==================== nocif_tx_arbiter
nocif_tx_arbiter/pdn.png
Scale bar: 20 µm. Pins as bars on the die edge.
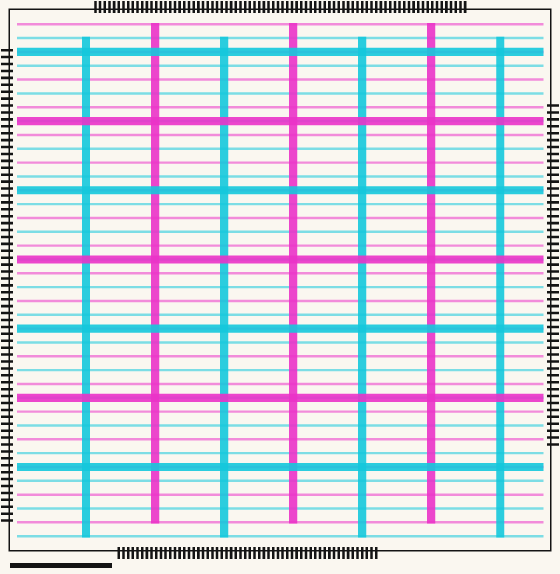
nocif_tx_arbiter/met3.png
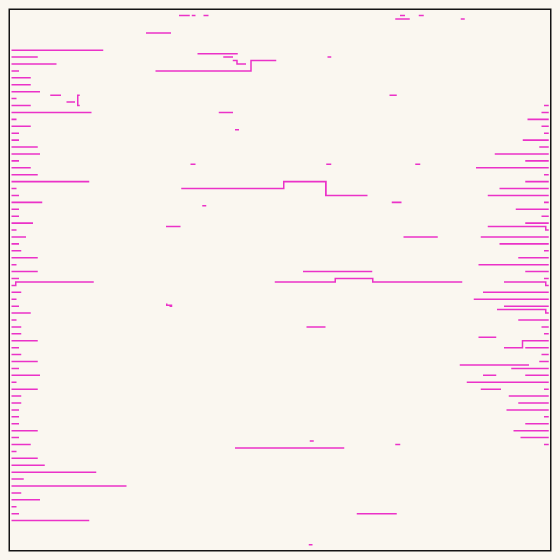
==> config.mk <==
export PLATFORM = sky130hd
export DESIGN_NAME = nocif_tx_arbiter
export DESIGN_NICKNAME = d
export VERILOG_FILES = /design/src/rtl/nocif_tx_arbiter_pkg.sv /design/src/rtl/nocif_rr_arbiter.sv /design/src/rtl/nocif_tx_arbiter.sv
export SDC_FILE = /design/constraint.sdc
export NUM_CORES = 1
export LEC_CHECK = 0
export CAP_MARGIN = 20
export CORE_UTILIZATION = 38
export DETAILED_ROUTE_END_ITERATION = 7
export PLACE_DENSITY = 0.82
export SYNTH_ARGS = -nofsm -noshare
export SYNTH_HDL_FRONTEND = slang
export SYNTH_HIERARCHICAL = 1
export SYNTH_SLANG_ARGS = --single-unit
==> constraint.sdc <==
create_clock -name clk_i -period 4 [get_ports clk_i]
set_input_delay 1.2 -clock clk_i [delete_from_list [all_inputs] [get_ports clk_i]]
set_output_delay 1.2 -clock clk_i [all_outputs]
set_load 0.02 [all_outputs]
==> src/rtl/nocif_tx_arbiter_pkg.sv <==
// Shared NoC sizing and arbiter types; the header burst flag is the MSB of the header.
// Requesters, the arbiter and the NoC TX side all take the header and payload widths from here.
package nocif_tx_arbiter_pkg;

   localparam int NOC_HEADER_SIZE  = 16;
   localparam int NOC_PAYLOAD_SIZE = 32;

   typedef struct packed {
      logic                       burst;
      logic [NOC_HEADER_SIZE-2:0] body;
   } noc_hdr_t;

   typedef enum logic {
      ST_ARB   = 1'b0,
      ST_BURST = 1'b1
   } arb_state_e;

endpackage

==> src/rtl/nocif_rr_arbiter.sv <==
// Combinational round-robin pick: first asserted request after ptr_i, wrapping; no latency.
// Pure function of its inputs, so it has no backpressure of its own.
module nocif_rr_arbiter #(
   parameter int NUM_REQ = 4,
   parameter int IDX_W   = $clog2(NUM_REQ)
) (
   input  logic [NUM_REQ-1:0] req_i,
   input  logic [IDX_W-1:0]   ptr_i,
   output logic               gnt_vld_o,
   output logic [IDX_W-1:0]   gnt_idx_o
);

   // Walk offsets from farthest to nearest so the nearest asserted request wins.
   always_comb begin
      gnt_vld_o = 1'b0;
      gnt_idx_o = '0;
      for (int k = NUM_REQ; k >= 1; k--) begin
         for (int i = 0; i < NUM_REQ; i++) begin
            if (req_i[i] && (i == (int'(ptr_i) + k) % NUM_REQ)) begin
               gnt_vld_o = 1'b1;
               gnt_idx_o = IDX_W'(i);
            end
         end
      end
   end

endmodule

==> src/rtl/nocif_tx_arbiter.sv <==
// Round-robin flit arbiter with burst locking onto the NoC TX side; 1-cycle latency, 1 flit/cycle.
// A stalled full output register holds out_* and keeps every req_stall_o high.
module nocif_tx_arbiter
   import nocif_tx_arbiter_pkg::*;
#(
   parameter int NUM_REQ   = 4,
   parameter int MAX_BURST = 16
) (
   input  logic                                 clk_i,
   input  logic                                 reset_q_i,
   input  logic [NUM_REQ-1:0]                   req_wrreq_i,
   input  logic [NUM_REQ*NOC_HEADER_SIZE-1:0]   req_header_i,
   input  logic [NUM_REQ*NOC_PAYLOAD_SIZE-1:0]  req_payload_i,
   output logic [NUM_REQ-1:0]                   req_stall_o,
   output logic                                 out_wrreq_o,
   output logic [NOC_HEADER_SIZE-1:0]           out_header_o,
   output logic [NOC_PAYLOAD_SIZE-1:0]          out_payload_o,
   input  logic                                 out_stall_i,
   output logic [$clog2(NUM_REQ)-1:0]           grant_id_o,
   output logic                                 burst_err_o
);

   localparam int IDX_W = $clog2(NUM_REQ);
   localparam int CNT_W = $clog2(MAX_BURST + 1);
   localparam int HW    = NOC_HEADER_SIZE;
   localparam int PW    = NOC_PAYLOAD_SIZE;

   arb_state_e            state_q, state_d;
   logic [IDX_W-1:0]      rr_ptr_q, rr_ptr_d;
   logic [IDX_W-1:0]      lock_q, lock_d;
   logic [IDX_W-1:0]      grant_q, grant_d;
   logic [CNT_W-1:0]      burst_cnt_q, burst_cnt_d;
   logic                  burst_err_q, burst_err_d;
   logic                  out_vld_q, out_vld_d;
   noc_hdr_t              out_hdr_q, out_hdr_d;
   logic [PW-1:0]         out_pay_q, out_pay_d;

   logic                  rr_vld;
   logic [IDX_W-1:0]      rr_idx;
   logic                  lock_req;
   logic                  gnt_vld;
   logic [IDX_W-1:0]      gnt_idx;
   logic                  load_en;
   logic                  accept;
   noc_hdr_t              sel_hdr;
   logic [PW-1:0]         sel_pay;

   nocif_rr_arbiter #(
      .NUM_REQ (NUM_REQ),
      .IDX_W   (IDX_W)
   ) u_rr (
      .req_i     (req_wrreq_i),
      .ptr_i     (rr_ptr_q),
      .gnt_vld_o (rr_vld),
      .gnt_idx_o (rr_idx)
   );

   // Grant selection; during a burst only the locked requester can be served.
   always_comb begin
      lock_req = 1'b0;
      for (int i = 0; i < NUM_REQ; i++) begin
         if (lock_q == IDX_W'(i)) lock_req = req_wrreq_i[i];
      end
      if (state_q == ST_BURST) begin
         gnt_vld = lock_req;
         gnt_idx = lock_q;
      end else begin
         gnt_vld = rr_vld;
         gnt_idx = rr_idx;
      end
      load_en = !out_vld_q || !out_stall_i;
      // Gating with reset keeps every requester stalled while reset is held.
      accept  = load_en && gnt_vld && reset_q_i;
   end

   always_comb begin
      sel_hdr     = '0;
      sel_pay     = '0;
      req_stall_o = '1;
      for (int i = 0; i < NUM_REQ; i++) begin
         if (gnt_idx == IDX_W'(i)) begin
            sel_hdr        = noc_hdr_t'(req_header_i[i*HW +: HW]);
            sel_pay        = req_payload_i[i*PW +: PW];
            req_stall_o[i] = !accept;
         end
      end
   end

   always_comb begin
      state_d     = state_q;
      rr_ptr_d    = rr_ptr_q;
      lock_d      = lock_q;
      grant_d     = grant_q;
      burst_cnt_d = burst_cnt_q;
      burst_err_d = burst_err_q;
      out_vld_d   = out_vld_q;
      out_hdr_d   = out_hdr_q;
      out_pay_d   = out_pay_q;
      if (load_en) out_vld_d = accept;
      if (accept) begin
         out_hdr_d = sel_hdr;
         out_pay_d = sel_pay;
         grant_d   = gnt_idx;
         case (state_q)
            ST_ARB: begin
               rr_ptr_d = gnt_idx;
               if (sel_hdr.burst) begin
                  state_d     = ST_BURST;
                  lock_d      = gnt_idx;
                  burst_cnt_d = CNT_W'(1);
               end
            end
            ST_BURST: begin
               if (sel_hdr.burst) begin
                  // Over-long bursts are flagged but keep the lock so the flit stream stays intact.
                  if (burst_cnt_q == CNT_W'(MAX_BURST - 1)) burst_err_d = 1'b1;
                  if (burst_cnt_q != CNT_W'(MAX_BURST)) burst_cnt_d = burst_cnt_q + 1'b1;
               end else begin
                  state_d     = ST_ARB;
                  rr_ptr_d    = lock_q;
                  burst_cnt_d = '0;
               end
            end
            default: state_d = ST_ARB;
         endcase
      end
   end

   always_ff @(posedge clk_i or negedge reset_q_i) begin
      if (!reset_q_i) begin
         state_q     <= ST_ARB;
         rr_ptr_q    <= IDX_W'(NUM_REQ - 1);
         lock_q      <= '0;
         grant_q     <= '0;
         burst_cnt_q <= '0;
         burst_err_q <= 1'b0;
         out_vld_q   <= 1'b0;
         out_hdr_q   <= '0;
         out_pay_q   <= '0;
      end else begin
         state_q     <= state_d;
         rr_ptr_q    <= rr_ptr_d;
         lock_q      <= lock_d;
         grant_q     <= grant_d;
         burst_cnt_q <= burst_cnt_d;
         burst_err_q <= burst_err_d;
         out_vld_q   <= out_vld_d;
         out_hdr_q   <= out_hdr_d;
         out_pay_q   <= out_pay_d;
      end
   end

   assign out_wrreq_o   = out_vld_q;
   assign out_header_o  = out_hdr_q;
   assign out_payload_o = out_pay_q;
   assign grant_id_o    = grant_q;
   assign burst_err_o   = burst_err_q;

endmodule

==> Changelog: implementation <==
### Changed

- Run status: finished, final reports clean
- Leading cell kind: buffers
- Largest net degree at the start of global routing: 95
- CTS tree: built
- Die height: 106 µm
- RSZ-0062 raised after global routing: no
- Hold path cells: 2
- Simple Share, Synth: 0.358
- Slew @ Worst Pin: 916 ps
- CP Class: input pin to primary output
- Sequential Power Share: 0.235
- Synth flops: 61
- Nets: 1053
- Cell area leaders: dfrtp_1 (36%), nand2_1 (27%), o21ai_0 (12%), nand3_1 (6.1%), buf_6 (1.9%)
- Drc violations: 0
- Most frequent logic cells in the routed design: nand2_1 (293), clkdlybuf4s50_1 (245), o21ai_0 (96)
- Distinct lib cells: 42
- Antenna Nets Post-Route: 0
- Psw: 2.29 mW
- R2R Setup Slk: 1290 ps
- Clk latency late pin: 350 ps
- Fmax: 0.255 GHz
- Total die area: 11300 µm²
- Vias per cell: 4.92
- Cts hold-fix bufs: 0
- Cycle use final: 0.979
- R2r endpoint: out_payload_o[18]
- Maxcap violations: 0
- Share of cells above drive strength 1: 0.0724
- Worst r2r path cells: 9
- DP HPWL: 10100 µm
- CP arrival: 2720 ps
- Number of DRC markers in iteration 0: 281
- CLK BUF: 9
- GR peak layer: met2
- Rel. slew slack: 0.389
- Static Leak: 3.14 nW
- Seq. cell area: 1530 µm²
- Critical path capture point type: primary output
- Signal buffers: 270
- Area share, top type: 0.358
- Met1 WL: 5510 µm
- Final Max Slew Viols: 0
- Most frequent cell after synthesis: nand2_1
- Critical path's slowest cell: or3_4
- XORs/XNORs by Area: 0
- Layout filler cell count: 916
- Flop count: 61
- Family with the most delay on the worst path: buffers and inverters
- Root cell of the clock tree: clkbuf_8
- Layout Area Growth over Synthesis: 69.0%
- Signal buf overhead: 0.381
- Number of logic gates: 499
- Seq share, synth: 0.371
- Total global-route track usage: 0.237
- Postcts setup bufs: 0
- Met3 WL: 787 µm
- CP Buf/Inv Count: 3
- Setup Viol. Count Final: 0
- Max Buffers Root-to-Sink: 2
- Logic inverters: 10
- Hold path start: out_header_o[13]
- Mux area share: 0.0264
- Combinational fraction of the cell area: 0.341
- Worst clock skew: 14.3 ps
- Sink Count: 61
- WHS: 483 ps
Notes on nocif_tx_arbiter/pdn.png above:
VDD: drawn in magenta. VSS: drawn in cyan.
7 straps on met5. 7 straps on met4. The core has 37 rows.

Notes on nocif_tx_arbiter/met3.png above:
The wires run mostly horizontal. 143 nets have wire on it. The layer carries 787 µm of wire. The longest straight run is 22.3 µm.
DRT Wirelength: 13400 µm
met3 usage: 0.0558
Via Count: 4876

-- power by group through the flow --
stage	sequential, mW	combinational (mW)	clock (mW)
2_1_floorplan	1.38	1.69	0
3_3_place_gp	1.11	3.03	0
3_5_place_dp	1.14	3.11	0
4_1_cts	1.13	3.11	0.568
5_1_grt	1.17	3.47	0.602
6_report	1.13	3.13	0.549
-- flip-flops by register name (all words and copies together), names as in the netlist --
name	cells
state_q	1
burst_cnt_q	5
lock_q	2
out_wrreq_o	1
out_payload_o	32
burst_err_o	1
grant_id_o	2
rr_ptr_q	2
out_header_o	15

==================== prim_ram_cfg_ctrl
prim_ram_cfg_ctrl/met2.png
Scale bar: 20 µm.
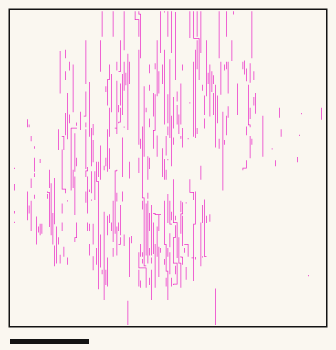
prim_ram_cfg_ctrl/metal_stack.png
Scale bar: 20 µm. Two of the layers only.
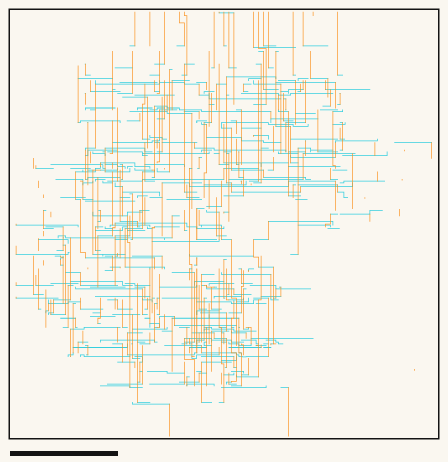
<file path="src/rtl/prim_ram_cfg_ctrl.sv">
// Per-channel RAM configuration holder with a hold/idle/settle update handshake.
// Optional WAIT_IDLE timeout enabled by defining PRIM_RAM_CFG_TIMEOUT_EN.
//
// state     | meaning
// ----------+-------------------------------------------------------------
// IDLE      | no update in flight, req_i sampled
// WAIT_IDLE | target RAM held, waiting for ram_idle_i[idx]
// APPLY     | captured cfg written into the target channel
// SETTLE    | target still held, counting down before ack
// ERR       | one-cycle ack with err_o, nothing changed
module prim_ram_cfg_ctrl #(
  parameter int unsigned NumRams       = 4,
  parameter int unsigned CfgW          = 4,
  parameter int unsigned SettleCycles  = 2,
  parameter logic [CfgW-1:0] CfgDefault = '0,
  parameter int unsigned TimeoutCycles = 16,
  localparam int unsigned IdxW = (NumRams > 1) ? $clog2(NumRams) : 1
) (
  input  logic                     clk_i,
  input  logic                     rst_i,
  input  logic                     req_i,
  input  logic [IdxW-1:0]          idx_i,
  input  logic                     cfg_en_i,
  input  logic [CfgW-1:0]          cfg_i,
  input  logic [NumRams-1:0]       ram_idle_i,
  output logic [NumRams-1:0]       ram_hold_o,
  output logic [NumRams-1:0]       ram_cfg_en_o,
  output logic [NumRams*CfgW-1:0]  ram_cfg_o,
  output logic                     busy_o,
  output logic                     ack_o,
  output logic                     err_o
);

  localparam int unsigned CntMax = (TimeoutCycles > SettleCycles) ? TimeoutCycles : SettleCycles;
  localparam int unsigned CntW   = $clog2(CntMax + 1);

  typedef enum logic [2:0] {
    IDLE      = 3'd0,
    WAIT_IDLE = 3'd1,
    APPLY     = 3'd2,
    SETTLE    = 3'd3,
    ERR       = 3'd4
  } state_t;

  state_t state_q, state_d;
  logic [CntW-1:0] cnt_q, cnt_d;
  logic [IdxW-1:0] idx_q;
  logic            cfg_en_new_q;
  logic [CfgW-1:0] cfg_new_q;
  logic            capture;
  logic            idx_ok;

  logic [NumRams-1:0][CfgW-1:0] cfg_q;
  logic [NumRams-1:0]           cfg_en_q;

  assign idx_ok = ({1'b0, idx_i} < (IdxW+1)'(NumRams));

  always_ff @(posedge clk_i) begin
    if (rst_i) begin
      state_q      <= IDLE;
      cnt_q        <= '0;
      idx_q        <= '0;
      cfg_en_new_q <= 1'b0;
      cfg_new_q    <= '0;
      cfg_en_q     <= '0;
      cfg_q        <= {NumRams{CfgDefault}};
    end else begin
      state_q <= state_d;
      cnt_q   <= cnt_d;
      if (capture) begin
        idx_q        <= idx_i;
        cfg_en_new_q <= cfg_en_i;
        cfg_new_q    <= cfg_i;
      end
      if (state_q == APPLY) begin
        cfg_q[idx_q]    <= cfg_new_q;
        cfg_en_q[idx_q] <= cfg_en_new_q;
      end
    end
  end

  always_comb begin
    state_d = state_q;
    cnt_d   = cnt_q;
    capture = 1'b0;
    unique case (state_q)
      IDLE: begin
        if (req_i) begin
          if (idx_ok) begin
            capture = 1'b1;
            cnt_d   = CntW'(TimeoutCycles);
            state_d = WAIT_IDLE;
          end else begin
            state_d = ERR;
          end
        end
      end
      WAIT_IDLE: begin
        if (ram_idle_i[idx_q]) begin
          state_d = APPLY;
`ifdef PRIM_RAM_CFG_TIMEOUT_EN
        end else if (cnt_q == '0) begin
          state_d = ERR;
        end else begin
          cnt_d = cnt_q - 1'b1;
`endif
        end
      end
      APPLY: begin
        cnt_d   = CntW'(SettleCycles - 1);
        state_d = SETTLE;
      end
      SETTLE: begin
        if (cnt_q == '0) begin
          state_d = IDLE;
        end else begin
          cnt_d = cnt_q - 1'b1;
        end
      end
      ERR:     state_d = IDLE;
      default: state_d = IDLE;
    endcase
  end

  // Outputs are decodes of registered state only; hold covers exactly one channel.
  always_comb begin
    ram_hold_o = '0;
    if (state_q == WAIT_IDLE || state_q == APPLY || state_q == SETTLE) begin
      ram_hold_o[idx_q] = 1'b1;
    end
  end

  assign busy_o       = (state_q != IDLE);
  assign ack_o        = (state_q == ERR) || (state_q == SETTLE && cnt_q == '0);
  assign err_o        = (state_q == ERR);
  assign ram_cfg_o    = cfg_q;
  assign ram_cfg_en_o = cfg_en_q;

endmodule

</file>
<file path="config.mk">
export PLATFORM = sky130hd
export DESIGN_NAME = prim_ram_cfg_ctrl
export DESIGN_NICKNAME = d
export VERILOG_FILES = /design/src/rtl/prim_ram_cfg_ctrl.sv
export SDC_FILE = /design/constraint.sdc
export NUM_CORES = 1
export LEC_CHECK = 0
export CAP_MARGIN = 20
export CORE_MARGIN = 4
export CORE_UTILIZATION = 30
export CTS_CLUSTER_SIZE = 14
export DETAILED_ROUTE_END_ITERATION = 8
export PLACE_DENSITY = 0.62
export SYNTH_ARGS = -nofsm -noshare
export SYNTH_HDL_FRONTEND = slang
export SYNTH_SLANG_ARGS = --single-unit
export TNS_END_PERCENT = 10
</file>
<file path="constraint.sdc">
create_clock -name clk_i -period 1.75 [get_ports clk_i]
set_input_delay 0.35 -clock clk_i [delete_from_list [all_inputs] [get_ports clk_i]]
set_output_delay 0.35 -clock clk_i [all_outputs]
set_load 0.02 [all_outputs]
</file>
==> Changelog: implementation <==
### Changed

- Run status: finished, final reports clean
- Top power group: combinational cells
- Met3 usage: 0.0372
- Nets: 244
- Clk latency late pin: 280 ps
- Fmax: 0.578 GHz
- Critical Path, Cell by Cell: ha_1 > or3b_4 > nor2_4 > buf_6
- Met3 WL: 192 µm
- Number of port buffers: 39
- Postcts setup bufs: 0
- Hold WC Path Type: flop to flop
- Main synth FF type: dfxtp_1
- P_seq: 0.926 mW
- Met2 Wirelength: 1680 µm
- Final setup margin: 20.2 ps
- Layout Area Growth over Synthesis: 46.5%
- Area share, top type: 0.443
- Sw Ratio: 0.347
- Initial core utilization: 0.317
- Dominant logic cell type in the layout: clkdlybuf4s50_1
- Cell row count: 25
- Synth Instances: 167
- Maxcap violations: 0
- Adder share: 0.0488
- Gpl congestion: 0.750
- First-pass GRT wire length: 6060 µm
- Avg Cell Area, Syn: 9.21 µm²
- Required @ worst endpoint: 1400 ps
- Simple Share, Synth: 0.203
- Largest net degree at the start of global routing: 28
- CP Buf/Inv Count: 1
- Distinct lib cells: 32
- Pwr Density: 1180 nW/µm²
- Min Clock Period, post-route: 1730 ps
- Max incr delay on CP: 390 ps
- Most frequent logic cells in the routed design: clkdlybuf4s50_1 (33), dfxtp_1 (32), mux2i_1 (24)
Notes on prim_ram_cfg_ctrl/met2.png above:
The layer holds 47% of the routed length. The longest straight run is 27.0 µm. 194 nets have wire on it. The wires run mostly vertical.
Via Count: 1345
DRT Wirelength: 3590 µm

Notes on prim_ram_cfg_ctrl/metal_stack.png above:
met1: drawn in cyan, wire length 1660 µm. met2: drawn in orange, wire length 1680 µm.
total global-route track usage: 0.121
WL/cell: 12.3 µm

-- state kept, by name (all words and copies together), names as in the netlist --
signal and count:
cnt_q 5, state_q 2, cfg_en_new_q 1, ram_cfg_en_o 4
idx_q 2, ram_cfg_o 16, cfg_new_q 4
-- stage by stage --
step / std cells / util / area [µm²] / hold WS, ps / power, mW
floorplan: 167 / - / 1540 / 462 / 1.54
global placement: 284 / 0.440 / 2130 / 478 / 1.97
detailed placement: 284 / 0.440 / 2130 / 490 / 1.98
CTS: 292 / 0.461 / 2240 / 505 / 2.62
global route: 292 / 0.465 / 2250 / 531 / 2.85
finish: 292 / 0.465 / 2250 / 497 / 2.65

==================== program_sequencer_flat
program_sequencer_flat/met3.png
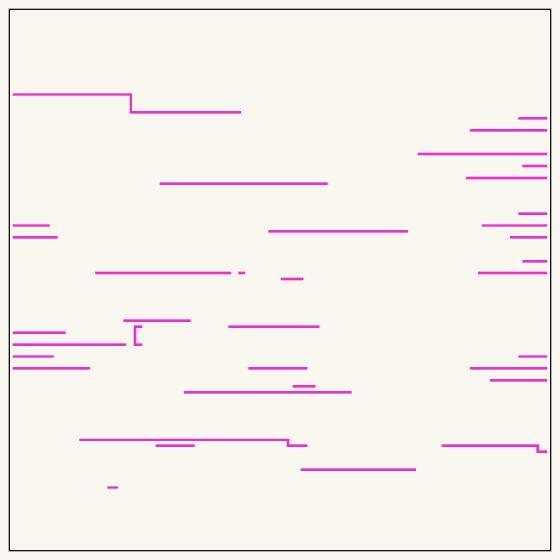
$ cat config.mk
export PLATFORM = sky130hd
export DESIGN_NAME = program_sequencer_flat
export DESIGN_NICKNAME = d
export VERILOG_FILES = /design/src/rtl/program_sequencer_pkg.sv /design/src/rtl/program_sequencer_if.sv /design/src/rtl/program_sequencer_key_event_sync.sv /design/src/rtl/program_sequencer.sv /design/src/flat_wrapper.sv
export SDC_FILE = /design/constraint.sdc
export NUM_CORES = 1
export LEC_CHECK = 0
export CAP_MARGIN = 20
export CORE_MARGIN = 2
export CORE_UTILIZATION = 50
export DETAILED_ROUTE_END_ITERATION = 7
export DONT_BUFFER_PORTS = 1
export PLACE_DENSITY_LB_ADDON = 0.1
export RECOVER_POWER = 100
export SLEW_MARGIN = 20
export SYNTH_ARGS = -nofsm -noshare
export SYNTH_HDL_FRONTEND = slang
export SYNTH_SLANG_ARGS = --single-unit
$ cat constraint.sdc
create_clock -name clk -period 2.1 [get_ports clk]
set_input_delay 0.42 -clock clk [delete_from_list [all_inputs] [get_ports clk]]
set_output_delay 0.42 -clock clk [all_outputs]
set_load 0.005 [all_outputs]
$ cat src/rtl/program_sequencer_pkg.sv
// Shared CPU definitions: op codes, instruction field positions and event-bit indices.
package program_sequencer_pkg;

    typedef enum logic [2:0] {
        OP_NOP = 3'd0,
        OP_MOV = 3'd1,
        OP_ACC = 3'd2,
        OP_JMP = 3'd3,
        OP_ATC = 3'd4
    } op_e;

    localparam int OP_MSB     = 31;
    localparam int OP_LSB     = 29;
    localparam int SUB_MSB    = 28;
    localparam int SUB_LSB    = 26;
    localparam int TARGET_MSB = 7;
    localparam int TARGET_LSB = 0;

    // Event bits 7:4 are external pulses; SHFT is the first of them.
    localparam logic [2:0] EV_SHFT = 3'd4;

    function automatic logic [2:0] op_of(input logic [31:0] word);
        return word[OP_MSB:OP_LSB];
    endfunction

    function automatic logic [2:0] sub_of(input logic [31:0] word);
        return word[SUB_MSB:SUB_LSB];
    endfunction

    function automatic logic [7:0] target_of(input logic [31:0] word);
        return word[TARGET_MSB:TARGET_LSB];
    endfunction

endpackage

$ cat src/rtl/program_sequencer_if.sv
// Instruction-memory side of the sequencer: fetch address out, word and flow controls in.
interface program_sequencer_if;
    logic [31:0] instruction;
    logic        cond_true;
    logic        stall;
    logic [7:0]  address;
    logic        exec_en;

    // No handshake: the word for `address` is valid combinationally in the same cycle.
    modport master (input instruction, cond_true, stall, output address, exec_en);
    modport slave  (output instruction, cond_true, stall, input address, exec_en);
endinterface

$ cat src/rtl/program_sequencer_key_event_sync.sv
// Two-flop key synchronizer plus press detector; one press pulse per release->press cycle.
module key_event_sync #(
    parameter int W = 4
) (
    input  logic         clk,
    input  logic         rst,
    input  logic [W-1:0] key_n,
    output logic [W-1:0] press
);
    logic [W-1:0] meta;
    logic [W-1:0] sync;
    logic [W-1:0] armed;
    logic [1:0]   valid;

    // A key must be seen released from a real pin sample before it can arm, so a key
    // held through reset (flops preset to "released") does not fake an event.
    always_ff @(posedge clk or posedge rst) begin
        if (rst) begin
            meta  <= '1;
            sync  <= '1;
            armed <= '0;
            valid <= '0;
        end else begin
            meta  <= key_n;
            sync  <= meta;
            valid <= {valid[0], 1'b1};
            armed <= (armed | ({W{valid[1]}} & sync)) & ~press;
        end
    end

    assign press = armed & ~sync;

endmodule

$ cat src/rtl/program_sequencer.sv
// Instruction pointer sequencer with event register and conditional / event-driven jumps.
module program_sequencer
    import program_sequencer_pkg::*;
(
    input  logic                  clk,
    input  logic                  reset,
    program_sequencer_if.master   bus,
    input  logic [3:0]            key_n,
    input  logic [3:0]            ev_set,
    output logic [7:0]            pending
);
    logic [7:0] ip;
    logic [7:0] ip_next;
    logic [7:0] set_bits;
    logic [7:0] clr_bits;
    logic [3:0] key_press;
    logic [2:0] op;
    logic [2:0] sub;
    logic [7:0] target;
    logic       unused_fields;

    assign op            = op_of(bus.instruction);
    assign sub           = sub_of(bus.instruction);
    assign target        = target_of(bus.instruction);
    assign unused_fields = ^bus.instruction[25:8];

    key_event_sync #(.W(4)) u_key_sync (
        .clk   (clk),
        .rst   (reset),
        .key_n (key_n),
        .press (key_press)
    );

    always_comb begin
        ip_next  = ip + 8'd1;
        clr_bits = '0;
        case (op)
            OP_JMP: if (bus.cond_true) ip_next = target;
            OP_ATC: begin
                if (pending[sub]) begin
                    ip_next       = target;
                    clr_bits[sub] = 1'b1;
                end
            end
            default: ;
        endcase
        if (bus.stall) begin
            ip_next  = ip;
            clr_bits = '0;
        end
    end

    assign set_bits = {ev_set, key_press};

    always_ff @(posedge clk or posedge reset) begin
        if (reset) ip <= '0;
        else       ip <= ip_next;
    end

    // Set after clear so a new event in the same cycle as its ATC is not lost.
    always_ff @(posedge clk or posedge reset) begin
        if (reset) pending <= '0;
        else       pending <= (pending & ~clr_bits) | set_bits;
    end

    assign bus.address = ip;
    assign bus.exec_en = ((op == OP_MOV) || (op == OP_ACC)) && !bus.stall && !reset;

endmodule

$ cat src/flat_wrapper.sv
// flat-port wrapper written by rule: the top's interface ports become plain ports
module program_sequencer_flat import program_sequencer_pkg::*;
  (clk, reset, key_n, ev_set, pending, bus_instruction, bus_cond_true, bus_stall, bus_address, bus_exec_en);
  program_sequencer_if bus_i ();
  input  logic clk;
  input  logic reset;
  input  logic [3:0] key_n;
  input  logic [3:0] ev_set;
  output logic [7:0] pending;
  input wire logic [$bits(bus_i.instruction)-1:0] bus_instruction;
  input wire logic [$bits(bus_i.cond_true)-1:0] bus_cond_true;
  input wire logic [$bits(bus_i.stall)-1:0] bus_stall;
  output wire logic [$bits(bus_i.address)-1:0] bus_address;
  output wire logic [$bits(bus_i.exec_en)-1:0] bus_exec_en;
  assign bus_i.instruction = bus_instruction;
  assign bus_i.cond_true = bus_cond_true;
  assign bus_i.stall = bus_stall;
  assign bus_address = bus_i.address;
  assign bus_exec_en = bus_i.exec_en;
  program_sequencer u_core (.clk(clk), .reset(reset), .bus(bus_i), .key_n(key_n), .ev_set(ev_set), .pending(pending));
endmodule
==> Changelog: implementation <==
### Changed

- Run status: finished, violations left
- Failing checks: capacitance limit, slew limit
- Layout Area Growth over Synthesis: 7.60%
- Seq share, synth: 0.457
- Placed cells: 206
- Hold Path Sink: u_core.u_key_sync.meta[2]
- Final Max Slew Viols: 31
- Maxcap violations: 1
- Met1 usage: 0.294
- Hold Vio Cnt, Final: 0
- DP HPWL: 2780 µm
- Mux area share: 0.0188
- Mapped cell area: 1660 µm²
- Family with the most delay on the worst path: simple AND/OR/NAND/NOR gates
- CP dominant cell by count: nand3_1
- Count of library flops with an enable pin: 0
- Worst clock skew: 9.40 ps
- Rel. slew slack: -0.0412
- Clk latency late pin: 330 ps
- Sw Ratio: 0.293
- Vias per cell: 6.24
- Min Clock Period, post-route: 1830 ps
- Critical path capture point type: flop
## Picture notes: program_sequencer_flat/met3.png
The layer holds 8.2% of the routed length. The layer carries 305 µm of wire. 31 nets have wire on it. The wires run mostly horizontal. The longest straight run is 23.7 µm.
met3 usage: 0.0651
DRT Wirelength: 3720 µm
Via Count: 1335

==> cell type report <==
cell class / count / area, µm²
sequential: 30 / 761
fill: 298 / 1310
timing repair buffer: 5 / 22.5
tap: 44 / 55.1
clock buffer: 6 / 51.3
inverter: 8 / 30.0
multi-input combinational: 119 / 810
clock inverter: 2 / 60.1
==> state kept, by name, indices dropped and copies added (netlist names) <==
| signal | flops |
|---|---|
| u_core.bus.address | 8 |
| u_core.u_key_sync.armed | 4 |
| u_core.u_key_sync.valid | 2 |
| u_core.u_key_sync.sync | 4 |
| u_core.u_key_sync.meta | 4 |
| u_core.pending | 8 |

==================== seq_divider
seq_divider/final_clocks.png
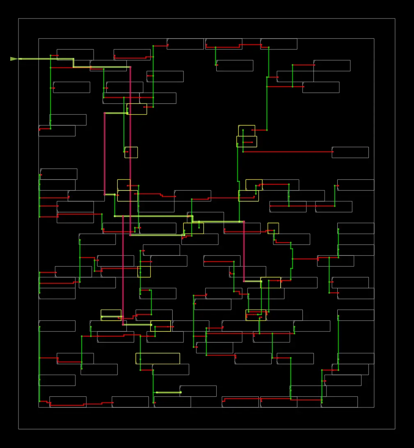
seq_divider/pdn.png
Scale bar: 20 µm. Pins as bars on the die edge.
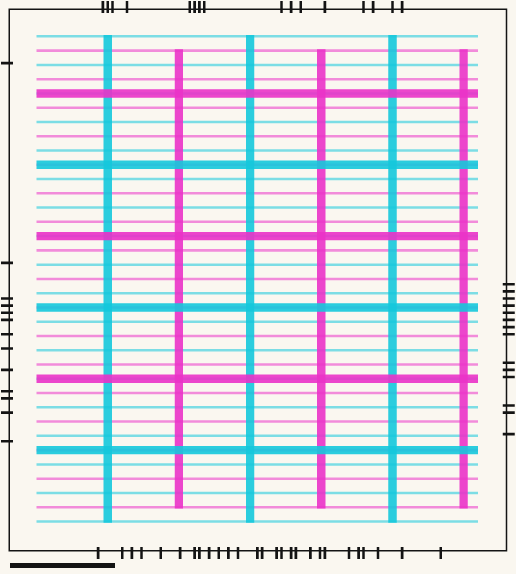
`src/rtl/seq_divider_pkg.sv`:
```
// seq_divider_pkg: shared FSM encoding and operand-width helper for the
// iterative divider.
package seq_divider_pkg;
   localparam int N_DEF = 4;
   typedef enum logic [1:0] {IDLE = 2'd0, CALC = 2'd1, FIN = 2'd2} state_t;
   function automatic int op_width(input int n);
      return 2 ** n;
   endfunction
endpackage

```
`src/rtl/seq_divider_div_step.sv`:
```
// div_step: one restoring trial subtract; shifts the next dividend bit into
// the partial remainder and keeps the difference only when it is non-negative.
module div_step #(
   parameter int W = 16
) (
   input  logic [W-1:0] r,
   input  logic         q_msb,
   input  logic [W-1:0] divisor,
   output logic [W-1:0] r_next,
   output logic         q_bit
);
   logic [W:0] rs, t;
   always_comb begin
      rs     = {r, q_msb};
      t      = rs - {1'b0, divisor};
      q_bit  = ~t[W];
      r_next = q_bit ? t[W-1:0] : rs[W-1:0];
   end
endmodule

```
`src/rtl/seq_divider.sv`:
```
// seq_divider: unsigned restoring divider producing one quotient bit per clock;
// divide-by-zero short-circuits to a one-cycle result.
module seq_divider
   import seq_divider_pkg::*;
#(
   parameter int N = N_DEF,
   localparam int W = op_width(N)
) (
   input  logic         clk,
   input  logic         rst,
   input  logic         start,
   input  logic [W-1:0] dividend,
   input  logic [W-1:0] divisor,
   output logic         busy,
   output logic         done,
   output logic [W-1:0] quotient,
   output logic [W-1:0] remainder,
   output logic         div_by_zero
);
   state_t state, nxt;
   logic [N-1:0] count;
   logic [W-1:0] r, r_next, q, dvs;
   logic q_bit, accept;

   // The remainder stays below the divisor, so only W bits need storing;
   // the guard bit lives inside div_step for the trial-subtract sign.
   div_step #(.W(W)) u_step (
      .r(r), .q_msb(q[W-1]), .divisor(dvs), .r_next(r_next), .q_bit(q_bit)
   );

   assign accept = start && !busy;

   always_ff @(posedge clk or posedge rst)
      if (rst) state <= IDLE;
      else state <= nxt;

   always_comb
      nxt = state == CALC ? (count == '0 ? FIN : CALC)
          : accept ? (divisor == '0 ? FIN : CALC) : IDLE;

   always_comb begin
      busy = state == CALC;
      done = state == FIN;
   end

   // Results are loaded on the edge entering FIN so they are valid with done.
   always_ff @(posedge clk or posedge rst)
      if (rst) begin
         count       <= '0;
         r           <= '0;
         q           <= '0;
         dvs         <= '0;
         quotient    <= '0;
         remainder   <= '0;
         div_by_zero <= 1'b0;
      end else if (accept) begin
         count       <= '1;
         r           <= '0;
         q           <= dividend;
         dvs         <= divisor;
         div_by_zero <= divisor == '0;
         if (divisor == '0) begin
            quotient  <= '1;
            remainder <= dividend;
         end
      end else if (busy) begin
         count <= count - 1'b1;
         r     <= r_next;
         q     <= {q[W-2:0], q_bit};
         if (count == '0) begin
            quotient  <= {q[W-2:0], q_bit};
            remainder <= r_next;
         end
      end
endmodule

```
`config.mk`:
```
export PLATFORM = sky130hd
export DESIGN_NAME = seq_divider
export DESIGN_NICKNAME = d
export VERILOG_FILES = /design/src/rtl/seq_divider_pkg.sv /design/src/rtl/seq_divider_div_step.sv /design/src/rtl/seq_divider.sv
export SDC_FILE = /design/constraint.sdc
export NUM_CORES = 1
export LEC_CHECK = 0
export CAP_MARGIN = 10
export CORE_ASPECT_RATIO = 1.1
export CORE_MARGIN = 5
export CORE_UTILIZATION = 60
export CTS_CLUSTER_SIZE = 24
export DETAILED_ROUTE_END_ITERATION = 12
export DONT_BUFFER_PORTS = 1
export PLACE_DENSITY_LB_ADDON = 0.08
export REMOVE_ABC_BUFFERS = 1
export SETUP_SLACK_MARGIN = 0.15
export SYNTH_ARGS = -nofsm -noshare
export SYNTH_HDL_FRONTEND = slang
export SYNTH_SLANG_ARGS = --single-unit
```
`constraint.sdc`:
```
create_clock -name clk -period 3.16 [get_ports clk]
set_input_delay 0.632 -clock clk [delete_from_list [all_inputs] [get_ports clk]]
set_output_delay 0.632 -clock clk [all_outputs]
set_load 0.05 [all_outputs]
```
==> Changelog: implementation <==
### Changed

- Yosys top cell by area: dfrtp_1
- Number of DRC markers in iteration 0: 157
- R2R Setup Slk: 420 ps
- Mux area share: 0.108
- Crit path to: remainder[2]
- Worst r2r path cells: 9
- Setup TNS: 0 ps
- Initial antenna violation count: 0
- Yosys stat area: 4710 µm²
- Run status: finished, final reports clean
- Min Clock Period, post-route: 2740 ps
- Top cells by count, synth: dfrtp_1 (87), o21ai_0 (68), nand2_1 (66), mux2i_1 (30), a21oi_1 (28)
- Postcts setup bufs: 0
- Distinct lib cells: 49
- Flop count: 87
- Synth Instances: 491
- DRT Wirelength: 11100 µm
- XORs/XNORs by Area: 0.0356
## Picture notes: seq_divider/final_clocks.png
Sink Count: 87
worst clock skew: 16.8 ps
Num CTS Buffers: 9

## Picture notes: seq_divider/pdn.png
VDD: drawn in magenta. VSS: drawn in cyan.
35 met1 rails follow the rows. The core has 34 rows. 6 straps on met4. 70 signal pins sit on the boundary. 6 straps on met5.
core footprint: 7780 µm²
Die X: 94.5 µm

==> stage by stage <==
stage | instances | hold WS [ps]
floorplan | 463 | 460
global placement | 580 | 479
detailed placement | 580 | 484
CTS | 596 | 301
global route | 596 | 334
finish | 596 | 275
==> routing by layer <==
layer	up-vias	part of all wire	wire length, µm
met4	0	0.014	151
met2	90	0.50	5530
met5	-	0	0
met1	1750	0.43	4840
met3	13	0.055	607
li1	1704	-	-
==> sequential cells by signal, indices dropped and copies added (netlist names) <==
name	flops
count	4
r	16
quotient	16
div_by_zero	1
dvs	16
state	2
remainder	16
q	16

==================== axi_default_slave
axi_default_slave/met2.png
Scale bar: 20 µm.
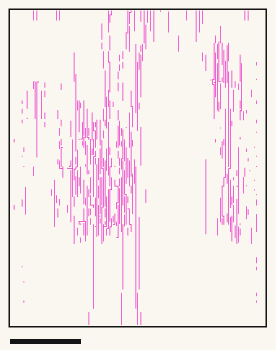
axi_default_slave/metal_stack.png
Scale bar: 20 µm. Two of the layers only.
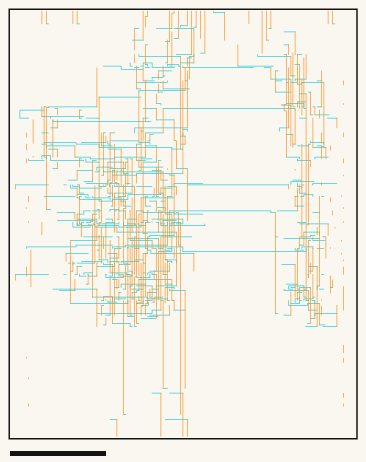
File: config.mk
export PLATFORM = sky130hd
export DESIGN_NAME = axi_default_slave
export DESIGN_NICKNAME = d
export VERILOG_FILES = /design/src/rtl/axi_pkg.sv /design/src/rtl/axi_default_slave_rd.sv /design/src/rtl/axi_default_slave.sv
export SDC_FILE = /design/constraint.sdc
export NUM_CORES = 1
export LEC_CHECK = 0
export ABC_AREA = 1
export CORE_ASPECT_RATIO = 1.25
export CORE_MARGIN = 2
export CORE_UTILIZATION = 25
export CTS_CLUSTER_DIAMETER = 100
export DETAILED_ROUTE_END_ITERATION = 16
export PLACE_DENSITY = 0.78
export SLEW_MARGIN = 20
export SYNTH_ARGS = -nofsm -noshare
export SYNTH_HDL_FRONTEND = slang
export SYNTH_HIERARCHICAL = 1
export SYNTH_SLANG_ARGS = --single-unit
File: constraint.sdc
create_clock -name ACLK -period 2.1 [get_ports ACLK]
set_clock_uncertainty 0.2 [all_clocks]
set_input_delay 0.42 -clock ACLK [delete_from_list [all_inputs] [get_ports ACLK]]
set_output_delay 0.42 -clock ACLK [all_outputs]
set_load 0.03 [all_outputs]
File: src/rtl/axi_pkg.sv
// Shared AXI definitions: response codes, burst length width and the
// state encodings used by the default (DECERR) slave.
package axi_pkg;

    localparam logic [1:0] RESP_OKAY   = 2'b00;
    localparam logic [1:0] RESP_SLVERR = 2'b10;
    localparam logic [1:0] RESP_DECERR = 2'b11;

    localparam int AXI_LEN_WIDTH = 8;

    typedef enum logic [1:0] {
        W_IDLE = 2'd0,
        W_DATA = 2'd1,
        W_RESP = 2'd2
    } wr_state_t;

    typedef enum logic {
        R_IDLE = 1'b0,
        R_DATA = 1'b1
    } rd_state_t;

    // Response code driven on a channel: DECERR while a response is live,
    // otherwise the bus is held at zero.
    function automatic logic [1:0] decerr_when(input logic active);
        return active ? RESP_DECERR : RESP_OKAY;
    endfunction

endpackage

File: src/rtl/axi_default_slave_rd.sv
// Read burst generator for the default slave: accepts one AR at a time and
// returns ARLEN+1 DECERR beats, the last one flagged with RLAST.
module axi_default_slave_rd
    import axi_pkg::*;
#(
    parameter int ID_WIDTH = 4
) (
    input  logic                     clk,
    input  logic                     srst,
    input  logic                     ar_valid,
    input  logic [ID_WIDTH-1:0]      ar_id,
    input  logic [AXI_LEN_WIDTH-1:0] ar_len,
    output logic                     ar_ready,
    output logic                     r_valid,
    output logic [ID_WIDTH-1:0]      r_id,
    output logic                     r_last,
    input  logic                     r_ready
);

    rd_state_t                r_state_reg;
    logic [ID_WIDTH-1:0]      rid_reg;
    logic [AXI_LEN_WIDTH-1:0] cnt_reg;

    logic ar_hs;
    logic r_hs;
    logic active;

    assign active = (r_state_reg == R_DATA) && !srst;
    assign ar_hs  = ar_valid && ar_ready;
    assign r_hs   = r_valid && r_ready;

    always_ff @(posedge clk) begin
        if (srst) begin
            r_state_reg <= R_IDLE;
            rid_reg     <= '0;
            cnt_reg     <= '0;
        end else begin
            case (r_state_reg)
                R_IDLE: begin
                    if (ar_hs) begin
                        rid_reg     <= ar_id;
                        cnt_reg     <= ar_len;
                        r_state_reg <= R_DATA;
                    end
                end
                R_DATA: begin
                    if (r_hs) begin
                        if (cnt_reg == '0) begin
                            r_state_reg <= R_IDLE;
                        end else begin
                            cnt_reg <= cnt_reg - 1'b1;
                        end
                    end
                end
                default: r_state_reg <= R_IDLE;
            endcase
        end
    end

    // Everything decodes from registered state; reset forces the bus quiet
    // in the very cycle it is asserted.
    assign ar_ready = (r_state_reg == R_IDLE) && !srst;
    assign r_valid  = active;
    assign r_id     = active ? rid_reg : '0;
    assign r_last   = active && (cnt_reg == '0);

endmodule

File: src/rtl/axi_default_slave.sv
// AXI4 default slave: terminates transactions that decode to no mapped
// slave. Writes and reads run independently and always answer DECERR.
module axi_default_slave
    import axi_pkg::*;
#(
    parameter int ADDR_WIDTH = 32,
    parameter int DATA_WIDTH = 32,
    parameter int ID_WIDTH   = 4
) (
    input  logic                     ACLK,
    input  logic                     ARESET,

    input  logic [ID_WIDTH-1:0]      AWID,
    input  logic [ADDR_WIDTH-1:0]    AWADDR,
    input  logic [7:0]               AWLEN,
    input  logic [2:0]               AWSIZE,
    input  logic [1:0]               AWBURST,
    input  logic                     AWVALID,
    output logic                     AWREADY,

    input  logic [DATA_WIDTH-1:0]    WDATA,
    input  logic [DATA_WIDTH/8-1:0]  WSTRB,
    input  logic                     WLAST,
    input  logic                     WVALID,
    output logic                     WREADY,

    output logic [ID_WIDTH-1:0]      BID,
    output logic [1:0]               BRESP,
    output logic                     BVALID,
    input  logic                     BREADY,

    input  logic [ID_WIDTH-1:0]      ARID,
    input  logic [ADDR_WIDTH-1:0]    ARADDR,
    input  logic [7:0]               ARLEN,
    input  logic [2:0]               ARSIZE,
    input  logic [1:0]               ARBURST,
    input  logic                     ARVALID,
    output logic                     ARREADY,

    output logic [ID_WIDTH-1:0]      RID,
    output logic [DATA_WIDTH-1:0]    RDATA,
    output logic [1:0]               RRESP,
    output logic                     RLAST,
    output logic                     RVALID,
    input  logic                     RREADY
);

    wr_state_t           w_state_reg;
    logic [ID_WIDTH-1:0] bid_reg;

    logic aw_hs;
    logic w_last_hs;
    logic b_active;

    // Address, size, burst and write data carry no meaning for a DECERR
    // target; AWLEN is ignored because WLAST alone ends the burst.
    logic unused_inputs;
    assign unused_inputs = ^{AWADDR, AWLEN, AWSIZE, AWBURST, WDATA, WSTRB,
                             ARADDR, ARSIZE, ARBURST};

    assign aw_hs     = AWVALID && AWREADY;
    assign w_last_hs = WVALID && WREADY && WLAST;

    always_ff @(posedge ACLK) begin
        if (ARESET) begin
            w_state_reg <= W_IDLE;
            bid_reg     <= '0;
        end else begin
            case (w_state_reg)
                W_IDLE: begin
                    if (aw_hs) begin
                        bid_reg     <= AWID;
                        w_state_reg <= W_DATA;
                    end
                end
                W_DATA: begin
                    if (w_last_hs) begin
                        w_state_reg <= W_RESP;
                    end
                end
                W_RESP: begin
                    if (BREADY) begin
                        w_state_reg <= W_IDLE;
                    end
                end
                default: w_state_reg <= W_IDLE;
            endcase
        end
    end

    assign b_active = (w_state_reg == W_RESP) && !ARESET;

    assign AWREADY = (w_state_reg == W_IDLE) && !ARESET;
    assign WREADY  = (w_state_reg == W_DATA) && !ARESET;
    assign BVALID  = b_active;
    assign BID     = b_active ? bid_reg : '0;
    assign BRESP   = decerr_when(b_active);

    axi_default_slave_rd #(
        .ID_WIDTH (ID_WIDTH)
    ) u_rd (
        .clk      (ACLK),
        .srst     (ARESET),
        .ar_valid (ARVALID),
        .ar_id    (ARID),
        .ar_len   (ARLEN),
        .ar_ready (ARREADY),
        .r_valid  (RVALID),
        .r_id     (RID),
        .r_last   (RLAST),
        .r_ready  (RREADY)
    );

    assign RDATA = '0;
    assign RRESP = decerr_when(RVALID);

endmodule

==> Changelog: implementation <==
### Changed

- First-pass GRT wire length: 5030 µm
- Startpoint types: input pin
- Hold path start: u_rd/rid_reg[3]
- Initial core utilization: 0.256
- Yosys top cell by area: dfxtp_1
- Max Buffers Root-to-Sink: 2
- Most frequent cell after synthesis: nand2_1
- Number of DRC markers in iteration 0: 41
- RSZ-0062 raised after global routing: no
- Design Area, Final: 1870 µm²
- Pre-antenna DRT Iters: 4
- Gpl congestion: 0.810
- Pwr Density: 768 nW/µm²
- Cell Area, Placed: 1800 µm²
- Placed cells: 323
- Log Warnings: 145
- Met2 Wirelength: 1660 µm
- Worst Path Max Fanout: 16
- Crit path to: RID[2]
- Number of port buffers: 41
- Clock edge transition at the registers on the reported setup and hold paths: 70 ps
- Dominant comb cell: simple AND/OR/NAND/NOR gates
- Die X: 72.3 µm
- Nets: 407
- Adder share: 0.0172
- Fmax: 0.505 GHz
- Cts hold-fix bufs: 0
- Resize count post-CTS: 6
- Seq share, synth: 0.261
- DRT Wirelength: 3200 µm
- Avg Cell Area, Syn: 6.75 µm²
- Ys async rst share: 0
- Final Max Slew Viols: 0
- Num CTS Buffers: 3
- Met1 usage: 0.111
- Critical path capture point type: primary output
- Met3 WL: 276 µm
- Simple Share, Synth: 0.308
- Run status: finished, final reports clean
- Total die area: 6470 µm²
- Fin util: 0.328
- Cycle use final: 0.943
- Mapped cell area: 1460 µm²
- Required @ worst endpoint: 1480 ps
- Area fraction in compound gates: 0.127
- Worst slack at placement: -274 ps
- R2r endpoint: u_rd/cnt_reg[3]
- Cells in synth_stat.txt: 216
- Cell row count: 31
- Setup TNS: 0 ps
- R2R Setup Slk: 300 ps
- Hold WC Path Type: flop to flop
- CTS tree: built
- Cell area leaders: dfxtp_1 (26%), buf_4 (19%), nand2_1 (11%), nor2_1 (6.2%), inv_1 (5.4%)
## Picture notes: axi_default_slave/met2.png
The layer carries 1660 µm of wire. 229 nets have wire on it. The layer holds 52% of the routed length. The longest straight run is 40.1 µm. The wires run mostly vertical.

## Picture notes: axi_default_slave/metal_stack.png
met1: drawn in cyan, wire length 1260 µm. met2: drawn in orange, wire length 1660 µm.

==> power by group <==
part / leakage, nW / total (mW) / switching (mW) / internal (mW)
Sequential: 0.157 / 0.471 / 0.0524 / 0.418
Clock: 0.0228 / 0.260 / 0.125 / 0.135
Combinational: 0.708 / 0.706 / 0.458 / 0.248
==> critical path: stages <==
cell and delay, ps:
dlygate4sd2_1 290, buf_8 180, inv_2 120, nand2_1 80, nor2_1 100, buf_4 170
==> final cells by class <==
cell class                 count  area, µm²
clock buffer                   4       45.0
fill                         614       3830
inverter                      28        110
multi-input combinational    160        800
sequential                    19        382
tap                           66       82.6
timing repair buffer          51        450

==================== tower_game_engine
tower_game_engine/metal_stack.png
Scale bar: 20 µm. Two of the layers only.
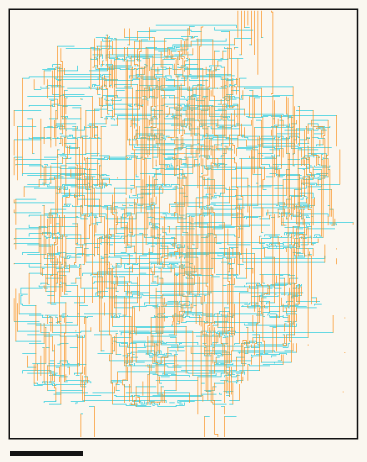
### config.mk
export PLATFORM = sky130hd
export DESIGN_NAME = tower_game_engine
export DESIGN_NICKNAME = d
export VERILOG_FILES = /design/src/rtl/tower_game_engine.sv
export SDC_FILE = /design/constraint.sdc
export NUM_CORES = 1
export LEC_CHECK = 0
export ABC_AREA = 1
export CORE_ASPECT_RATIO = 1.25
export CORE_MARGIN = 3
export CORE_UTILIZATION = 45
export CTS_BUF_LIST = sky130_fd_sc_hd__clkbuf_4
export DETAILED_ROUTE_END_ITERATION = 8
export MAX_ROUTING_LAYER = met4
export PLACE_DENSITY = 0.69
export REMOVE_ABC_BUFFERS = 1
export SYNTH_ARGS = -nofsm -noshare
export SYNTH_HDL_FRONTEND = slang
export SYNTH_SLANG_ARGS = --single-unit
### constraint.sdc
create_clock -name clk -period 10.05 [get_ports clk]
set_clock_uncertainty 0.2 [all_clocks]
set_input_delay 1.5075 -clock clk [delete_from_list [all_inputs] [get_ports clk]]
set_output_delay 1.5075 -clock clk [all_outputs]
set_load 0.05 [all_outputs]
### src/rtl/tower_game_engine.sv
// Block-stacking gameplay engine: moves the current block, evaluates drops
// against the previous block, and tracks score, chances and game status.
module tower_game_engine #(
    parameter int SCREEN_W      = 160,
    parameter int SCREEN_H      = 120,
    parameter int X_W           = 8,
    parameter int Y_W           = 7,
    parameter int BLOCK_W0      = 32,
    parameter int BLOCK_H       = 8,
    parameter int MAX_CHANCES   = 3,
    parameter int CH_W          = 4,
    parameter int SCORE_W       = 4,
    parameter int SPEEDUP_EVERY = 4,
    parameter int MAX_STEP      = 4
) (
    input  logic               clk,
    input  logic               resetn,
    input  logic               sync,
    input  logic               key,
    output logic [X_W-1:0]     x,
    output logic [Y_W-1:0]     y,
    output logic [X_W-1:0]     w,
    output logic               o,
    output logic [SCORE_W-1:0] score,
    output logic [CH_W-1:0]    chances,
    output logic [1:0]         game_status,
    output logic               drop_done
);

    localparam int XE = X_W + 1;
    localparam int SE = SCORE_W + 1;

    localparam logic [X_W:0]       SCREEN_W_E = XE'(SCREEN_W);
    localparam logic [X_W:0]       MAX_STEP_E = XE'(MAX_STEP);
    localparam logic [X_W-1:0]     BLOCK_W0_X = X_W'(BLOCK_W0);
    localparam logic [X_W-1:0]     BASE_X     = X_W'((SCREEN_W - BLOCK_W0) / 2);
    localparam logic [Y_W-1:0]     SPAWN_Y    = Y_W'(SCREEN_H - 2 * BLOCK_H);
    localparam logic [Y_W-1:0]     BLOCK_H_Y  = Y_W'(BLOCK_H);
    localparam logic [CH_W-1:0]    MAX_CH     = CH_W'(MAX_CHANCES);
    localparam logic [SCORE_W-1:0] SPEED_DIV  = SCORE_W'(SPEEDUP_EVERY);
    localparam logic [SCORE_W-1:0] SCORE_MAX  = '1;

    typedef enum logic [1:0] {
        S_IDLE = 2'b00,
        S_MOVE = 2'b01,
        S_EVAL = 2'b10,
        S_OVER = 2'b11
    } state_t;

    state_t state, state_nx;

    logic               key_q;
    logic               kedge;
    logic               dir;
    logic [X_W-1:0]     px;
    logic [X_W-1:0]     pw;

    logic [X_W:0]       x_e, w_e, px_e, pw_e;
    logic [X_W:0]       lvl_step, step;
    logic [X_W:0]       right_e, prev_right_e;
    logic [X_W:0]       x_fwd, x_back, x_wall;
    logic [X_W:0]       lft, rgt, ov_w;
    logic               hit, perfect, tower_full;
    logic [SCORE_W:0]   score_sum;
    logic [SCORE_W-1:0] score_nx;
    logic [CH_W-1:0]    chances_dec;

    assign kedge = key & ~key_q;

    assign x_e  = {1'b0, x};
    assign w_e  = {1'b0, w};
    assign px_e = {1'b0, px};
    assign pw_e = {1'b0, pw};

    // Speed grows one pixel per SPEEDUP_EVERY points, capped at MAX_STEP.
    assign lvl_step = XE'(score / SPEED_DIV) + XE'(1);
    assign step     = (lvl_step > MAX_STEP_E) ? MAX_STEP_E : lvl_step;

    assign right_e      = x_e + w_e;
    assign prev_right_e = px_e + pw_e;
    assign x_fwd        = x_e + step;
    assign x_back       = x_e - step;
    assign x_wall       = SCREEN_W_E - w_e;

    assign lft     = (x_e > px_e) ? x_e : px_e;
    assign rgt     = (right_e < prev_right_e) ? right_e : prev_right_e;
    assign hit     = rgt > lft;
    assign ov_w    = rgt - lft;
    assign perfect = (x == px);

    assign score_sum   = {1'b0, score} + (perfect ? SE'(2) : SE'(1));
    assign score_nx    = score_sum[SCORE_W] ? SCORE_MAX : score_sum[SCORE_W-1:0];
    assign chances_dec = chances - CH_W'(1);
    assign tower_full  = (y < BLOCK_H_Y);

    assign game_status = state;

    always_ff @(posedge clk or negedge resetn) begin
        if (!resetn) begin
            state <= S_IDLE;
        end else begin
            state <= state_nx;
        end
    end

    always_comb begin
        state_nx = state;
        case (state)
            S_IDLE, S_OVER: begin
                if (kedge) state_nx = S_MOVE;
            end
            S_MOVE: begin
                if (kedge) state_nx = S_EVAL;
            end
            S_EVAL: begin
                if (hit) begin
                    state_nx = tower_full ? S_OVER : S_MOVE;
                end else begin
                    state_nx = (chances_dec == '0) ? S_OVER : S_MOVE;
                end
            end
            default: state_nx = S_IDLE;
        endcase
    end

    always_ff @(posedge clk or negedge resetn) begin
        if (!resetn) begin
            key_q     <= 1'b0;
            drop_done <= 1'b0;
            x         <= '0;
            y         <= '0;
            w         <= BLOCK_W0_X;
            o         <= 1'b0;
            score     <= '0;
            chances   <= MAX_CH;
            dir       <= 1'b1;
            px        <= BASE_X;
            pw        <= BLOCK_W0_X;
        end else begin
            key_q     <= key;
            drop_done <= (state == S_EVAL);
            case (state)
                S_IDLE, S_OVER: begin
                    if (kedge) begin
                        score   <= '0;
                        chances <= MAX_CH;
                        o       <= 1'b0;
                        w       <= BLOCK_W0_X;
                        px      <= BASE_X;
                        pw      <= BLOCK_W0_X;
                        x       <= '0;
                        y       <= SPAWN_Y;
                        dir     <= 1'b1;
                    end
                end
                S_MOVE: begin
                    // A drop request wins over a movement tick in the same cycle.
                    if (!kedge && sync) begin
                        if (dir) begin
                            if (right_e + step >= SCREEN_W_E) begin
                                x   <= x_wall[X_W-1:0];
                                dir <= 1'b0;
                            end else begin
                                x <= x_fwd[X_W-1:0];
                            end
                        end else begin
                            if (x_e <= step) begin
                                x   <= '0;
                                dir <= 1'b1;
                            end else begin
                                x <= x_back[X_W-1:0];
                            end
                        end
                    end
                end
                S_EVAL: begin
                    if (hit) begin
                        o     <= 1'b1;
                        px    <= lft[X_W-1:0];
                        pw    <= ov_w[X_W-1:0];
                        w     <= ov_w[X_W-1:0];
                        score <= score_nx;
                        if (!tower_full) begin
                            y   <= y - BLOCK_H_Y;
                            x   <= '0;
                            dir <= 1'b1;
                        end
                    end else begin
                        o       <= 1'b0;
                        chances <= chances_dec;
                        if (chances_dec != '0) begin
                            x   <= '0;
                            dir <= 1'b1;
                        end
                    end
                end
                default: ;
            endcase
        end
    end

endmodule

==> Changelog: implementation <==
### Changed

- Run status: finished, final reports clean
- Finished Layout Cells: 814
- Final setup margin: 4730 ps
- Final Max Slew Viols: 0
- Dominant comb cell: simple AND/OR/NAND/NOR gates
- Number of port buffers: 35
- CP Depth: 29
- Yosys stat area: 4510 µm²
- Slew @ Worst Pin: 1030 ps
- Cycle use final: 0.529
- Adder share: 0.198
- RSZ-0062 raised after global routing: no
- Max incr delay on CP: 490 ps
- Pre-antenna DRT Iters: 5
- Max Buffers Root-to-Sink: 2
- Hold path cells: 2
- Gpl congestion: 0.945
- Worst Path Max Fanout: 18
- Cells in synth_stat.txt: 655
## Picture notes: tower_game_engine/metal_stack.png
met1: drawn in cyan, wire length 5670 µm. met2: drawn in orange, wire length 6250 µm.

flip-flops by register name, indices dropped and copies added (netlist names):
signal,count
px,8
chances,4
pw,8
dir,1
o,1
x,8
score,4
drop_done,1
y,4
key_q,1
game_status,2
area by class of cell:
type,count,area [µm²],area share
clock inverters,3,45.0,0.00895
clock buffers,5,37.5,0.00746
inverters,98,370,0.0736
multi-input cells,505,3020,0.600
flip-flops and latches,42,1060,0.210
repair buffers,35,345,0.0686
well taps,126,158,0.0313

==================== terminal_src_fifo_flat
terminal_src_fifo_flat/final_clocks.png
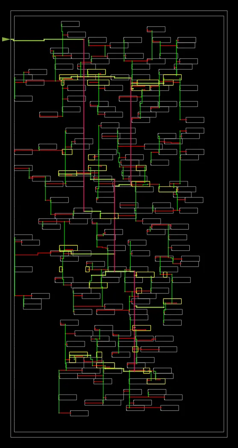
terminal_src_fifo_flat/met2.png
Scale bar: 20 µm.
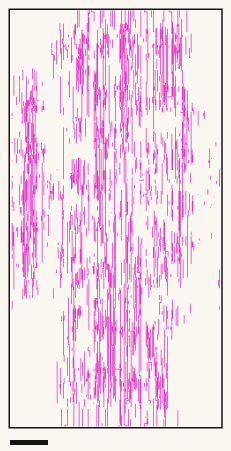
File: src/rtl/terminal_src_fifo_if.sv
// Handshake bundle between a terminal source FIFO, its terminal agent and the mesh router port.
interface terminal_src_fifo_if #(
  parameter int unsigned pckg_sz    = 40,
  parameter int unsigned fifo_depth = 4
) ();
  localparam int unsigned CntW = $clog2(fifo_depth + 1);

  logic               push;
  logic [pckg_sz-1:0] data_in;
  logic               pop;
  logic               pndng;
  logic [pckg_sz-1:0] data_out;
  logic               full;
  logic [CntW-1:0]    count;
  logic [15:0]        drop_cnt;

  modport master (
    output push, data_in, pop,
    input  pndng, data_out, full, count, drop_cnt
  );

  modport slave (
    input  push, data_in, pop,
    output pndng, data_out, full, count, drop_cnt
  );
endinterface

File: src/rtl/terminal_src_fifo.sv
// Per-terminal FWFT source FIFO feeding one mesh entry port; counts dropped pushes.
// Optional macro TERM_FIFO_DEST_CHECK_EN drops pushes whose row/col header is off-mesh.
module terminal_src_fifo #(
  parameter int unsigned ROWS       = 4,
  parameter int unsigned COLUMS     = 4,
  parameter int unsigned pckg_sz    = 40,
  parameter int unsigned fifo_depth = 4
) (
  input logic                clk,
  input logic                reset,
  terminal_src_fifo_if.slave bus
);
  localparam int unsigned CntW = $clog2(fifo_depth + 1);
  localparam int unsigned PtrW = $clog2(fifo_depth);

  if (fifo_depth < 2 || fifo_depth > 64 || ROWS < 1 || ROWS > 14 ||
      COLUMS < 1 || COLUMS > 14) begin : g_bad_param
    $error("terminal_src_fifo: parameter out of range");
  end

  logic [pckg_sz-1:0] r_mem [fifo_depth];
  logic [PtrW-1:0]    r_rd_ptr;
  logic [PtrW-1:0]    r_wr_ptr;
  logic [CntW-1:0]    r_count;
  logic [15:0]        r_drop_cnt;

  logic w_full;
  logic w_pndng;
  logic w_pop_eff;
  logic w_dest_ok;
  logic w_push_acc;
  logic w_drop;

`ifdef TERM_FIFO_DEST_CHECK_EN
  logic [3:0] w_row;
  logic [3:0] w_col;

  always_comb begin
    w_row     = bus.data_in[pckg_sz-9 -: 4];
    w_col     = bus.data_in[pckg_sz-13 -: 4];
    w_dest_ok = (32'(w_row) <= ROWS + 32'd1) && (32'(w_col) <= COLUMS + 32'd1);
  end
`else
  assign w_dest_ok = 1'b1;
`endif

  assign w_full     = (r_count == CntW'(fifo_depth));
  assign w_pndng    = (r_count != '0);
  assign w_pop_eff  = bus.pop && w_pndng;
  // A full FIFO still accepts when the head leaves in the same cycle.
  assign w_push_acc = bus.push && w_dest_ok && (!w_full || w_pop_eff);
  assign w_drop     = bus.push && !w_push_acc;

  always_ff @(posedge clk or posedge reset) begin
    if (reset) begin
      for (int i = 0; i < int'(fifo_depth); i++) r_mem[i] <= '0;
    end else if (w_push_acc) begin
      r_mem[r_wr_ptr] <= bus.data_in;
    end
  end

  always_ff @(posedge clk or posedge reset) begin
    if (reset) begin
      r_rd_ptr   <= '0;
      r_wr_ptr   <= '0;
      r_count    <= '0;
      r_drop_cnt <= '0;
    end else begin
      if (w_pop_eff) begin
        r_rd_ptr <= (r_rd_ptr == PtrW'(fifo_depth - 1)) ? '0 : r_rd_ptr + 1'b1;
      end
      if (w_push_acc) begin
        r_wr_ptr <= (r_wr_ptr == PtrW'(fifo_depth - 1)) ? '0 : r_wr_ptr + 1'b1;
      end
      if (w_push_acc && !w_pop_eff) begin
        r_count <= r_count + 1'b1;
      end else if (!w_push_acc && w_pop_eff) begin
        r_count <= r_count - 1'b1;
      end
      if (w_drop && (r_drop_cnt != 16'hFFFF)) begin
        r_drop_cnt <= r_drop_cnt + 16'd1;
      end
    end
  end

  assign bus.pndng    = w_pndng;
  assign bus.data_out = r_mem[r_rd_ptr];
  assign bus.full     = w_full;
  assign bus.count    = r_count;
  assign bus.drop_cnt = r_drop_cnt;
endmodule

File: src/flat_wrapper.sv
// flat-port wrapper written by rule: the top's interface ports become plain ports
module terminal_src_fifo_flat 
#(
  parameter int unsigned ROWS       = 4,
  parameter int unsigned COLUMS     = 4,
  parameter int unsigned pckg_sz    = 40,
  parameter int unsigned fifo_depth = 4
)
  (clk, reset, bus_push, bus_data_in, bus_pop, bus_pndng, bus_data_out, bus_full, bus_count, bus_drop_cnt);
  terminal_src_fifo_if #(.pckg_sz(pckg_sz), .fifo_depth(fifo_depth)) bus_i ();
  input logic clk;
  input logic reset;
  input wire logic [$bits(bus_i.push)-1:0] bus_push;
  input wire logic [$bits(bus_i.data_in)-1:0] bus_data_in;
  input wire logic [$bits(bus_i.pop)-1:0] bus_pop;
  output wire logic [$bits(bus_i.pndng)-1:0] bus_pndng;
  output wire logic [$bits(bus_i.data_out)-1:0] bus_data_out;
  output wire logic [$bits(bus_i.full)-1:0] bus_full;
  output wire logic [$bits(bus_i.count)-1:0] bus_count;
  output wire logic [$bits(bus_i.drop_cnt)-1:0] bus_drop_cnt;
  assign bus_i.push = bus_push;
  assign bus_i.data_in = bus_data_in;
  assign bus_i.pop = bus_pop;
  assign bus_pndng = bus_i.pndng;
  assign bus_data_out = bus_i.data_out;
  assign bus_full = bus_i.full;
  assign bus_count = bus_i.count;
  assign bus_drop_cnt = bus_i.drop_cnt;
  terminal_src_fifo #(.ROWS(ROWS), .COLUMS(COLUMS), .pckg_sz(pckg_sz), .fifo_depth(fifo_depth)) u_core (.clk(clk), .reset(reset), .bus(bus_i));
endmodule
File: config.mk
export PLATFORM = sky130hd
export DESIGN_NAME = terminal_src_fifo_flat
export DESIGN_NICKNAME = d
export VERILOG_FILES = /design/src/rtl/terminal_src_fifo_if.sv /design/src/rtl/terminal_src_fifo.sv /design/src/flat_wrapper.sv
export SDC_FILE = /design/constraint.sdc
export NUM_CORES = 1
export LEC_CHECK = 0
export ABC_AREA = 0
export CORE_ASPECT_RATIO = 2
export CORE_MARGIN = 1.5
export CORE_UTILIZATION = 35
export DETAILED_ROUTE_END_ITERATION = 10
export SLEW_MARGIN = 30
export SYNTH_ARGS = -nofsm -noshare
export SYNTH_HDL_FRONTEND = slang
export SYNTH_SLANG_ARGS = --single-unit
File: constraint.sdc
create_clock -name clk -period 15.2 [get_ports clk]
set_input_delay 1.52 -clock clk [delete_from_list [all_inputs] [get_ports clk]]
set_output_delay 1.52 -clock clk [all_outputs]
set_load 0.02 [all_outputs]
==> Changelog: implementation <==
### Changed

- Run status: finished, final reports clean
- Worst r2r path cells: 5
- CP Buf/Inv Count: 2
- Postcts setup bufs: 0
- DP HPWL: 11800 µm
- Cell Area, Placed: 9400 µm²
- Peak VDD IR: 88.2 µV
- Mux area share: 0.341
- Maxcap violations: 0
- Finished Layout Cells: 898
- Fmax: 0.226 GHz
- Met3 usage: 0.0436
- Clock Power: 0.442 mW
- Cell area leaders: dfrtp_1 (57%), mux2_2 (23%), mux4_2 (11%), xor2_1 (1.3%), ha_1 (1.1%)
- Antenna Nets Post-Route: 0
- Hold Path Sink: u_core.bus.drop_cnt[6]
- Total die area: 24000 µm²
- Resize count post-CTS: 0
- Reg2reg start: u_core.bus.count[0]
- Mapped cell area: 8060 µm²
- Pre-antenna DRT Iters: 6
- Family with the most delay on the worst path: buffers and inverters
- Hold path cells: 1
- Comb pwr share: 0.442
- Top power group: combinational cells
- Dominant logic cell type in the layout: dfrtp_1
- Synth flops: 183
- Largest register FFs: 160
- Critical path's slowest cell: dfrtp_2
- Main synth FF type: dfrtp_1
- Internal power: 1.58 mW
- Most frequent cell after synthesis: dfrtp_1
- Final setup margin: 10770 ps
- Initial antenna violation count: 0
- Root cell of the clock tree: clkbuf_16
- Worst slack at placement: 11030 ps
- Yosys warning count: 0
- CP Class: flop to primary output
- Design Area, Final: 10000 µm²
- Dominant comb cell: multiplexers
- Met3 WL: 704 µm
- Seq share, synth: 0.568
- Die X: 110 µm
- Tot Pwr: 2.35 mW
- Worst clock skew: 8.22 ps
- Die height: 218 µm
- Synth Instances: 501
- Hold WC Path Type: flop to flop
- CTS H-Tree Depth: 4
- Psw: 0.774 mW
- Hold path start: u_core.bus.drop_cnt[6]
- Top cells by count, synth: dfrtp_1 (183), mux2_2 (164), mux4_2 (40), buf_2 (17), nand2_1 (16)
- Largest net degree at the start of global routing: 125
- Number of port buffers: 104
- Cts hold-fix bufs: 0
- Most frequent logic cells in the routed design: dfrtp_1 (181), mux2_2 (164), clkdlybuf4s50_1 (104)
About terminal_src_fifo_flat/final_clocks.png:
CLK BUF: 22
flop count: 183
Num CTS Buffers: 17
clk latency late pin: 430 ps

About terminal_src_fifo_flat/met2.png:
The wires run mostly vertical. The longest straight run is 73.6 µm. 634 nets have wire on it. The layer carries 10100 µm of wire.
Via Count: 4680
DRT Wirelength: 17900 µm
met2 Track Usage GR: 0.296

-- final cells by class --
cell class	instances	area, µm²
tap	280	350
clock inverter	10	119
multi-input combinational	287	3350
clock buffer	22	474
fill	2076	12600
timing repair buffer	111	1090
sequential	183	4580
inverter	5	26.3
-- worst max path at each step --
| stage | to | cells past startpoint |
|---|---|---|
| global route | bus_data_out[26] | 3 |
| CTS | bus_data_out[26] | 3 |
| finish | bus_data_out[15] | 3 |
| global placement | u_core.r_mem[157] | 6 |
| detailed placement | u_core.r_mem[135] | 6 |
| floorplan | u_core.bus.count[0] | 1 |

==================== ray_dir_gen
--- src/rtl/ray_dir_gen.sv ---
// Raster pixel scanner that emits one unnormalized primary-ray direction per pixel
// as 27-bit floats (1 sign, 8 exponent bias 127, 18 mantissa), under a valid/ready handshake.
module ray_dir_gen #(
    parameter int          H_RES   = 640,
    parameter int          V_RES   = 480,
    parameter logic [26:0] FOCAL_Z = 27'h21D0000
) (
    input  logic        i_clk,
    input  logic        i_reset,
    input  logic        i_start,
    input  logic        i_abort,
    input  logic        i_ready,
    output logic        o_valid,
    output logic [26:0] o_dir_x,
    output logic [26:0] o_dir_y,
    output logic [26:0] o_dir_z,
    output logic [9:0]  o_px,
    output logic [9:0]  o_py,
    output logic        o_last,
    output logic        o_busy,
    output logic        o_frame_done
);

    typedef enum logic {IDLE, RUN} state_t;

    state_t            state, state_next;
    logic              load, valid_next, done_next, last_next;
    logic [9:0]        px_next, py_next;
    logic signed [11:0] xi, yi;

    // Exact conversion: the integer magnitude never exceeds 11 significant bits,
    // so it always fits the 18-bit mantissa without rounding.
    function automatic logic [26:0] int_to_float(input logic signed [11:0] v);
        logic [11:0] mag;
        logic [3:0]  p;
        logic [17:0] mant;
        logic [26:0] result;
        mag = v[11] ? $unsigned(-v) : $unsigned(v);
        p = '0;
        for (int i = 0; i < 12; i++) begin
            if (mag[i]) p = 4'(i);
        end
        mant = {6'b0, mag} << (5'd18 - 5'(p));
        result = {v[11], 8'd127 + 8'(p), mant};
        if (mag == '0) result = '0;
        return result;
    endfunction

    always_comb begin
        state_next = state;
        load       = 1'b0;
        valid_next = o_valid;
        done_next  = 1'b0;
        px_next    = o_px;
        py_next    = o_py;
        case (state)
            IDLE: begin
                if (i_start && !i_abort) begin
                    state_next = RUN;
                    load       = 1'b1;
                    valid_next = 1'b1;
                    px_next    = '0;
                    py_next    = '0;
                end
            end
            RUN: begin
                if (i_abort) begin
                    state_next = IDLE;
                    valid_next = 1'b0;
                end else if (o_valid && i_ready) begin
                    if (o_last) begin
                        state_next = IDLE;
                        valid_next = 1'b0;
                        done_next  = 1'b1;
                    end else begin
                        load = 1'b1;
                        if (o_px == 10'(H_RES - 1)) begin
                            px_next = '0;
                            py_next = o_py + 10'd1;
                        end else begin
                            px_next = o_px + 10'd1;
                        end
                    end
                end
            end
            default: state_next = IDLE;
        endcase
    end

    // Pixel centres are symmetric about the optical axis, hence the doubled, offset coordinates.
    always_comb begin
        xi        = $signed({1'b0, px_next, 1'b0}) - 12'(H_RES - 1);
        yi        = 12'(V_RES - 1) - $signed({1'b0, py_next, 1'b0});
        last_next = (px_next == 10'(H_RES - 1)) && (py_next == 10'(V_RES - 1));
    end

    always_ff @(posedge i_clk) begin
        if (i_reset) begin
            state        <= IDLE;
            o_valid      <= 1'b0;
            o_dir_x      <= '0;
            o_dir_y      <= '0;
            o_dir_z      <= '0;
            o_px         <= '0;
            o_py         <= '0;
            o_last       <= 1'b0;
            o_frame_done <= 1'b0;
        end else begin
            state        <= state_next;
            o_valid      <= valid_next;
            o_frame_done <= done_next;
            o_last       <= valid_next & (load ? last_next : o_last);
            if (load) begin
                o_px    <= px_next;
                o_py    <= py_next;
                o_dir_x <= int_to_float(xi);
                o_dir_y <= int_to_float(yi);
                o_dir_z <= FOCAL_Z;
            end
        end
    end

    assign o_busy = (state == RUN);

endmodule
--- config.mk ---
export PLATFORM = sky130hd
export DESIGN_NAME = ray_dir_gen
export DESIGN_NICKNAME = d
export VERILOG_FILES = /design/src/rtl/ray_dir_gen.sv
export SDC_FILE = /design/constraint.sdc
export NUM_CORES = 1
export LEC_CHECK = 0
export ABC_AREA = 1
export CAP_MARGIN = 10
export CORE_ASPECT_RATIO = 0.6
export CORE_MARGIN = 2
export CORE_UTILIZATION = 23
export CTS_CLUSTER_SIZE = 28
export DETAILED_ROUTE_END_ITERATION = 8
export PLACE_DENSITY = 0.48
export SYNTH_ARGS = -nofsm -noshare
export SYNTH_HDL_FRONTEND = slang
export SYNTH_SLANG_ARGS = --single-unit
--- constraint.sdc ---
create_clock -name i_clk -period 4.5 [get_ports i_clk]
set_input_delay 1.35 -clock i_clk [delete_from_list [all_inputs] [get_ports i_clk]]
set_output_delay 1.35 -clock i_clk [all_outputs]
set_load 0.01 [all_outputs]
ray_dir_gen/metal_stack.png
Scale bar: 50 µm. Two of the layers only.
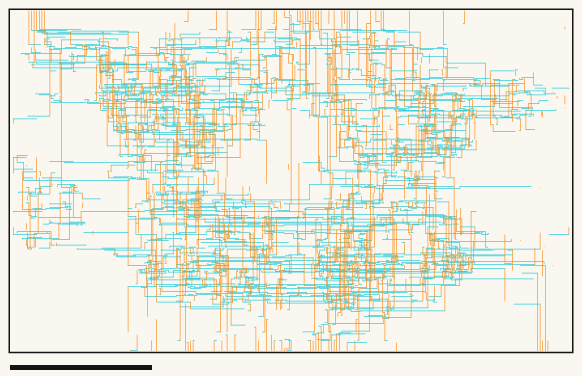
met2: drawn in orange, wire length 7060 µm. met1: drawn in cyan, wire length 9210 µm.

ray_dir_gen/final_clocks.png
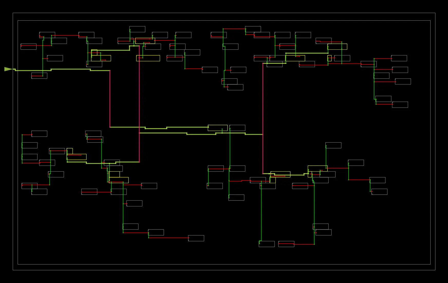
flop count: 77
Sink Count: 77
Clock Power: 0.745 mW
CLK BUF: 10
clk latency late pin: 350 ps

==> Changelog: implementation <==
### Changed

- CTS H-Tree Depth: 3
- Placed cells: 1265
- Rel. slew slack: 0.547
- First-pass GRT wire length: 27400 µm
- Run status: finished, final reports clean
- Hold path cells: 2
- Layout Area Growth over Synthesis: 52.9%
- Synth Instances: 771
- Diodes inserted: 0
- Pre-antenna DRT Iters: 5
- Met1 WL: 9210 µm
- Mux area share: 0
- Met3 WL: 733 µm
- IO Pins: 110
- WL/cell: 13.3 µm
- Resize count post-CTS: 37
- R2r endpoint: o_dir_y[8]
- Sw Ratio: 0.323
- Crit path to: o_dir_y[8]
- Via Count: 5566
- Area share, top type: 0.296
- Top power group: the clock network
- Share of cells above drive strength 1: 0.295
- Met2 Track Usage GR: 0.211
- Most frequent logic cells in the routed design: nand2_1 (177), buf_4 (137), clkdlybuf4s50_1 (83)
- Static Leak: 3.41 nW
- Slew @ Worst Pin: 679 ps
- Initial core utilization: 0.235
- Comb pwr: 0.652 mW
- Fmax: 0.236 GHz
- Family with the most delay on the worst path: simple AND/OR/NAND/NOR gates
- Yosys warning count: 0
- Met3 usage: 0.0363
- Cell Area, Placed: 7230 µm²
- Total die area: 23900 µm²
- Max Buffers Root-to-Sink: 2
- Antenna Nets Post-Route: 0
- CP arrival: 4520 ps
- Largest net degree at the start of global routing: 58
- Main synth FF type: dfxtp_1
- P_seq: 0.733 mW
- Max Used Layer: met4
- Cell row count: 42
- Number of port buffers: 87
==> layout make-up <==
cell class / count / area (µm²) / share of cell area
inverters: 87 / 352 / 0.0442
multi-input cells: 580 / 3440 / 0.432
well taps: 308 / 385 / 0.0484
flip-flops and latches: 77 / 1540 / 0.194
clock inverters: 6 / 62.6 / 0.00786
repair buffers: 227 / 1940 / 0.244
clock buffers: 10 / 239 / 0.0300
==> registers in the layout, summed over array words and instances, names as in the netlist <==
register,cells
o_py,10
o_last,1
o_dir_z,1
o_frame_done,1
o_dir_x,26
o_busy,1
o_px,10
o_valid,1
o_dir_y,26

==================== ask_fsk_modulator_flat
ask_fsk_modulator_flat/metal_stack.png
Scale bar: 20 µm. Two of the layers only.
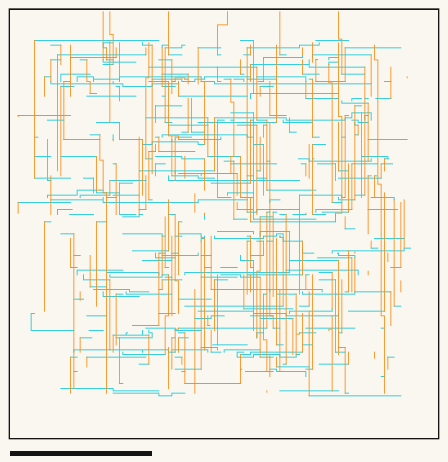
ask_fsk_modulator_flat/met2.png
Scale bar: 20 µm.
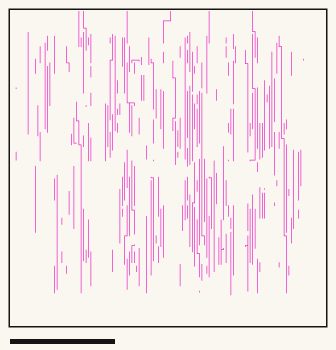
===== src/rtl/ask_fsk_modulator_if.sv =====
// Bit-stream in / modulated-sample out bundle between the serializer and the modulator.
// Latency: none (wires only).
// Backpressure: none; samples are pushed at the fixed sample rate and must be taken.
//
// Signals:
//   SerIn     serial data bit, valid in the bit_stb cycle
//   bit_stb   one-cycle strobe marking the start of a bit period
//   mode      0 = ASK, 1 = FSK, sampled on bit_stb
//   mod_out   8-bit unsigned sample, midscale 128
//   mod_valid one-cycle pulse when mod_out updates
//   active    modulator is in its ACTIVE state
interface ask_fsk_modulator_if;
    logic       SerIn;
    logic       bit_stb;
    logic       mode;
    logic [7:0] mod_out;
    logic       mod_valid;
    logic       active;

    // master: bit source (drives the bit stream, observes the samples)
    modport master (
        output SerIn,
        output bit_stb,
        output mode,
        input  mod_out,
        input  mod_valid,
        input  active
    );

    // slave: the modulator itself
    modport slave (
        input  SerIn,
        input  bit_stb,
        input  mode,
        output mod_out,
        output mod_valid,
        output active
    );
endinterface


===== src/rtl/ask_fsk_modulator.sv =====
// ASK/FSK modulator: phase-continuous 16-bit accumulator with triangle shaping, 8-bit samples.
// Latency: first sample SAMPLE_DIV clocks after the starting strobe, then one every SAMPLE_DIV clocks.
// Backpressure: none; samples are emitted unconditionally at the sample tick rate.
//
// Ports:
//   clk  system clock, rising edge
//   rst  asynchronous active-low reset
//   mif  slave side of ask_fsk_modulator_if (SerIn/bit_stb/mode in, mod_out/mod_valid/active out)
//
// Parameters:
//   F0_INC      phase increment per sample for FSK bit 0
//   F1_INC      phase increment per sample for FSK bit 1 and the ASK carrier
//   SAMPLE_DIV  clocks per sample tick (>= 2)
//   TIMEOUT     clocks without bit_stb before falling back to IDLE (>= 2)
module ask_fsk_modulator #(
    parameter logic [15:0] F0_INC     = 16'h0400,
    parameter logic [15:0] F1_INC     = 16'h0800,
    parameter int unsigned SAMPLE_DIV = 4,
    parameter int unsigned TIMEOUT    = 1024
) (
    input  logic                 clk,
    input  logic                 rst,
    ask_fsk_modulator_if.slave   mif
);

    localparam int SW = $clog2(SAMPLE_DIV);
    localparam int TW = $clog2(TIMEOUT);

    localparam logic [SW-1:0] SAMP_LAST = SW'(SAMPLE_DIV - 1);
    localparam logic [TW-1:0] TO_LAST   = TW'(TIMEOUT - 1);
    localparam logic [7:0]    MIDSCALE  = 8'd128;

    typedef enum logic {
        ST_IDLE   = 1'b0,
        ST_ACTIVE = 1'b1
    } state_t;

    state_t          state_q,     state_d;
    logic            bit_q,       bit_d;
    logic            mode_q,      mode_d;
    logic [15:0]     phase_q,     phase_d;
    logic [SW-1:0]   samp_cnt_q,  samp_cnt_d;
    logic [TW-1:0]   to_cnt_q,    to_cnt_d;
    logic [7:0]      mod_out_q,   mod_out_d;
    logic            mod_valid_q, mod_valid_d;

    logic            tick;
    logic            ask_zero;
    logic [15:0]     inc;
    logic [7:0]      p;
    logic [7:0]      tri_val;

    // Tick and shaping work from the registered bit/mode, so a strobe landing
    // on a tick cycle only affects the following tick.
    assign tick     = (samp_cnt_q == SAMP_LAST);
    assign ask_zero = (mode_q == 1'b0) && (bit_q == 1'b0);
    assign inc      = ((mode_q == 1'b0) || (bit_q == 1'b1)) ? F1_INC : F0_INC;

    // Triangle: rising half maps p[6:0] to 0..254, falling half is its complement.
    assign p       = phase_q[15:8];
    assign tri_val = p[7] ? ~{p[6:0], 1'b0} : {p[6:0], 1'b0};

    always_comb begin
        state_d     = state_q;
        bit_d       = bit_q;
        mode_d      = mode_q;
        phase_d     = phase_q;
        samp_cnt_d  = samp_cnt_q;
        to_cnt_d    = to_cnt_q;
        mod_out_d   = mod_out_q;
        mod_valid_d = 1'b0;

        unique case (state_q)
            ST_IDLE: begin
                mod_out_d  = MIDSCALE;
                phase_d    = '0;
                samp_cnt_d = '0;
                to_cnt_d   = '0;
                if (mif.bit_stb) begin
                    bit_d   = mif.SerIn;
                    mode_d  = mif.mode;
                    state_d = ST_ACTIVE;
                end
            end

            ST_ACTIVE: begin
                // Sample generation. The carrier keeps advancing during ASK
                // zeros so it is coherent when the next one bit arrives.
                if (tick) begin
                    samp_cnt_d  = '0;
                    phase_d     = phase_q + inc;
                    mod_out_d   = ask_zero ? MIDSCALE : tri_val;
                    mod_valid_d = 1'b1;
                end else begin
                    samp_cnt_d  = samp_cnt_q + 1'b1;
                end

                // Bit bookkeeping. A strobe in the expiry cycle keeps us
                // active; otherwise expiry overrides any tick on the same edge.
                if (mif.bit_stb) begin
                    bit_d    = mif.SerIn;
                    mode_d   = mif.mode;
                    to_cnt_d = '0;
                end else if (to_cnt_q == TO_LAST) begin
                    state_d     = ST_IDLE;
                    mod_out_d   = MIDSCALE;
                    mod_valid_d = 1'b0;
                    phase_d     = '0;
                    samp_cnt_d  = '0;
                    to_cnt_d    = '0;
                end else begin
                    to_cnt_d = to_cnt_q + 1'b1;
                end
            end

            default: begin
                state_d = ST_IDLE;
            end
        endcase
    end

    always_ff @(posedge clk or negedge rst) begin
        if (!rst) begin
            state_q     <= ST_IDLE;
            bit_q       <= 1'b0;
            mode_q      <= 1'b0;
            phase_q     <= '0;
            samp_cnt_q  <= '0;
            to_cnt_q    <= '0;
            mod_out_q   <= MIDSCALE;
            mod_valid_q <= 1'b0;
        end else begin
            state_q     <= state_d;
            bit_q       <= bit_d;
            mode_q      <= mode_d;
            phase_q     <= phase_d;
            samp_cnt_q  <= samp_cnt_d;
            to_cnt_q    <= to_cnt_d;
            mod_out_q   <= mod_out_d;
            mod_valid_q <= mod_valid_d;
        end
    end

    assign mif.mod_out   = mod_out_q;
    assign mif.mod_valid = mod_valid_q;
    assign mif.active    = (state_q == ST_ACTIVE);

endmodule


===== src/flat_wrapper.sv =====
// flat-port wrapper written by rule: the top's interface ports become plain ports
module ask_fsk_modulator_flat 
#(
    parameter logic [15:0] F0_INC     = 16'h0400,
    parameter logic [15:0] F1_INC     = 16'h0800,
    parameter int unsigned SAMPLE_DIV = 4,
    parameter int unsigned TIMEOUT    = 1024
)
  (clk, rst, mif_SerIn, mif_bit_stb, mif_mode, mif_mod_out, mif_mod_valid, mif_active);
  ask_fsk_modulator_if mif_i ();
  input  logic clk;
  input  logic rst;
  input wire logic [$bits(mif_i.SerIn)-1:0] mif_SerIn;
  input wire logic [$bits(mif_i.bit_stb)-1:0] mif_bit_stb;
  input wire logic [$bits(mif_i.mode)-1:0] mif_mode;
  output wire logic [$bits(mif_i.mod_out)-1:0] mif_mod_out;
  output wire logic [$bits(mif_i.mod_valid)-1:0] mif_mod_valid;
  output wire logic [$bits(mif_i.active)-1:0] mif_active;
  assign mif_i.SerIn = mif_SerIn;
  assign mif_i.bit_stb = mif_bit_stb;
  assign mif_i.mode = mif_mode;
  assign mif_mod_out = mif_i.mod_out;
  assign mif_mod_valid = mif_i.mod_valid;
  assign mif_active = mif_i.active;
  ask_fsk_modulator #(.F0_INC(F0_INC), .F1_INC(F1_INC), .SAMPLE_DIV(SAMPLE_DIV), .TIMEOUT(TIMEOUT)) u_core (.clk(clk), .rst(rst), .mif(mif_i));
endmodule

===== config.mk =====
export PLATFORM = sky130hd
export DESIGN_NAME = ask_fsk_modulator_flat
export DESIGN_NICKNAME = d
export VERILOG_FILES = /design/src/rtl/ask_fsk_modulator_if.sv /design/src/rtl/ask_fsk_modulator.sv /design/src/flat_wrapper.sv
export SDC_FILE = /design/constraint.sdc
export NUM_CORES = 1
export LEC_CHECK = 0
export ABC_CLOCK_PERIOD_IN_PS = 5100
export CELL_PAD_IN_SITES_DETAIL_PLACEMENT = 1
export CELL_PAD_IN_SITES_GLOBAL_PLACEMENT = 1
export CORE_MARGIN = 3
export CORE_UTILIZATION = 49
export CTS_BUF_LIST = sky130_fd_sc_hd__clkbuf_4 sky130_fd_sc_hd__clkbuf_8
export CTS_CLUSTER_SIZE = 24
export DETAILED_ROUTE_END_ITERATION = 8
export PLACE_DENSITY_LB_ADDON = 0.1
export RECOVER_POWER = 25
export SLEW_MARGIN = 5
export SYNTH_ARGS = -nofsm -noshare
export SYNTH_HDL_FRONTEND = slang
export SYNTH_SLANG_ARGS = --single-unit

===== constraint.sdc =====
create_clock -name clk -period 5.1 [get_ports clk]
set_input_delay 0.765 -clock clk [delete_from_list [all_inputs] [get_ports clk]]
set_output_delay 0.765 -clock clk [all_outputs]
set_load 0.05 [all_outputs]

==> Changelog: implementation <==
### Changed

- Root cell of the clock tree: clkbuf_4
- Area fraction in compound gates: 0.139
- Pwr Density: 530 nW/µm²
- Static Leak: 0.737 nW
- Hold Path Sink: u_core.samp_cnt_q[0]
- Family with the most delay on the worst path: buffers and inverters
- Maxcap violations: 1
- Cell area leaders: dfrtp_1 (50%), xor2_1 (4.3%), a21oi_1 (4.2%), nor2_1 (3.9%), ha_1 (3.5%)
- Startpoint types: flop
- Comb pwr: 0.374 mW
- Internal power: 0.514 mW
- Synth flops: 30
- Run status: finished, violations left
- Log Warnings: 26
- Yosys stat area: 1440 µm²
- Placed cells: 177
- Reg2reg start: u_core.to_cnt_q[0]
- Sequential Power Share: 0.401
- Final Max Slew Viols: 31
- Top power group: combinational cells
- WHS: 447 ps
- DP HPWL: 2090 µm
- RSZ-0062 raised after global routing: no
- Count of library flops with an enable pin: 0
- Setup Viol. Count Final: 0
- Main synth FF type: dfrtp_1
- Largest net degree at the start of global routing: 31
- Finished Layout Cells: 185
- Antenna Nets Post-Route: 0
- Avg Cell Area, Syn: 10.7 µm²
- Slew @ Worst Pin: 1620 ps
- Worst r2r path cells: 4
- CP Buf/Inv Count: 1
- Pre-antenna DRT Iters: 4
- Failing checks: capacitance limit, slew limit
- Top cells by count, synth: dfrtp_1 (29), nor2_1 (15), a21oi_1 (12), nand2_1 (8)
- Layout Area Growth over Synthesis: 15.7%
- Met3 usage: 0.0454
- Clock Power Share: 0.176
- Max Used Layer: met4
- Hold WC Path Type: flop to flop
- Met1 usage: 0.229
- Clock Power: 0.156 mW
- Mapped cell area: 1440 µm²
- XORs/XNORs by Area: 0.0547
- Distinct lib cells: 39
- Required @ worst endpoint: 4340 ps
- Vias per cell: 5.61
- Ys async rst share: 1.00
- Design Area, Final: 1670 µm²
- Comb pwr share: 0.423
- Most frequent logic cells in the routed design: dfrtp_1 (29), nor2_1 (15), clkdlybuf4s50_1 (13)
- Number of DRC markers in iteration 0: 29
## Picture notes: ask_fsk_modulator_flat/metal_stack.png
met2: drawn in orange, wire length 1480 µm. met1: drawn in cyan, wire length 1310 µm.
DRT Wirelength: 2960 µm
Via Count: 1038
total global-route track usage: 0.197
WL/cell: 16.0 µm

## Picture notes: ask_fsk_modulator_flat/met2.png
The wires run mostly vertical. The layer holds 50% of the routed length. 149 nets have wire on it. The longest straight run is 28.2 µm.

==> registers in the layout, summed over array words and instances, names as in the netlist <==
name / cells
u_core.bit_q: 1
u_core.to_cnt_q: 10
u_core.samp_cnt_q: 2
u_core.mode_q: 1
u_core.mif.active: 1
u_core.phase_q: 6
u_core.mif.mod_valid: 1
u_core.mif.mod_out: 8
==> cell type report <==
cell class	instances	area (µm²)
clock buffer	7	58.8
tap	31	38.8
inverter	8	30.0
fill	312	1110
multi-input combinational	93	638
sequential	30	752
timing repair buffer	15	144
clock inverter	1	5.00

==================== fir_tap_feeder_flat
fir_tap_feeder_flat/pdn.png
Scale bar: 50 µm. Pins as bars on the die edge.
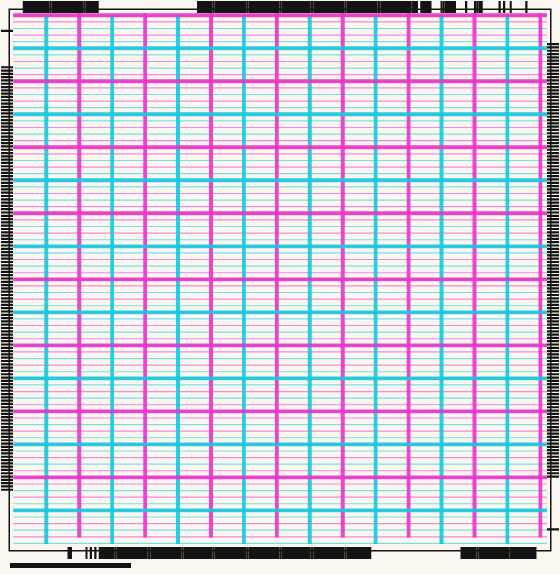
fir_tap_feeder_flat/metal_stack.png
Scale bar: 50 µm. Two of the layers only.
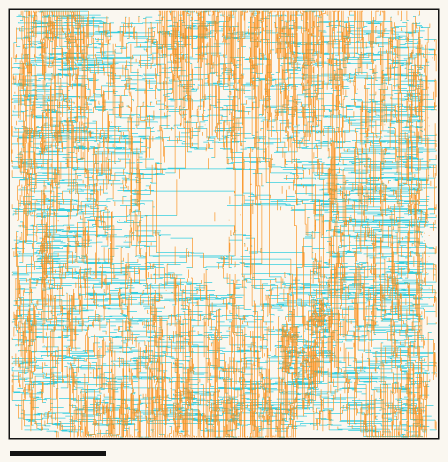
`src/rtl/fir_pkg.sv`:
```
// Shared types and defaults for the fir datapath and its tap feeder.
package fir_pkg;

  localparam int DWIDTH = 15;
  localparam int NTAPS  = 37;
  localparam int CWIDTH = 16;  // coefficient width used by fir

  typedef enum logic [1:0] {
    S_FILL  = 2'd0,
    S_RUN   = 2'd1,
    S_FLUSH = 2'd2
  } feeder_state_t;

  typedef logic [DWIDTH-1:0] win_t [NTAPS];

  // Width needed to hold a count from 0 to n inclusive.
  function automatic int cnt_w(input int n);
    return (n < 1) ? 1 : $clog2(n + 1);
  endfunction

endpackage

```
`src/rtl/fir_tap_feeder_if.sv`:
```
// Upstream sample handshake into the tap feeder, plus the flush request.
interface fir_tap_feeder_if #(
  parameter int DWIDTH = fir_pkg::DWIDTH
);

  logic              s_valid;
  logic              s_ready;
  logic [DWIDTH-1:0] s_data;
  logic              flush;

  modport master (output s_valid, output s_data, output flush, input s_ready);
  modport slave  (input s_valid, input s_data, input flush, output s_ready);

endinterface

```
`src/rtl/fir_decim_ctr.sv`:
```
// Decimation phase counter: one EN pulse for every DECIM eligible shifts.
module fir_decim_ctr #(
  parameter int DECIM = 1
) (
  input  logic CLK,
  input  logic RST,
  input  logic eligible,
  input  logic clear,
  output logic en
);

  localparam int PW = (DECIM > 1) ? $clog2(DECIM) : 1;

  logic [PW-1:0] phase;

  // Down-counter: EN fires on the terminal count, then reloads DECIM-1.
  always_ff @(posedge CLK or negedge RST) begin
    if (!RST) begin
      phase <= '0;
      en    <= 1'b0;
    end else begin
      en <= eligible && (phase == PW'(0));
      if (clear) begin
        phase <= '0;
      end else if (eligible) begin
        if (phase == PW'(0)) phase <= PW'(DECIM - 1);
        else                 phase <= phase - PW'(1);
      end
    end
  end

endmodule

```
`src/rtl/fir_tap_feeder.sv`:
```
// Serial-to-window tap feeder for the parallel fir: delay line, prime gating,
// decimated EN generation and a zero flush of the filter tail.
//
// state   | meaning
// --------+--------------------------------------------------------------
// S_FILL  | accepting samples, window not yet holding NTAPS real samples
// S_RUN   | window full of real samples, one sample per cycle sustained
// S_FLUSH | shifting NTAPS zeros through the window, upstream stalled
module fir_tap_feeder #(
  parameter int DWIDTH     = fir_pkg::DWIDTH,
  parameter int NTAPS      = fir_pkg::NTAPS,
  parameter int DECIM      = 1,
  parameter int PRIME_GATE = 1
) (
  input  logic              CLK,
  input  logic              RST,
  fir_tap_feeder_if.slave   up,
  output logic [DWIDTH-1:0] din_win [NTAPS],
  output logic              EN,
  output logic              primed,
  output logic              flushing
);

  import fir_pkg::*;

  localparam int CW = cnt_w(NTAPS);

  feeder_state_t state, state_nxt;
  logic [CW-1:0] fill_cnt, fill_nxt;
  logic [CW-1:0] flush_cnt, flush_cnt_nxt;
  logic          smp_shift;
  logic          fl_shift;
  logic          last_flush;
  logic          eligible;

  // Ready is a function of state only; held low while in reset.
  assign up.s_ready = RST && (state != S_FLUSH);
  assign flushing   = (state == S_FLUSH);

  always_comb begin
    state_nxt     = state;
    fill_nxt      = fill_cnt;
    flush_cnt_nxt = flush_cnt;
    smp_shift     = up.s_valid && up.s_ready;
    fl_shift      = (state == S_FLUSH);
    last_flush    = fl_shift && (flush_cnt == CW'(1));

    if (smp_shift && (fill_cnt != CW'(NTAPS))) fill_nxt = fill_cnt + CW'(1);

    case (state)
      S_FILL: begin
        if (up.flush) begin
          state_nxt     = S_FLUSH;
          flush_cnt_nxt = CW'(NTAPS);
        end else if (fill_nxt == CW'(NTAPS)) begin
          state_nxt = S_RUN;
        end
      end
      S_RUN: begin
        if (up.flush) begin
          state_nxt     = S_FLUSH;
          flush_cnt_nxt = CW'(NTAPS);
        end
      end
      S_FLUSH: begin
        flush_cnt_nxt = flush_cnt - CW'(1);
        if (last_flush) begin
          state_nxt = S_FILL;
          fill_nxt  = '0;
        end
      end
      default: state_nxt = S_FILL;
    endcase

    if (PRIME_GATE != 0) eligible = fl_shift || (smp_shift && (fill_nxt == CW'(NTAPS)));
    else                 eligible = fl_shift || smp_shift;
  end

  always_ff @(posedge CLK or negedge RST) begin
    if (!RST) begin
      state     <= S_FILL;
      fill_cnt  <= '0;
      flush_cnt <= '0;
      primed    <= 1'b0;
    end else begin
      state     <= state_nxt;
      fill_cnt  <= fill_nxt;
      flush_cnt <= flush_cnt_nxt;
      primed    <= (fill_nxt == CW'(NTAPS));
    end
  end

  // Window and EN update on the same edge so fir sees them together.
  always_ff @(posedge CLK or negedge RST) begin
    if (!RST) begin
      for (int i = 0; i < NTAPS; i++) din_win[i] <= '0;
    end else if (smp_shift || fl_shift) begin
      for (int i = 0; i < NTAPS - 1; i++) din_win[i] <= din_win[i+1];
      din_win[NTAPS-1] <= fl_shift ? '0 : up.s_data;
    end
  end

  fir_decim_ctr #(.DECIM(DECIM)) u_decim (
    .CLK      (CLK),
    .RST      (RST),
    .eligible (eligible),
    .clear    (last_flush),
    .en       (EN)
  );

endmodule

```
`src/flat_wrapper.sv`:
```
// flat-port wrapper written by rule: the top's interface ports become plain ports
module fir_tap_feeder_flat import fir_pkg::*;
#(
  parameter int DWIDTH     = fir_pkg::DWIDTH,
  parameter int NTAPS      = fir_pkg::NTAPS,
  parameter int DECIM      = 1,
  parameter int PRIME_GATE = 1
)
  (CLK, RST, din_win, EN, primed, flushing, up_s_valid, up_s_data, up_flush, up_s_ready);
  fir_tap_feeder_if #(.DWIDTH(DWIDTH)) up_i ();
  input  logic CLK;
  input  logic RST;
  output logic [DWIDTH-1:0] din_win[NTAPS];
  output logic EN;
  output logic primed;
  output logic flushing;
  input wire logic [$bits(up_i.s_valid)-1:0] up_s_valid;
  input wire logic [$bits(up_i.s_data)-1:0] up_s_data;
  input wire logic [$bits(up_i.flush)-1:0] up_flush;
  output wire logic [$bits(up_i.s_ready)-1:0] up_s_ready;
  assign up_i.s_valid = up_s_valid;
  assign up_i.s_data = up_s_data;
  assign up_i.flush = up_flush;
  assign up_s_ready = up_i.s_ready;
  fir_tap_feeder #(.DWIDTH(DWIDTH), .NTAPS(NTAPS), .DECIM(DECIM), .PRIME_GATE(PRIME_GATE)) u_core (.CLK(CLK), .RST(RST), .up(up_i), .din_win(din_win), .EN(EN), .primed(primed), .flushing(flushing));
endmodule
```
`config.mk`:
```
export PLATFORM = sky130hd
export DESIGN_NAME = fir_tap_feeder_flat
export DESIGN_NICKNAME = d
export VERILOG_FILES = /design/src/rtl/fir_pkg.sv /design/src/rtl/fir_tap_feeder_if.sv /design/src/rtl/fir_decim_ctr.sv /design/src/rtl/fir_tap_feeder.sv /design/src/flat_wrapper.sv
export SDC_FILE = /design/constraint.sdc
export NUM_CORES = 1
export LEC_CHECK = 0
export CAP_MARGIN = 20
export CORE_UTILIZATION = 44
export CTS_CLUSTER_DIAMETER = 30
export DETAILED_ROUTE_END_ITERATION = 8
export GPL_TIMING_DRIVEN = 0
export PLACE_DENSITY_LB_ADDON = 0.1
export SYNTH_ARGS = -nofsm -noshare
export SYNTH_HDL_FRONTEND = slang
export SYNTH_SLANG_ARGS = --single-unit
```
`constraint.sdc`:
```
create_clock -name CLK -period 1.8 [get_ports CLK]
set_input_delay 0.36 -clock CLK [delete_from_list [all_inputs] [get_ports CLK]]
set_output_delay 0.36 -clock CLK [all_outputs]
set_load 0.05 [all_outputs]
```
==> Changelog: implementation <==
### Changed

- Run status: finished, violations left
- Failing checks: setup timing
- Finished Layout Cells: 2717
- Logic area: 6830 µm²
- Required @ worst endpoint: 2310 ps
- Startpoint types: input pin
- Fin util: 0.651
- Layout Area Growth over Synthesis: 45.6%
- R2r endpoint: u_core.fill_cnt[1]
- Postcts setup bufs: 8
- CLK BUF: 139
- Dominant comb cell: multiplexers
- Sink Count: 571
- Number of DRC markers in iteration 0: 620
- Top cells by count, synth: dfrtp_1 (571), mux2_2 (540), buf_2 (60), nand2_1 (37), a21oi_1 (18)
- Crit path to: u_core.din_win[537]
- Max Used Layer: met4
- Log Warnings: 40
- Worst slack at placement: -1670 ps
- Vias in the first global route: 14900
- Number of logic gates: 654
- Seq share, synth: 0.668
- Setup Viol. Count Final: 546
- Vias per cell: 5.09
- Most frequent cell after synthesis: dfrtp_1
- Hold Vio Cnt, Final: 0
- Clk latency late pin: 640 ps
- Area share, top type: 0.668
- Yosys warning count: 0
- Tot Pwr: 42.3 mW
- Cell row count: 80
- Max Buffers Root-to-Sink: 3
- Worst r2r path cells: 6
- Gpl congestion: 0.845
- Final setup margin: -213 ps
- Cell Area, Placed: 28100 µm²
- Resize count post-CTS: 2221
- Number of port buffers: 577
- GR peak layer: met2
- Logic inverters: 6
- Signal buf overhead: 0.162
- Rel. slew slack: 0.571
- Met3 usage: 0.101
- Placed cells: 2492
- DP HPWL: 44400 µm
- CTS H-Tree Depth: 3
- Layout filler cell count: 3724
- Static Leak: 16.7 nW
- Tap cells: 615
- First-pass GRT wire length: 94600 µm
- Slew @ Worst Pin: 644 ps
- Cells in synth_stat.txt: 1296
- Cell area leaders: dfrtp_1 (67%), mux2_2 (28%), buf_2 (1.4%), nand2_1 (0.65%), a21oi_1 (0.42%)
- Setup TNS: -80260 ps
- Gr ovfl total: 0
- Largest net degree at the start of global routing: 122
- Drc violations: 0
- Met2 Track Usage GR: 0.426
- Final Max Slew Viols: 0
- Syn_nets: 1319
- Adder share: 0.00234
Notes on fir_tap_feeder_flat/pdn.png above:
VDD: drawn in magenta. VSS: drawn in cyan.
16 straps on met5. 578 signal pins sit on the boundary. 16 straps on met4. 81 met1 rails follow the rows.
Peak VDD IR: 860 µV
Die X: 222 µm

Notes on fir_tap_feeder_flat/metal_stack.png above:
met1: drawn in cyan, wire length 23.8 mm. met2: drawn in orange, wire length 31.1 mm.
Via Count: 13800
WL/cell: 22.9 µm
DRT Wirelength: 62200 µm
total global-route track usage: 0.253

worst max-delay path, stage by stage:
cell and delay (ps):
dlygate4sd3_1 720, buf_16 200, nand2_2 200, nand2_8 220
buf_6 200, buf_4 240, mux2_2 360
power breakdown:
part	internal, mW	switching, mW	leakage, nW
logic	2.47	3.69	6.70
registers	13.2	0.334	7.95
clock network	15.6	6.96	2.02
registers in the layout (all words and copies together) (netlist names):
| signal | count |
|---|---|
| u_core.fill_cnt | 6 |
| u_core.flush_cnt | 6 |
| u_core.din_win | 555 |
| u_core.u_decim.en | 1 |
| u_core.state | 2 |
| u_core.primed | 1 |

==================== slider_move_ctrl
slider_move_ctrl/met2.png
Scale bar: 10 µm.
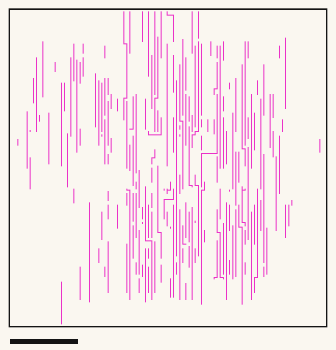
slider_move_ctrl/met3.png
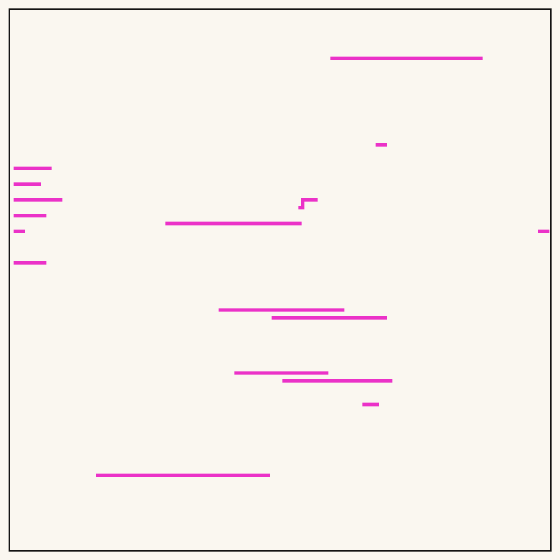
[src/rtl/slider_move_ctrl_pkg.sv]
// slider_move_ctrl_pkg: direction bit indices, owner encodings and default pacing for the slider motion controller.
package slider_move_ctrl_pkg;
    localparam int DIR_GO   = 0;
    localparam int DIR_BACK = 1;
    localparam int DIR_DOWN = 2;
    localparam int DIR_UP   = 3;
    localparam int STEP_FRAMES_DEF = 2;
    localparam int IDLE_FRAMES_DEF = 600;
    typedef enum logic {OWN_PLAYER = 1'b0, OWN_DEMO = 1'b1} owner_e;
endpackage

[src/rtl/slider_axis_step.sv]
// slider_axis_step: one motion axis; cancels opposing requests and emits step pulses on a press edge or divider wrap.
module slider_axis_step (
    input  logic       clk,
    input  logic       rst_n,
    input  logic [1:0] req,
    input  logic       wrap,
    input  logic       clr,
    output logic       pos,
    output logic       neg,
    output logic       press
);
    logic resolved, active_d, active_q, pos_d, pos_q, neg_d, neg_q;
    always_comb begin
        resolved = req[0] ^ req[1];
        press    = resolved && !active_q;
        active_d = !clr && resolved;
        pos_d    = !clr && resolved && req[0] && (press || wrap);
        neg_d    = !clr && resolved && req[1] && (press || wrap);
    end
    always_ff @(posedge clk) begin
        if (!rst_n) begin
            active_q <= 1'b0;
            pos_q    <= 1'b0;
            neg_q    <= 1'b0;
        end else begin
            active_q <= active_d;
            pos_q    <= pos_d;
            neg_q    <= neg_d;
        end
    end
    assign pos = pos_q;
    assign neg = neg_q;
endmodule

[src/rtl/slider_move_ctrl.sv]
// slider_move_ctrl: arbitrates player/demo ownership of the slider and paces requests into one-cycle step pulses.
module slider_move_ctrl
    import slider_move_ctrl_pkg::*;
#(
    parameter int STEP_FRAMES = STEP_FRAMES_DEF,
    parameter int IDLE_FRAMES = IDLE_FRAMES_DEF,
    parameter int IDLE_W      = 10
) (
    input  logic       iVGA_CLK,
    input  logic       iRST_n,
    input  logic       iFrame_tick,
    input  logic [3:0] iKey_dir,
    input  logic [3:0] iDemo_dir,
    input  logic       iDemo_en,
    output logic       oSlider_go,
    output logic       oSlider_back,
    output logic       oSlider_up,
    output logic       oSlider_down,
    output logic       oOwner
);
    localparam int DIV_W = STEP_FRAMES > 1 ? $clog2(STEP_FRAMES) : 1;
    owner_e owner_d, owner_q;
    logic [IDLE_W-1:0] idle_d, idle_q;
    logic [DIV_W-1:0] div_d, div_q;
    logic [3:0] dir;
    logic leave, enter, switch_own, wrap, press_h, press_v;
    always_comb begin
        dir        = (owner_q == OWN_DEMO) ? iDemo_dir : iKey_dir;
        leave      = (owner_q == OWN_DEMO) && (|iKey_dir || !iDemo_en);
        enter      = (owner_q == OWN_PLAYER) && (idle_q == IDLE_W'(IDLE_FRAMES)) && iDemo_en;
        switch_own = leave || enter;
        owner_d    = leave ? OWN_PLAYER : enter ? OWN_DEMO : owner_q;
        idle_d     = (|iKey_dir || leave) ? '0 :
                     (iFrame_tick && idle_q != IDLE_W'(IDLE_FRAMES)) ? idle_q + 1'b1 : idle_q;
        wrap       = iFrame_tick && (div_q == DIV_W'(STEP_FRAMES - 1));
        // a fresh press restarts pacing so the next held step is a full period away
        div_d      = (switch_own || press_h || press_v) ? '0 :
                     iFrame_tick ? (wrap ? '0 : div_q + 1'b1) : div_q;
    end
    always_ff @(posedge iVGA_CLK) begin
        if (!iRST_n) begin
            owner_q <= OWN_PLAYER;
            idle_q  <= '0;
            div_q   <= '0;
        end else begin
            owner_q <= owner_d;
            idle_q  <= idle_d;
            div_q   <= div_d;
        end
    end
    slider_axis_step u_horiz (
        .clk   (iVGA_CLK),
        .rst_n (iRST_n),
        .req   ({dir[DIR_BACK], dir[DIR_GO]}),
        .wrap  (wrap),
        .clr   (switch_own),
        .pos   (oSlider_go),
        .neg   (oSlider_back),
        .press (press_h)
    );
    slider_axis_step u_vert (
        .clk   (iVGA_CLK),
        .rst_n (iRST_n),
        .req   ({dir[DIR_DOWN], dir[DIR_UP]}),
        .wrap  (wrap),
        .clr   (switch_own),
        .pos   (oSlider_up),
        .neg   (oSlider_down),
        .press (press_v)
    );
    assign oOwner = owner_q;
endmodule
[config.mk]
export PLATFORM = sky130hd
export DESIGN_NAME = slider_move_ctrl
export DESIGN_NICKNAME = d
export VERILOG_FILES = /design/src/rtl/slider_move_ctrl_pkg.sv /design/src/rtl/slider_axis_step.sv /design/src/rtl/slider_move_ctrl.sv
export SDC_FILE = /design/constraint.sdc
export NUM_CORES = 1
export LEC_CHECK = 0
export CORE_MARGIN = 2
export CORE_UTILIZATION = 49
export CTS_CLUSTER_DIAMETER = 50
export DETAILED_ROUTE_END_ITERATION = 7
export GPL_ROUTABILITY_DRIVEN = 0
export HOLD_SLACK_MARGIN = 0.12
export PLACE_DENSITY = 0.8
export SYNTH_ARGS = -nofsm -noshare
export SYNTH_HDL_FRONTEND = slang
export SYNTH_SLANG_ARGS = --single-unit
[constraint.sdc]
create_clock -name iVGA_CLK -period 1.55 [get_ports iVGA_CLK]
set_input_delay 0.31 -clock iVGA_CLK [delete_from_list [all_inputs] [get_ports iVGA_CLK]]
set_output_delay 0.31 -clock iVGA_CLK [all_outputs]
set_load 0.01 [all_outputs]
==> Changelog: implementation <==
### Changed

- Required @ worst endpoint: 1770 ps
- Yosys stat area: 892 µm²
- Clock edge transition at the registers on the reported setup and hold paths: 100 ps
- Min Clock Period, post-route: 1520 ps
- Pre-antenna DRT Iters: 4
- Psw: 0.205 mW
- WHS: 524 ps
- CTS H-Tree Depth: 1
- CP Buf/Inv Count: 1
- Diodes inserted: 0
- Signal buf overhead: 0.217
- Slew @ Worst Pin: 318 ps
- Drc violations: 0
- Internal power: 0.643 mW
- DP HPWL: 1570 µm
- Avg Cell Area, Syn: 9.39 µm²
- Core footprint: 1730 µm²
- Fmax: 0.658 GHz
- Static Leak: 0.487 nW
- Cycle use final: 0.980
- Cells in synth_stat.txt: 95
- Critical Path, Cell by Cell: inv_2 > ha_1 > nand4bb_1 > nor3_2 > a31o_4 > nor4bb_4
- Flop count: 18
- Total die area: 2180 µm²
- Worst Path Max Fanout: 7
- Run status: finished, final reports clean
- Maxcap violations: 0
- Synth flops: 18
- Dominant comb cell: simple AND/OR/NAND/NOR gates
About slider_move_ctrl/met2.png:
The layer holds 52% of the routed length. The wires run mostly vertical.
DRT Wirelength: 2230 µm
Via Count: 836
met2 Track Usage GR: 0.339

About slider_move_ctrl/met3.png:
The longest straight run is 14.7 µm. 16 nets have wire on it. The wires run mostly horizontal.
met3 usage: 0.0314

final timing paths:
path	from	endpoint	slack, ps	cells past startpoint
worst max-delay path	idle_q[0]	div_q	30	6
worst min-delay path	idle_q[7]	idle_q[7]	520	2
worst max register to register	idle_q[0]	div_q	30	6
worst min register to register	idle_q[7]	idle_q[7]	520	2
timing repair:
action | 4_1_cts | 5_1_grt
hold buffers | 0 | 0
pin swaps | 2 | 5
setup endpoints to repair | 5 | 6
resized | 6 | 11
gates cloned | 0 | 0

==================== bias_sram_ctrl_flat
bias_sram_ctrl_flat/final_clocks.png
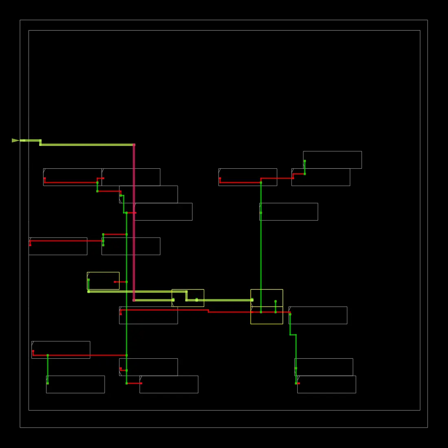
$ cat src/rtl/bias_ctrl_pkg.sv
// Shared constants and FSM state encoding for the bias SRAM controller.
package bias_ctrl_pkg;

    localparam int WORDS = 48;
    localparam int BITW  = 17;
    localparam int AW    = $clog2(WORDS);

    typedef enum logic [1:0] {
        IDLE  = 2'd0,
        LOAD  = 2'd1,
        READY = 2'd2
    } state_t;

endpackage

$ cat src/rtl/bias_sram_ctrl_if.sv
// Bias load stream, fetch request and read response bundle between a client and bias_sram_ctrl.
interface bias_sram_ctrl_if #(
    parameter int AW   = bias_ctrl_pkg::AW,
    parameter int BITW = bias_ctrl_pkg::BITW
) ();

    logic            ld_valid;
    logic [BITW-1:0] ld_data;
    logic            ld_ready;

    logic            fetch_req;
    logic [AW-1:0]   fetch_ch;
    logic            fetch_gnt;

    logic            bias_valid;
    logic [BITW-1:0] bias_data;

    modport master (
        output ld_valid, ld_data, fetch_req, fetch_ch,
        input  ld_ready, fetch_gnt, bias_valid, bias_data
    );

    modport slave (
        input  ld_valid, ld_data, fetch_req, fetch_ch,
        output ld_ready, fetch_gnt, bias_valid, bias_data
    );

endinterface

$ cat src/rtl/bias_sram_ctrl.sv
// Bias SRAM controller: loads a bias table into an external single-port SRAM,
// then serves per-channel fetches with a one-cycle registered-read response.
module bias_sram_ctrl #(
    parameter  int WORDS = bias_ctrl_pkg::WORDS,
    parameter  int BITW  = bias_ctrl_pkg::BITW,
    localparam int AW    = $clog2(WORDS)
) (
    input  logic            clk,
    input  logic            rst_n,
    input  logic            load_start,
    input  logic [AW-1:0]   load_len,
    bias_sram_ctrl_if.slave bus,
    output logic            busy,
    output logic            loaded,
    output logic            err,
    output logic            sram_we,
    output logic [AW-1:0]   sram_addr,
    output logic [BITW-1:0] sram_din,
    input  logic [BITW-1:0] sram_dout
);

    import bias_ctrl_pkg::*;

    state_t        r_state;
    logic [AW-1:0] r_wcnt;
    logic [AW-1:0] r_len;
    logic          r_loaded;
    logic          r_err;
    logic          r_vld_p1;
    logic          r_oor_p1;

    logic w_start_ok;
    logic w_start_bad;
    logic w_ld_fire;
    logic w_last;
    logic w_gnt;
    logic w_oor;

    function automatic logic len_legal(input logic [AW-1:0] len);
        return (len != '0) && (int'(len) <= WORDS);
    endfunction

    assign w_start_ok  = load_start &&  len_legal(load_len);
    assign w_start_bad = load_start && !len_legal(load_len);
    assign w_ld_fire   = (r_state == LOAD) && bus.ld_valid;
    assign w_last      = (r_wcnt == (r_len - 1'b1));
    // A load_start of any length blocks the grant so the restart always wins.
    assign w_gnt       = (r_state == READY) && bus.fetch_req && !load_start;
    assign w_oor       = (bus.fetch_ch >= r_len);

    assign bus.ld_ready   = (r_state == LOAD);
    assign bus.fetch_gnt  = w_gnt;
    assign bus.bias_valid = r_vld_p1;
    assign bus.bias_data  = (r_vld_p1 && !r_oor_p1) ? sram_dout : '0;
    assign busy           = (r_state == LOAD);
    assign loaded         = r_loaded;
    assign err            = r_err;

    always_comb begin
        sram_we   = 1'b0;
        sram_addr = '0;
        sram_din  = '0;
        if (w_ld_fire) begin
            sram_we   = 1'b1;
            sram_addr = r_wcnt;
            sram_din  = bus.ld_data;
        end else if (w_gnt) begin
            sram_addr = bus.fetch_ch;
        end
    end

    always_ff @(posedge clk or negedge rst_n) begin
        if (!rst_n) begin
            r_state  <= IDLE;
            r_wcnt   <= '0;
            r_len    <= '0;
            r_loaded <= 1'b0;
            r_err    <= 1'b0;
        end else if (w_start_ok) begin
            r_state  <= LOAD;
            r_wcnt   <= '0;
            r_len    <= load_len;
            r_loaded <= 1'b0;
            r_err    <= 1'b0;
        end else begin
            if (w_ld_fire) begin
                r_wcnt <= r_wcnt + 1'b1;
                if (w_last) begin
                    r_state  <= READY;
                    r_loaded <= 1'b1;
                end
            end
            if (w_gnt && w_oor) begin
                r_err <= 1'b1;
            end
            if (w_start_bad) begin
                r_err    <= 1'b1;
                r_loaded <= 1'b0;
            end
        end
    end

    // p0 = grant cycle (SRAM address phase), p1 = SRAM data phase / response
    always_ff @(posedge clk or negedge rst_n) begin
        if (!rst_n) begin
            r_vld_p1 <= 1'b0;
            r_oor_p1 <= 1'b0;
        end else begin
            r_vld_p1 <= w_gnt;
            r_oor_p1 <= w_gnt && w_oor;
        end
    end

endmodule

$ cat src/flat_wrapper.sv
// flat-port wrapper written by rule: the top's interface ports become plain ports
module bias_sram_ctrl_flat import bias_ctrl_pkg::*;
#(
    parameter  int WORDS = bias_ctrl_pkg::WORDS,
    parameter  int BITW  = bias_ctrl_pkg::BITW,
    localparam int AW    = $clog2(WORDS)
)
  (clk, rst_n, load_start, load_len, busy, loaded, err, sram_we, sram_addr, sram_din, sram_dout, bus_ld_valid, bus_ld_data, bus_fetch_req, bus_fetch_ch, bus_ld_ready, bus_fetch_gnt, bus_bias_valid, bus_bias_data);
  bias_sram_ctrl_if #(.AW(AW), .BITW(BITW)) bus_i ();
  input  logic clk;
  input  logic rst_n;
  input  logic load_start;
  input  logic [AW-1:0] load_len;
  output logic busy;
  output logic loaded;
  output logic err;
  output logic sram_we;
  output logic [AW-1:0] sram_addr;
  output logic [BITW-1:0] sram_din;
  input  logic [BITW-1:0] sram_dout;
  input wire logic [$bits(bus_i.ld_valid)-1:0] bus_ld_valid;
  input wire logic [$bits(bus_i.ld_data)-1:0] bus_ld_data;
  input wire logic [$bits(bus_i.fetch_req)-1:0] bus_fetch_req;
  input wire logic [$bits(bus_i.fetch_ch)-1:0] bus_fetch_ch;
  output wire logic [$bits(bus_i.ld_ready)-1:0] bus_ld_ready;
  output wire logic [$bits(bus_i.fetch_gnt)-1:0] bus_fetch_gnt;
  output wire logic [$bits(bus_i.bias_valid)-1:0] bus_bias_valid;
  output wire logic [$bits(bus_i.bias_data)-1:0] bus_bias_data;
  assign bus_i.ld_valid = bus_ld_valid;
  assign bus_i.ld_data = bus_ld_data;
  assign bus_i.fetch_req = bus_fetch_req;
  assign bus_i.fetch_ch = bus_fetch_ch;
  assign bus_ld_ready = bus_i.ld_ready;
  assign bus_fetch_gnt = bus_i.fetch_gnt;
  assign bus_bias_valid = bus_i.bias_valid;
  assign bus_bias_data = bus_i.bias_data;
  bias_sram_ctrl #(.WORDS(WORDS), .BITW(BITW)) u_core (.clk(clk), .rst_n(rst_n), .load_start(load_start), .load_len(load_len), .bus(bus_i), .busy(busy), .loaded(loaded), .err(err), .sram_we(sram_we), .sram_addr(sram_addr), .sram_din(sram_din), .sram_dout(sram_dout));
endmodule
$ cat config.mk
export PLATFORM = sky130hd
export DESIGN_NAME = bias_sram_ctrl_flat
export DESIGN_NICKNAME = d
export VERILOG_FILES = /design/src/rtl/bias_ctrl_pkg.sv /design/src/rtl/bias_sram_ctrl_if.sv /design/src/rtl/bias_sram_ctrl.sv /design/src/flat_wrapper.sv
export SDC_FILE = /design/constraint.sdc
export NUM_CORES = 1
export LEC_CHECK = 0
export ABC_CLOCK_PERIOD_IN_PS = 3310
export CAP_MARGIN = 5
export CORE_UTILIZATION = 35
export CTS_CLUSTER_DIAMETER = 50
export DETAILED_ROUTE_END_ITERATION = 8
export PLACE_DENSITY_LB_ADDON = 0.08
export SLEW_MARGIN = 20
export SYNTH_ARGS = -nofsm -noshare
export SYNTH_HDL_FRONTEND = slang
export SYNTH_SLANG_ARGS = --single-unit
$ cat constraint.sdc
create_clock -name clk -period 3.31 [get_ports clk]
set_input_delay 0.4965 -clock clk [delete_from_list [all_inputs] [get_ports clk]]
set_output_delay 0.4965 -clock clk [all_outputs]
set_load 0.01 [all_outputs]
==> Changelog: implementation <==
### Changed

- Seq share, synth: 0.333
- Comb pwr share: 0.407
- Max Buffers Root-to-Sink: 2
- Fmax: 0.381 GHz
- Required @ worst endpoint: 2810 ps
- Area fraction in compound gates: 0.128
- Distinct lib cells: 34
- Critical path's slowest cell: clkdlybuf4s50_1
- Simple Share, Synth: 0.313
- Reg2reg start: u_core.r_len[0]
- Total die area: 4120 µm²
- Slew @ Worst Pin: 815 ps
- Via Count: 1426
- Most frequent cell after synthesis: and3_1
- Core footprint: 3690 µm²
- R2R Setup Slk: 1520 ps
- Max incr delay on CP: 530 ps
- Root cell of the clock tree: clkbuf_8
- Run status: finished, final reports clean
- Yosys top cell by area: dfrtp_1
- Number of logic gates: 119
- Design Area, Final: 2420 µm²
- Leading cell kind: buffers
- Avg Cell Area, Syn: 8.73 µm²
- First-pass GRT wire length: 5990 µm
- Clock edge transition at the registers on the reported setup and hold paths: 70 ps
- WHS: 511 ps
- CP Buf/Inv Count: 3
- Combinational fraction of the cell area: 0.336
- Die X: 64.2 µm
- Area share, top type: 0.333
- Hold path cells: 1
- CP Class: input pin to primary output
- Synth Instances: 155
- Number of DRC markers in iteration 0: 39
- Peak VDD IR: 318 µV
- Psw: 0.235 mW
- Most frequent logic cells in the routed design: clkdlybuf4s50_1 (97), and3_1 (20), dfrtp_1 (18)
- Seq. cell area: 450 µm²
- Mux area share: 0.00739
- Num CTS Buffers: 3
- Tot Pwr: 0.770 mW
- Crit path to: sram_addr[1]
- Comb pwr: 0.314 mW
- Share of cells above drive strength 1: 0.0516
- Synth flops: 18
- Main synth FF type: dfrtp_1
- Mapped cell area: 1350 µm²
- Initial antenna violation count: 0
- Resize count post-CTS: 0
- Log Warnings: 26
- Final Max Slew Viols: 0
- Largest net degree at the start of global routing: 21
- Vias per cell: 4.75
- Top power group: combinational cells
- Static Leak: 1.07 nW
- Signal buf overhead: 0.414
- Pre-antenna DRT Iters: 4
Notes on bias_sram_ctrl_flat/final_clocks.png above:
CLK BUF: 4
worst clock skew: 4.28 ps
flop count: 18
Sink Count: 18
Clock Power: 0.182 mW

-- routing by layer --
layer | wire length [µm] | track usage | up-vias
li1 | - | - | 728
met1 | 1670 | 0.225 | 648
met2 | 1800 | 0.320 | 48
met3 | 280 | 0.0571 | 2
met4 | 24 | 0.0417 | 0
met5 | 0 | 0 | -
-- flip-flops by register name, indices dropped and copies added (netlist names) --
name                   flops
u_core.err                 1
u_core.r_oor_p1            1
u_core.r_state             2
u_core.loaded              1
u_core.r_len               6
u_core.r_wcnt              6
u_core.bus.bias_valid      1


==> notes/layouts.md <==
Pictures saved along the way, in no particular order.

The metal 3 layer.
panel A
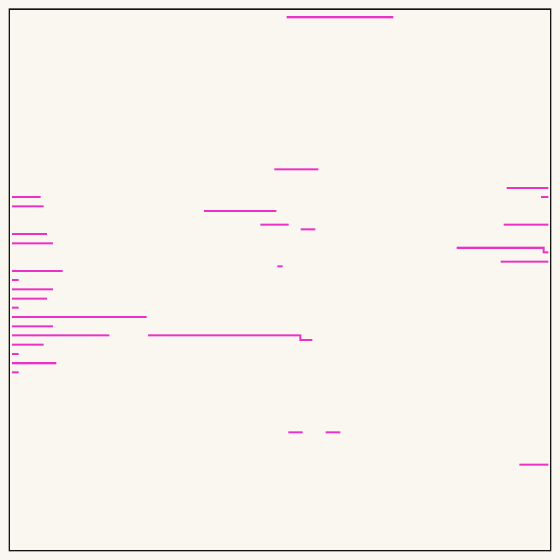
panel B
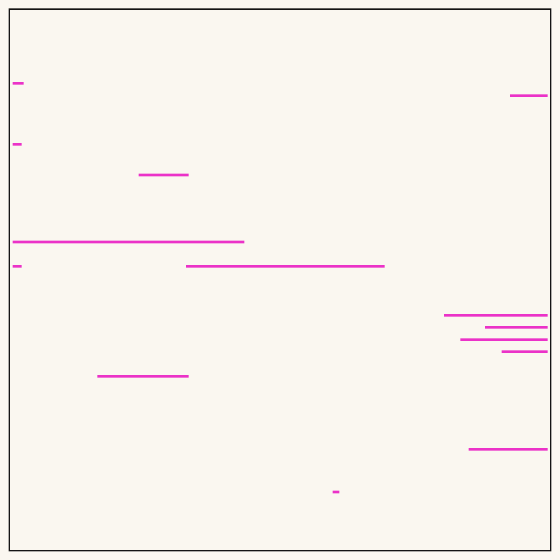
panel C
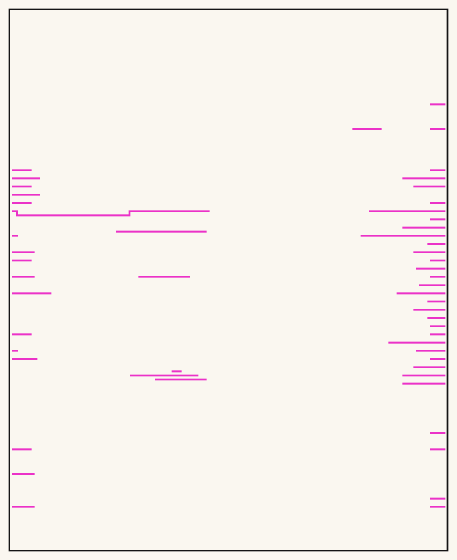
panel D
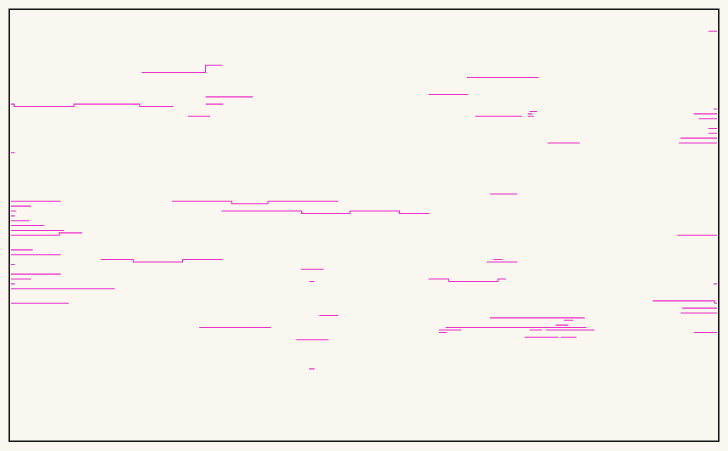
panel E
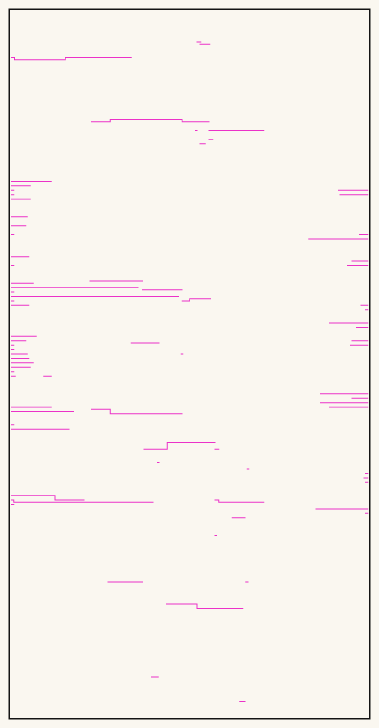
panel F
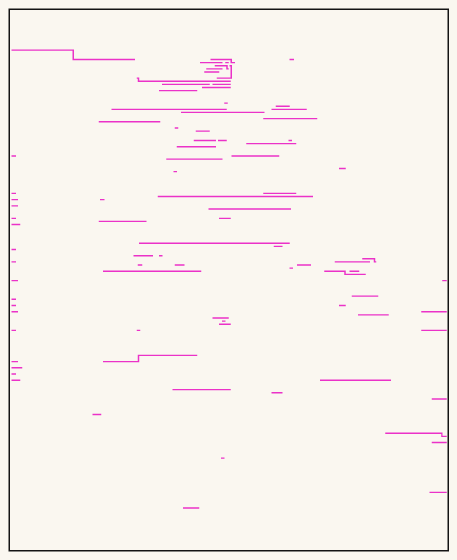
For axi_default_slave, see panel C.
For prim_ram_cfg_ctrl, see panel A.
For tower_game_engine, see panel F.
For terminal_src_fifo_flat, see panel E.
For ray_dir_gen, see panel D.
For ask_fsk_modulator_flat, see panel B.


==> gallery <==
The metal 3 layer.
Plate I
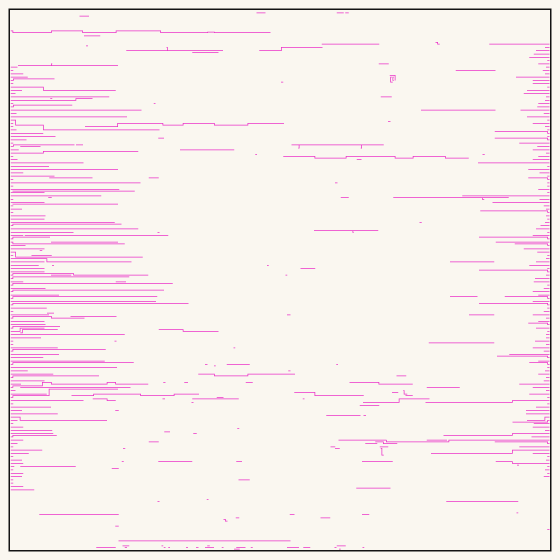
Plate II
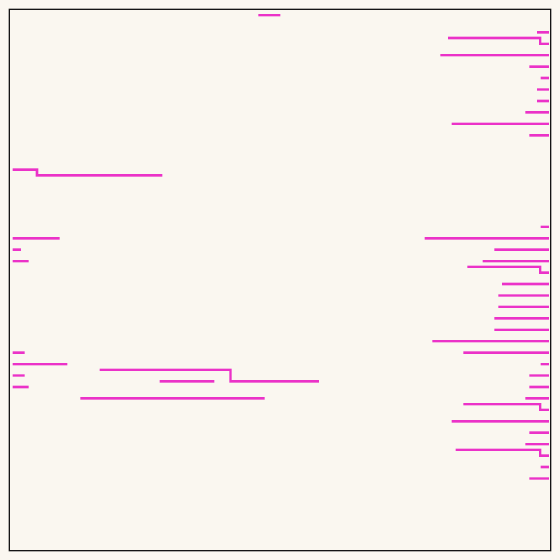
Plate III
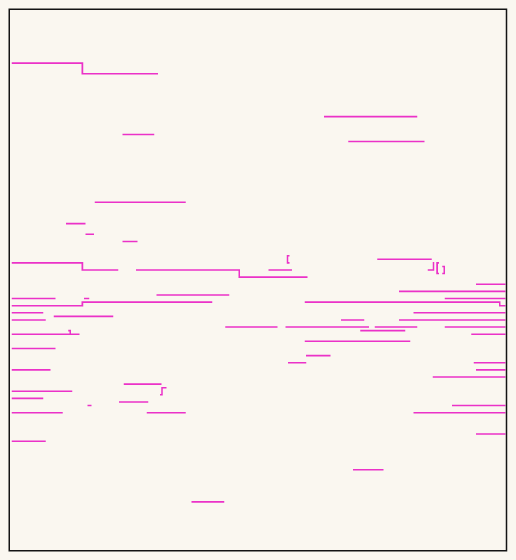
bias_sram_ctrl_flat -> Plate II
seq_divider -> Plate III
fir_tap_feeder_flat -> Plate I

Key to Plate II:
44 nets have wire on it. The longest straight run is 21.6 µm. The layer carries 280 µm of wire. The layer holds 7.4% of the routed length. The wires run mostly horizontal.

Power figures rest on the tool's default switching activity, not on a simulated workload.
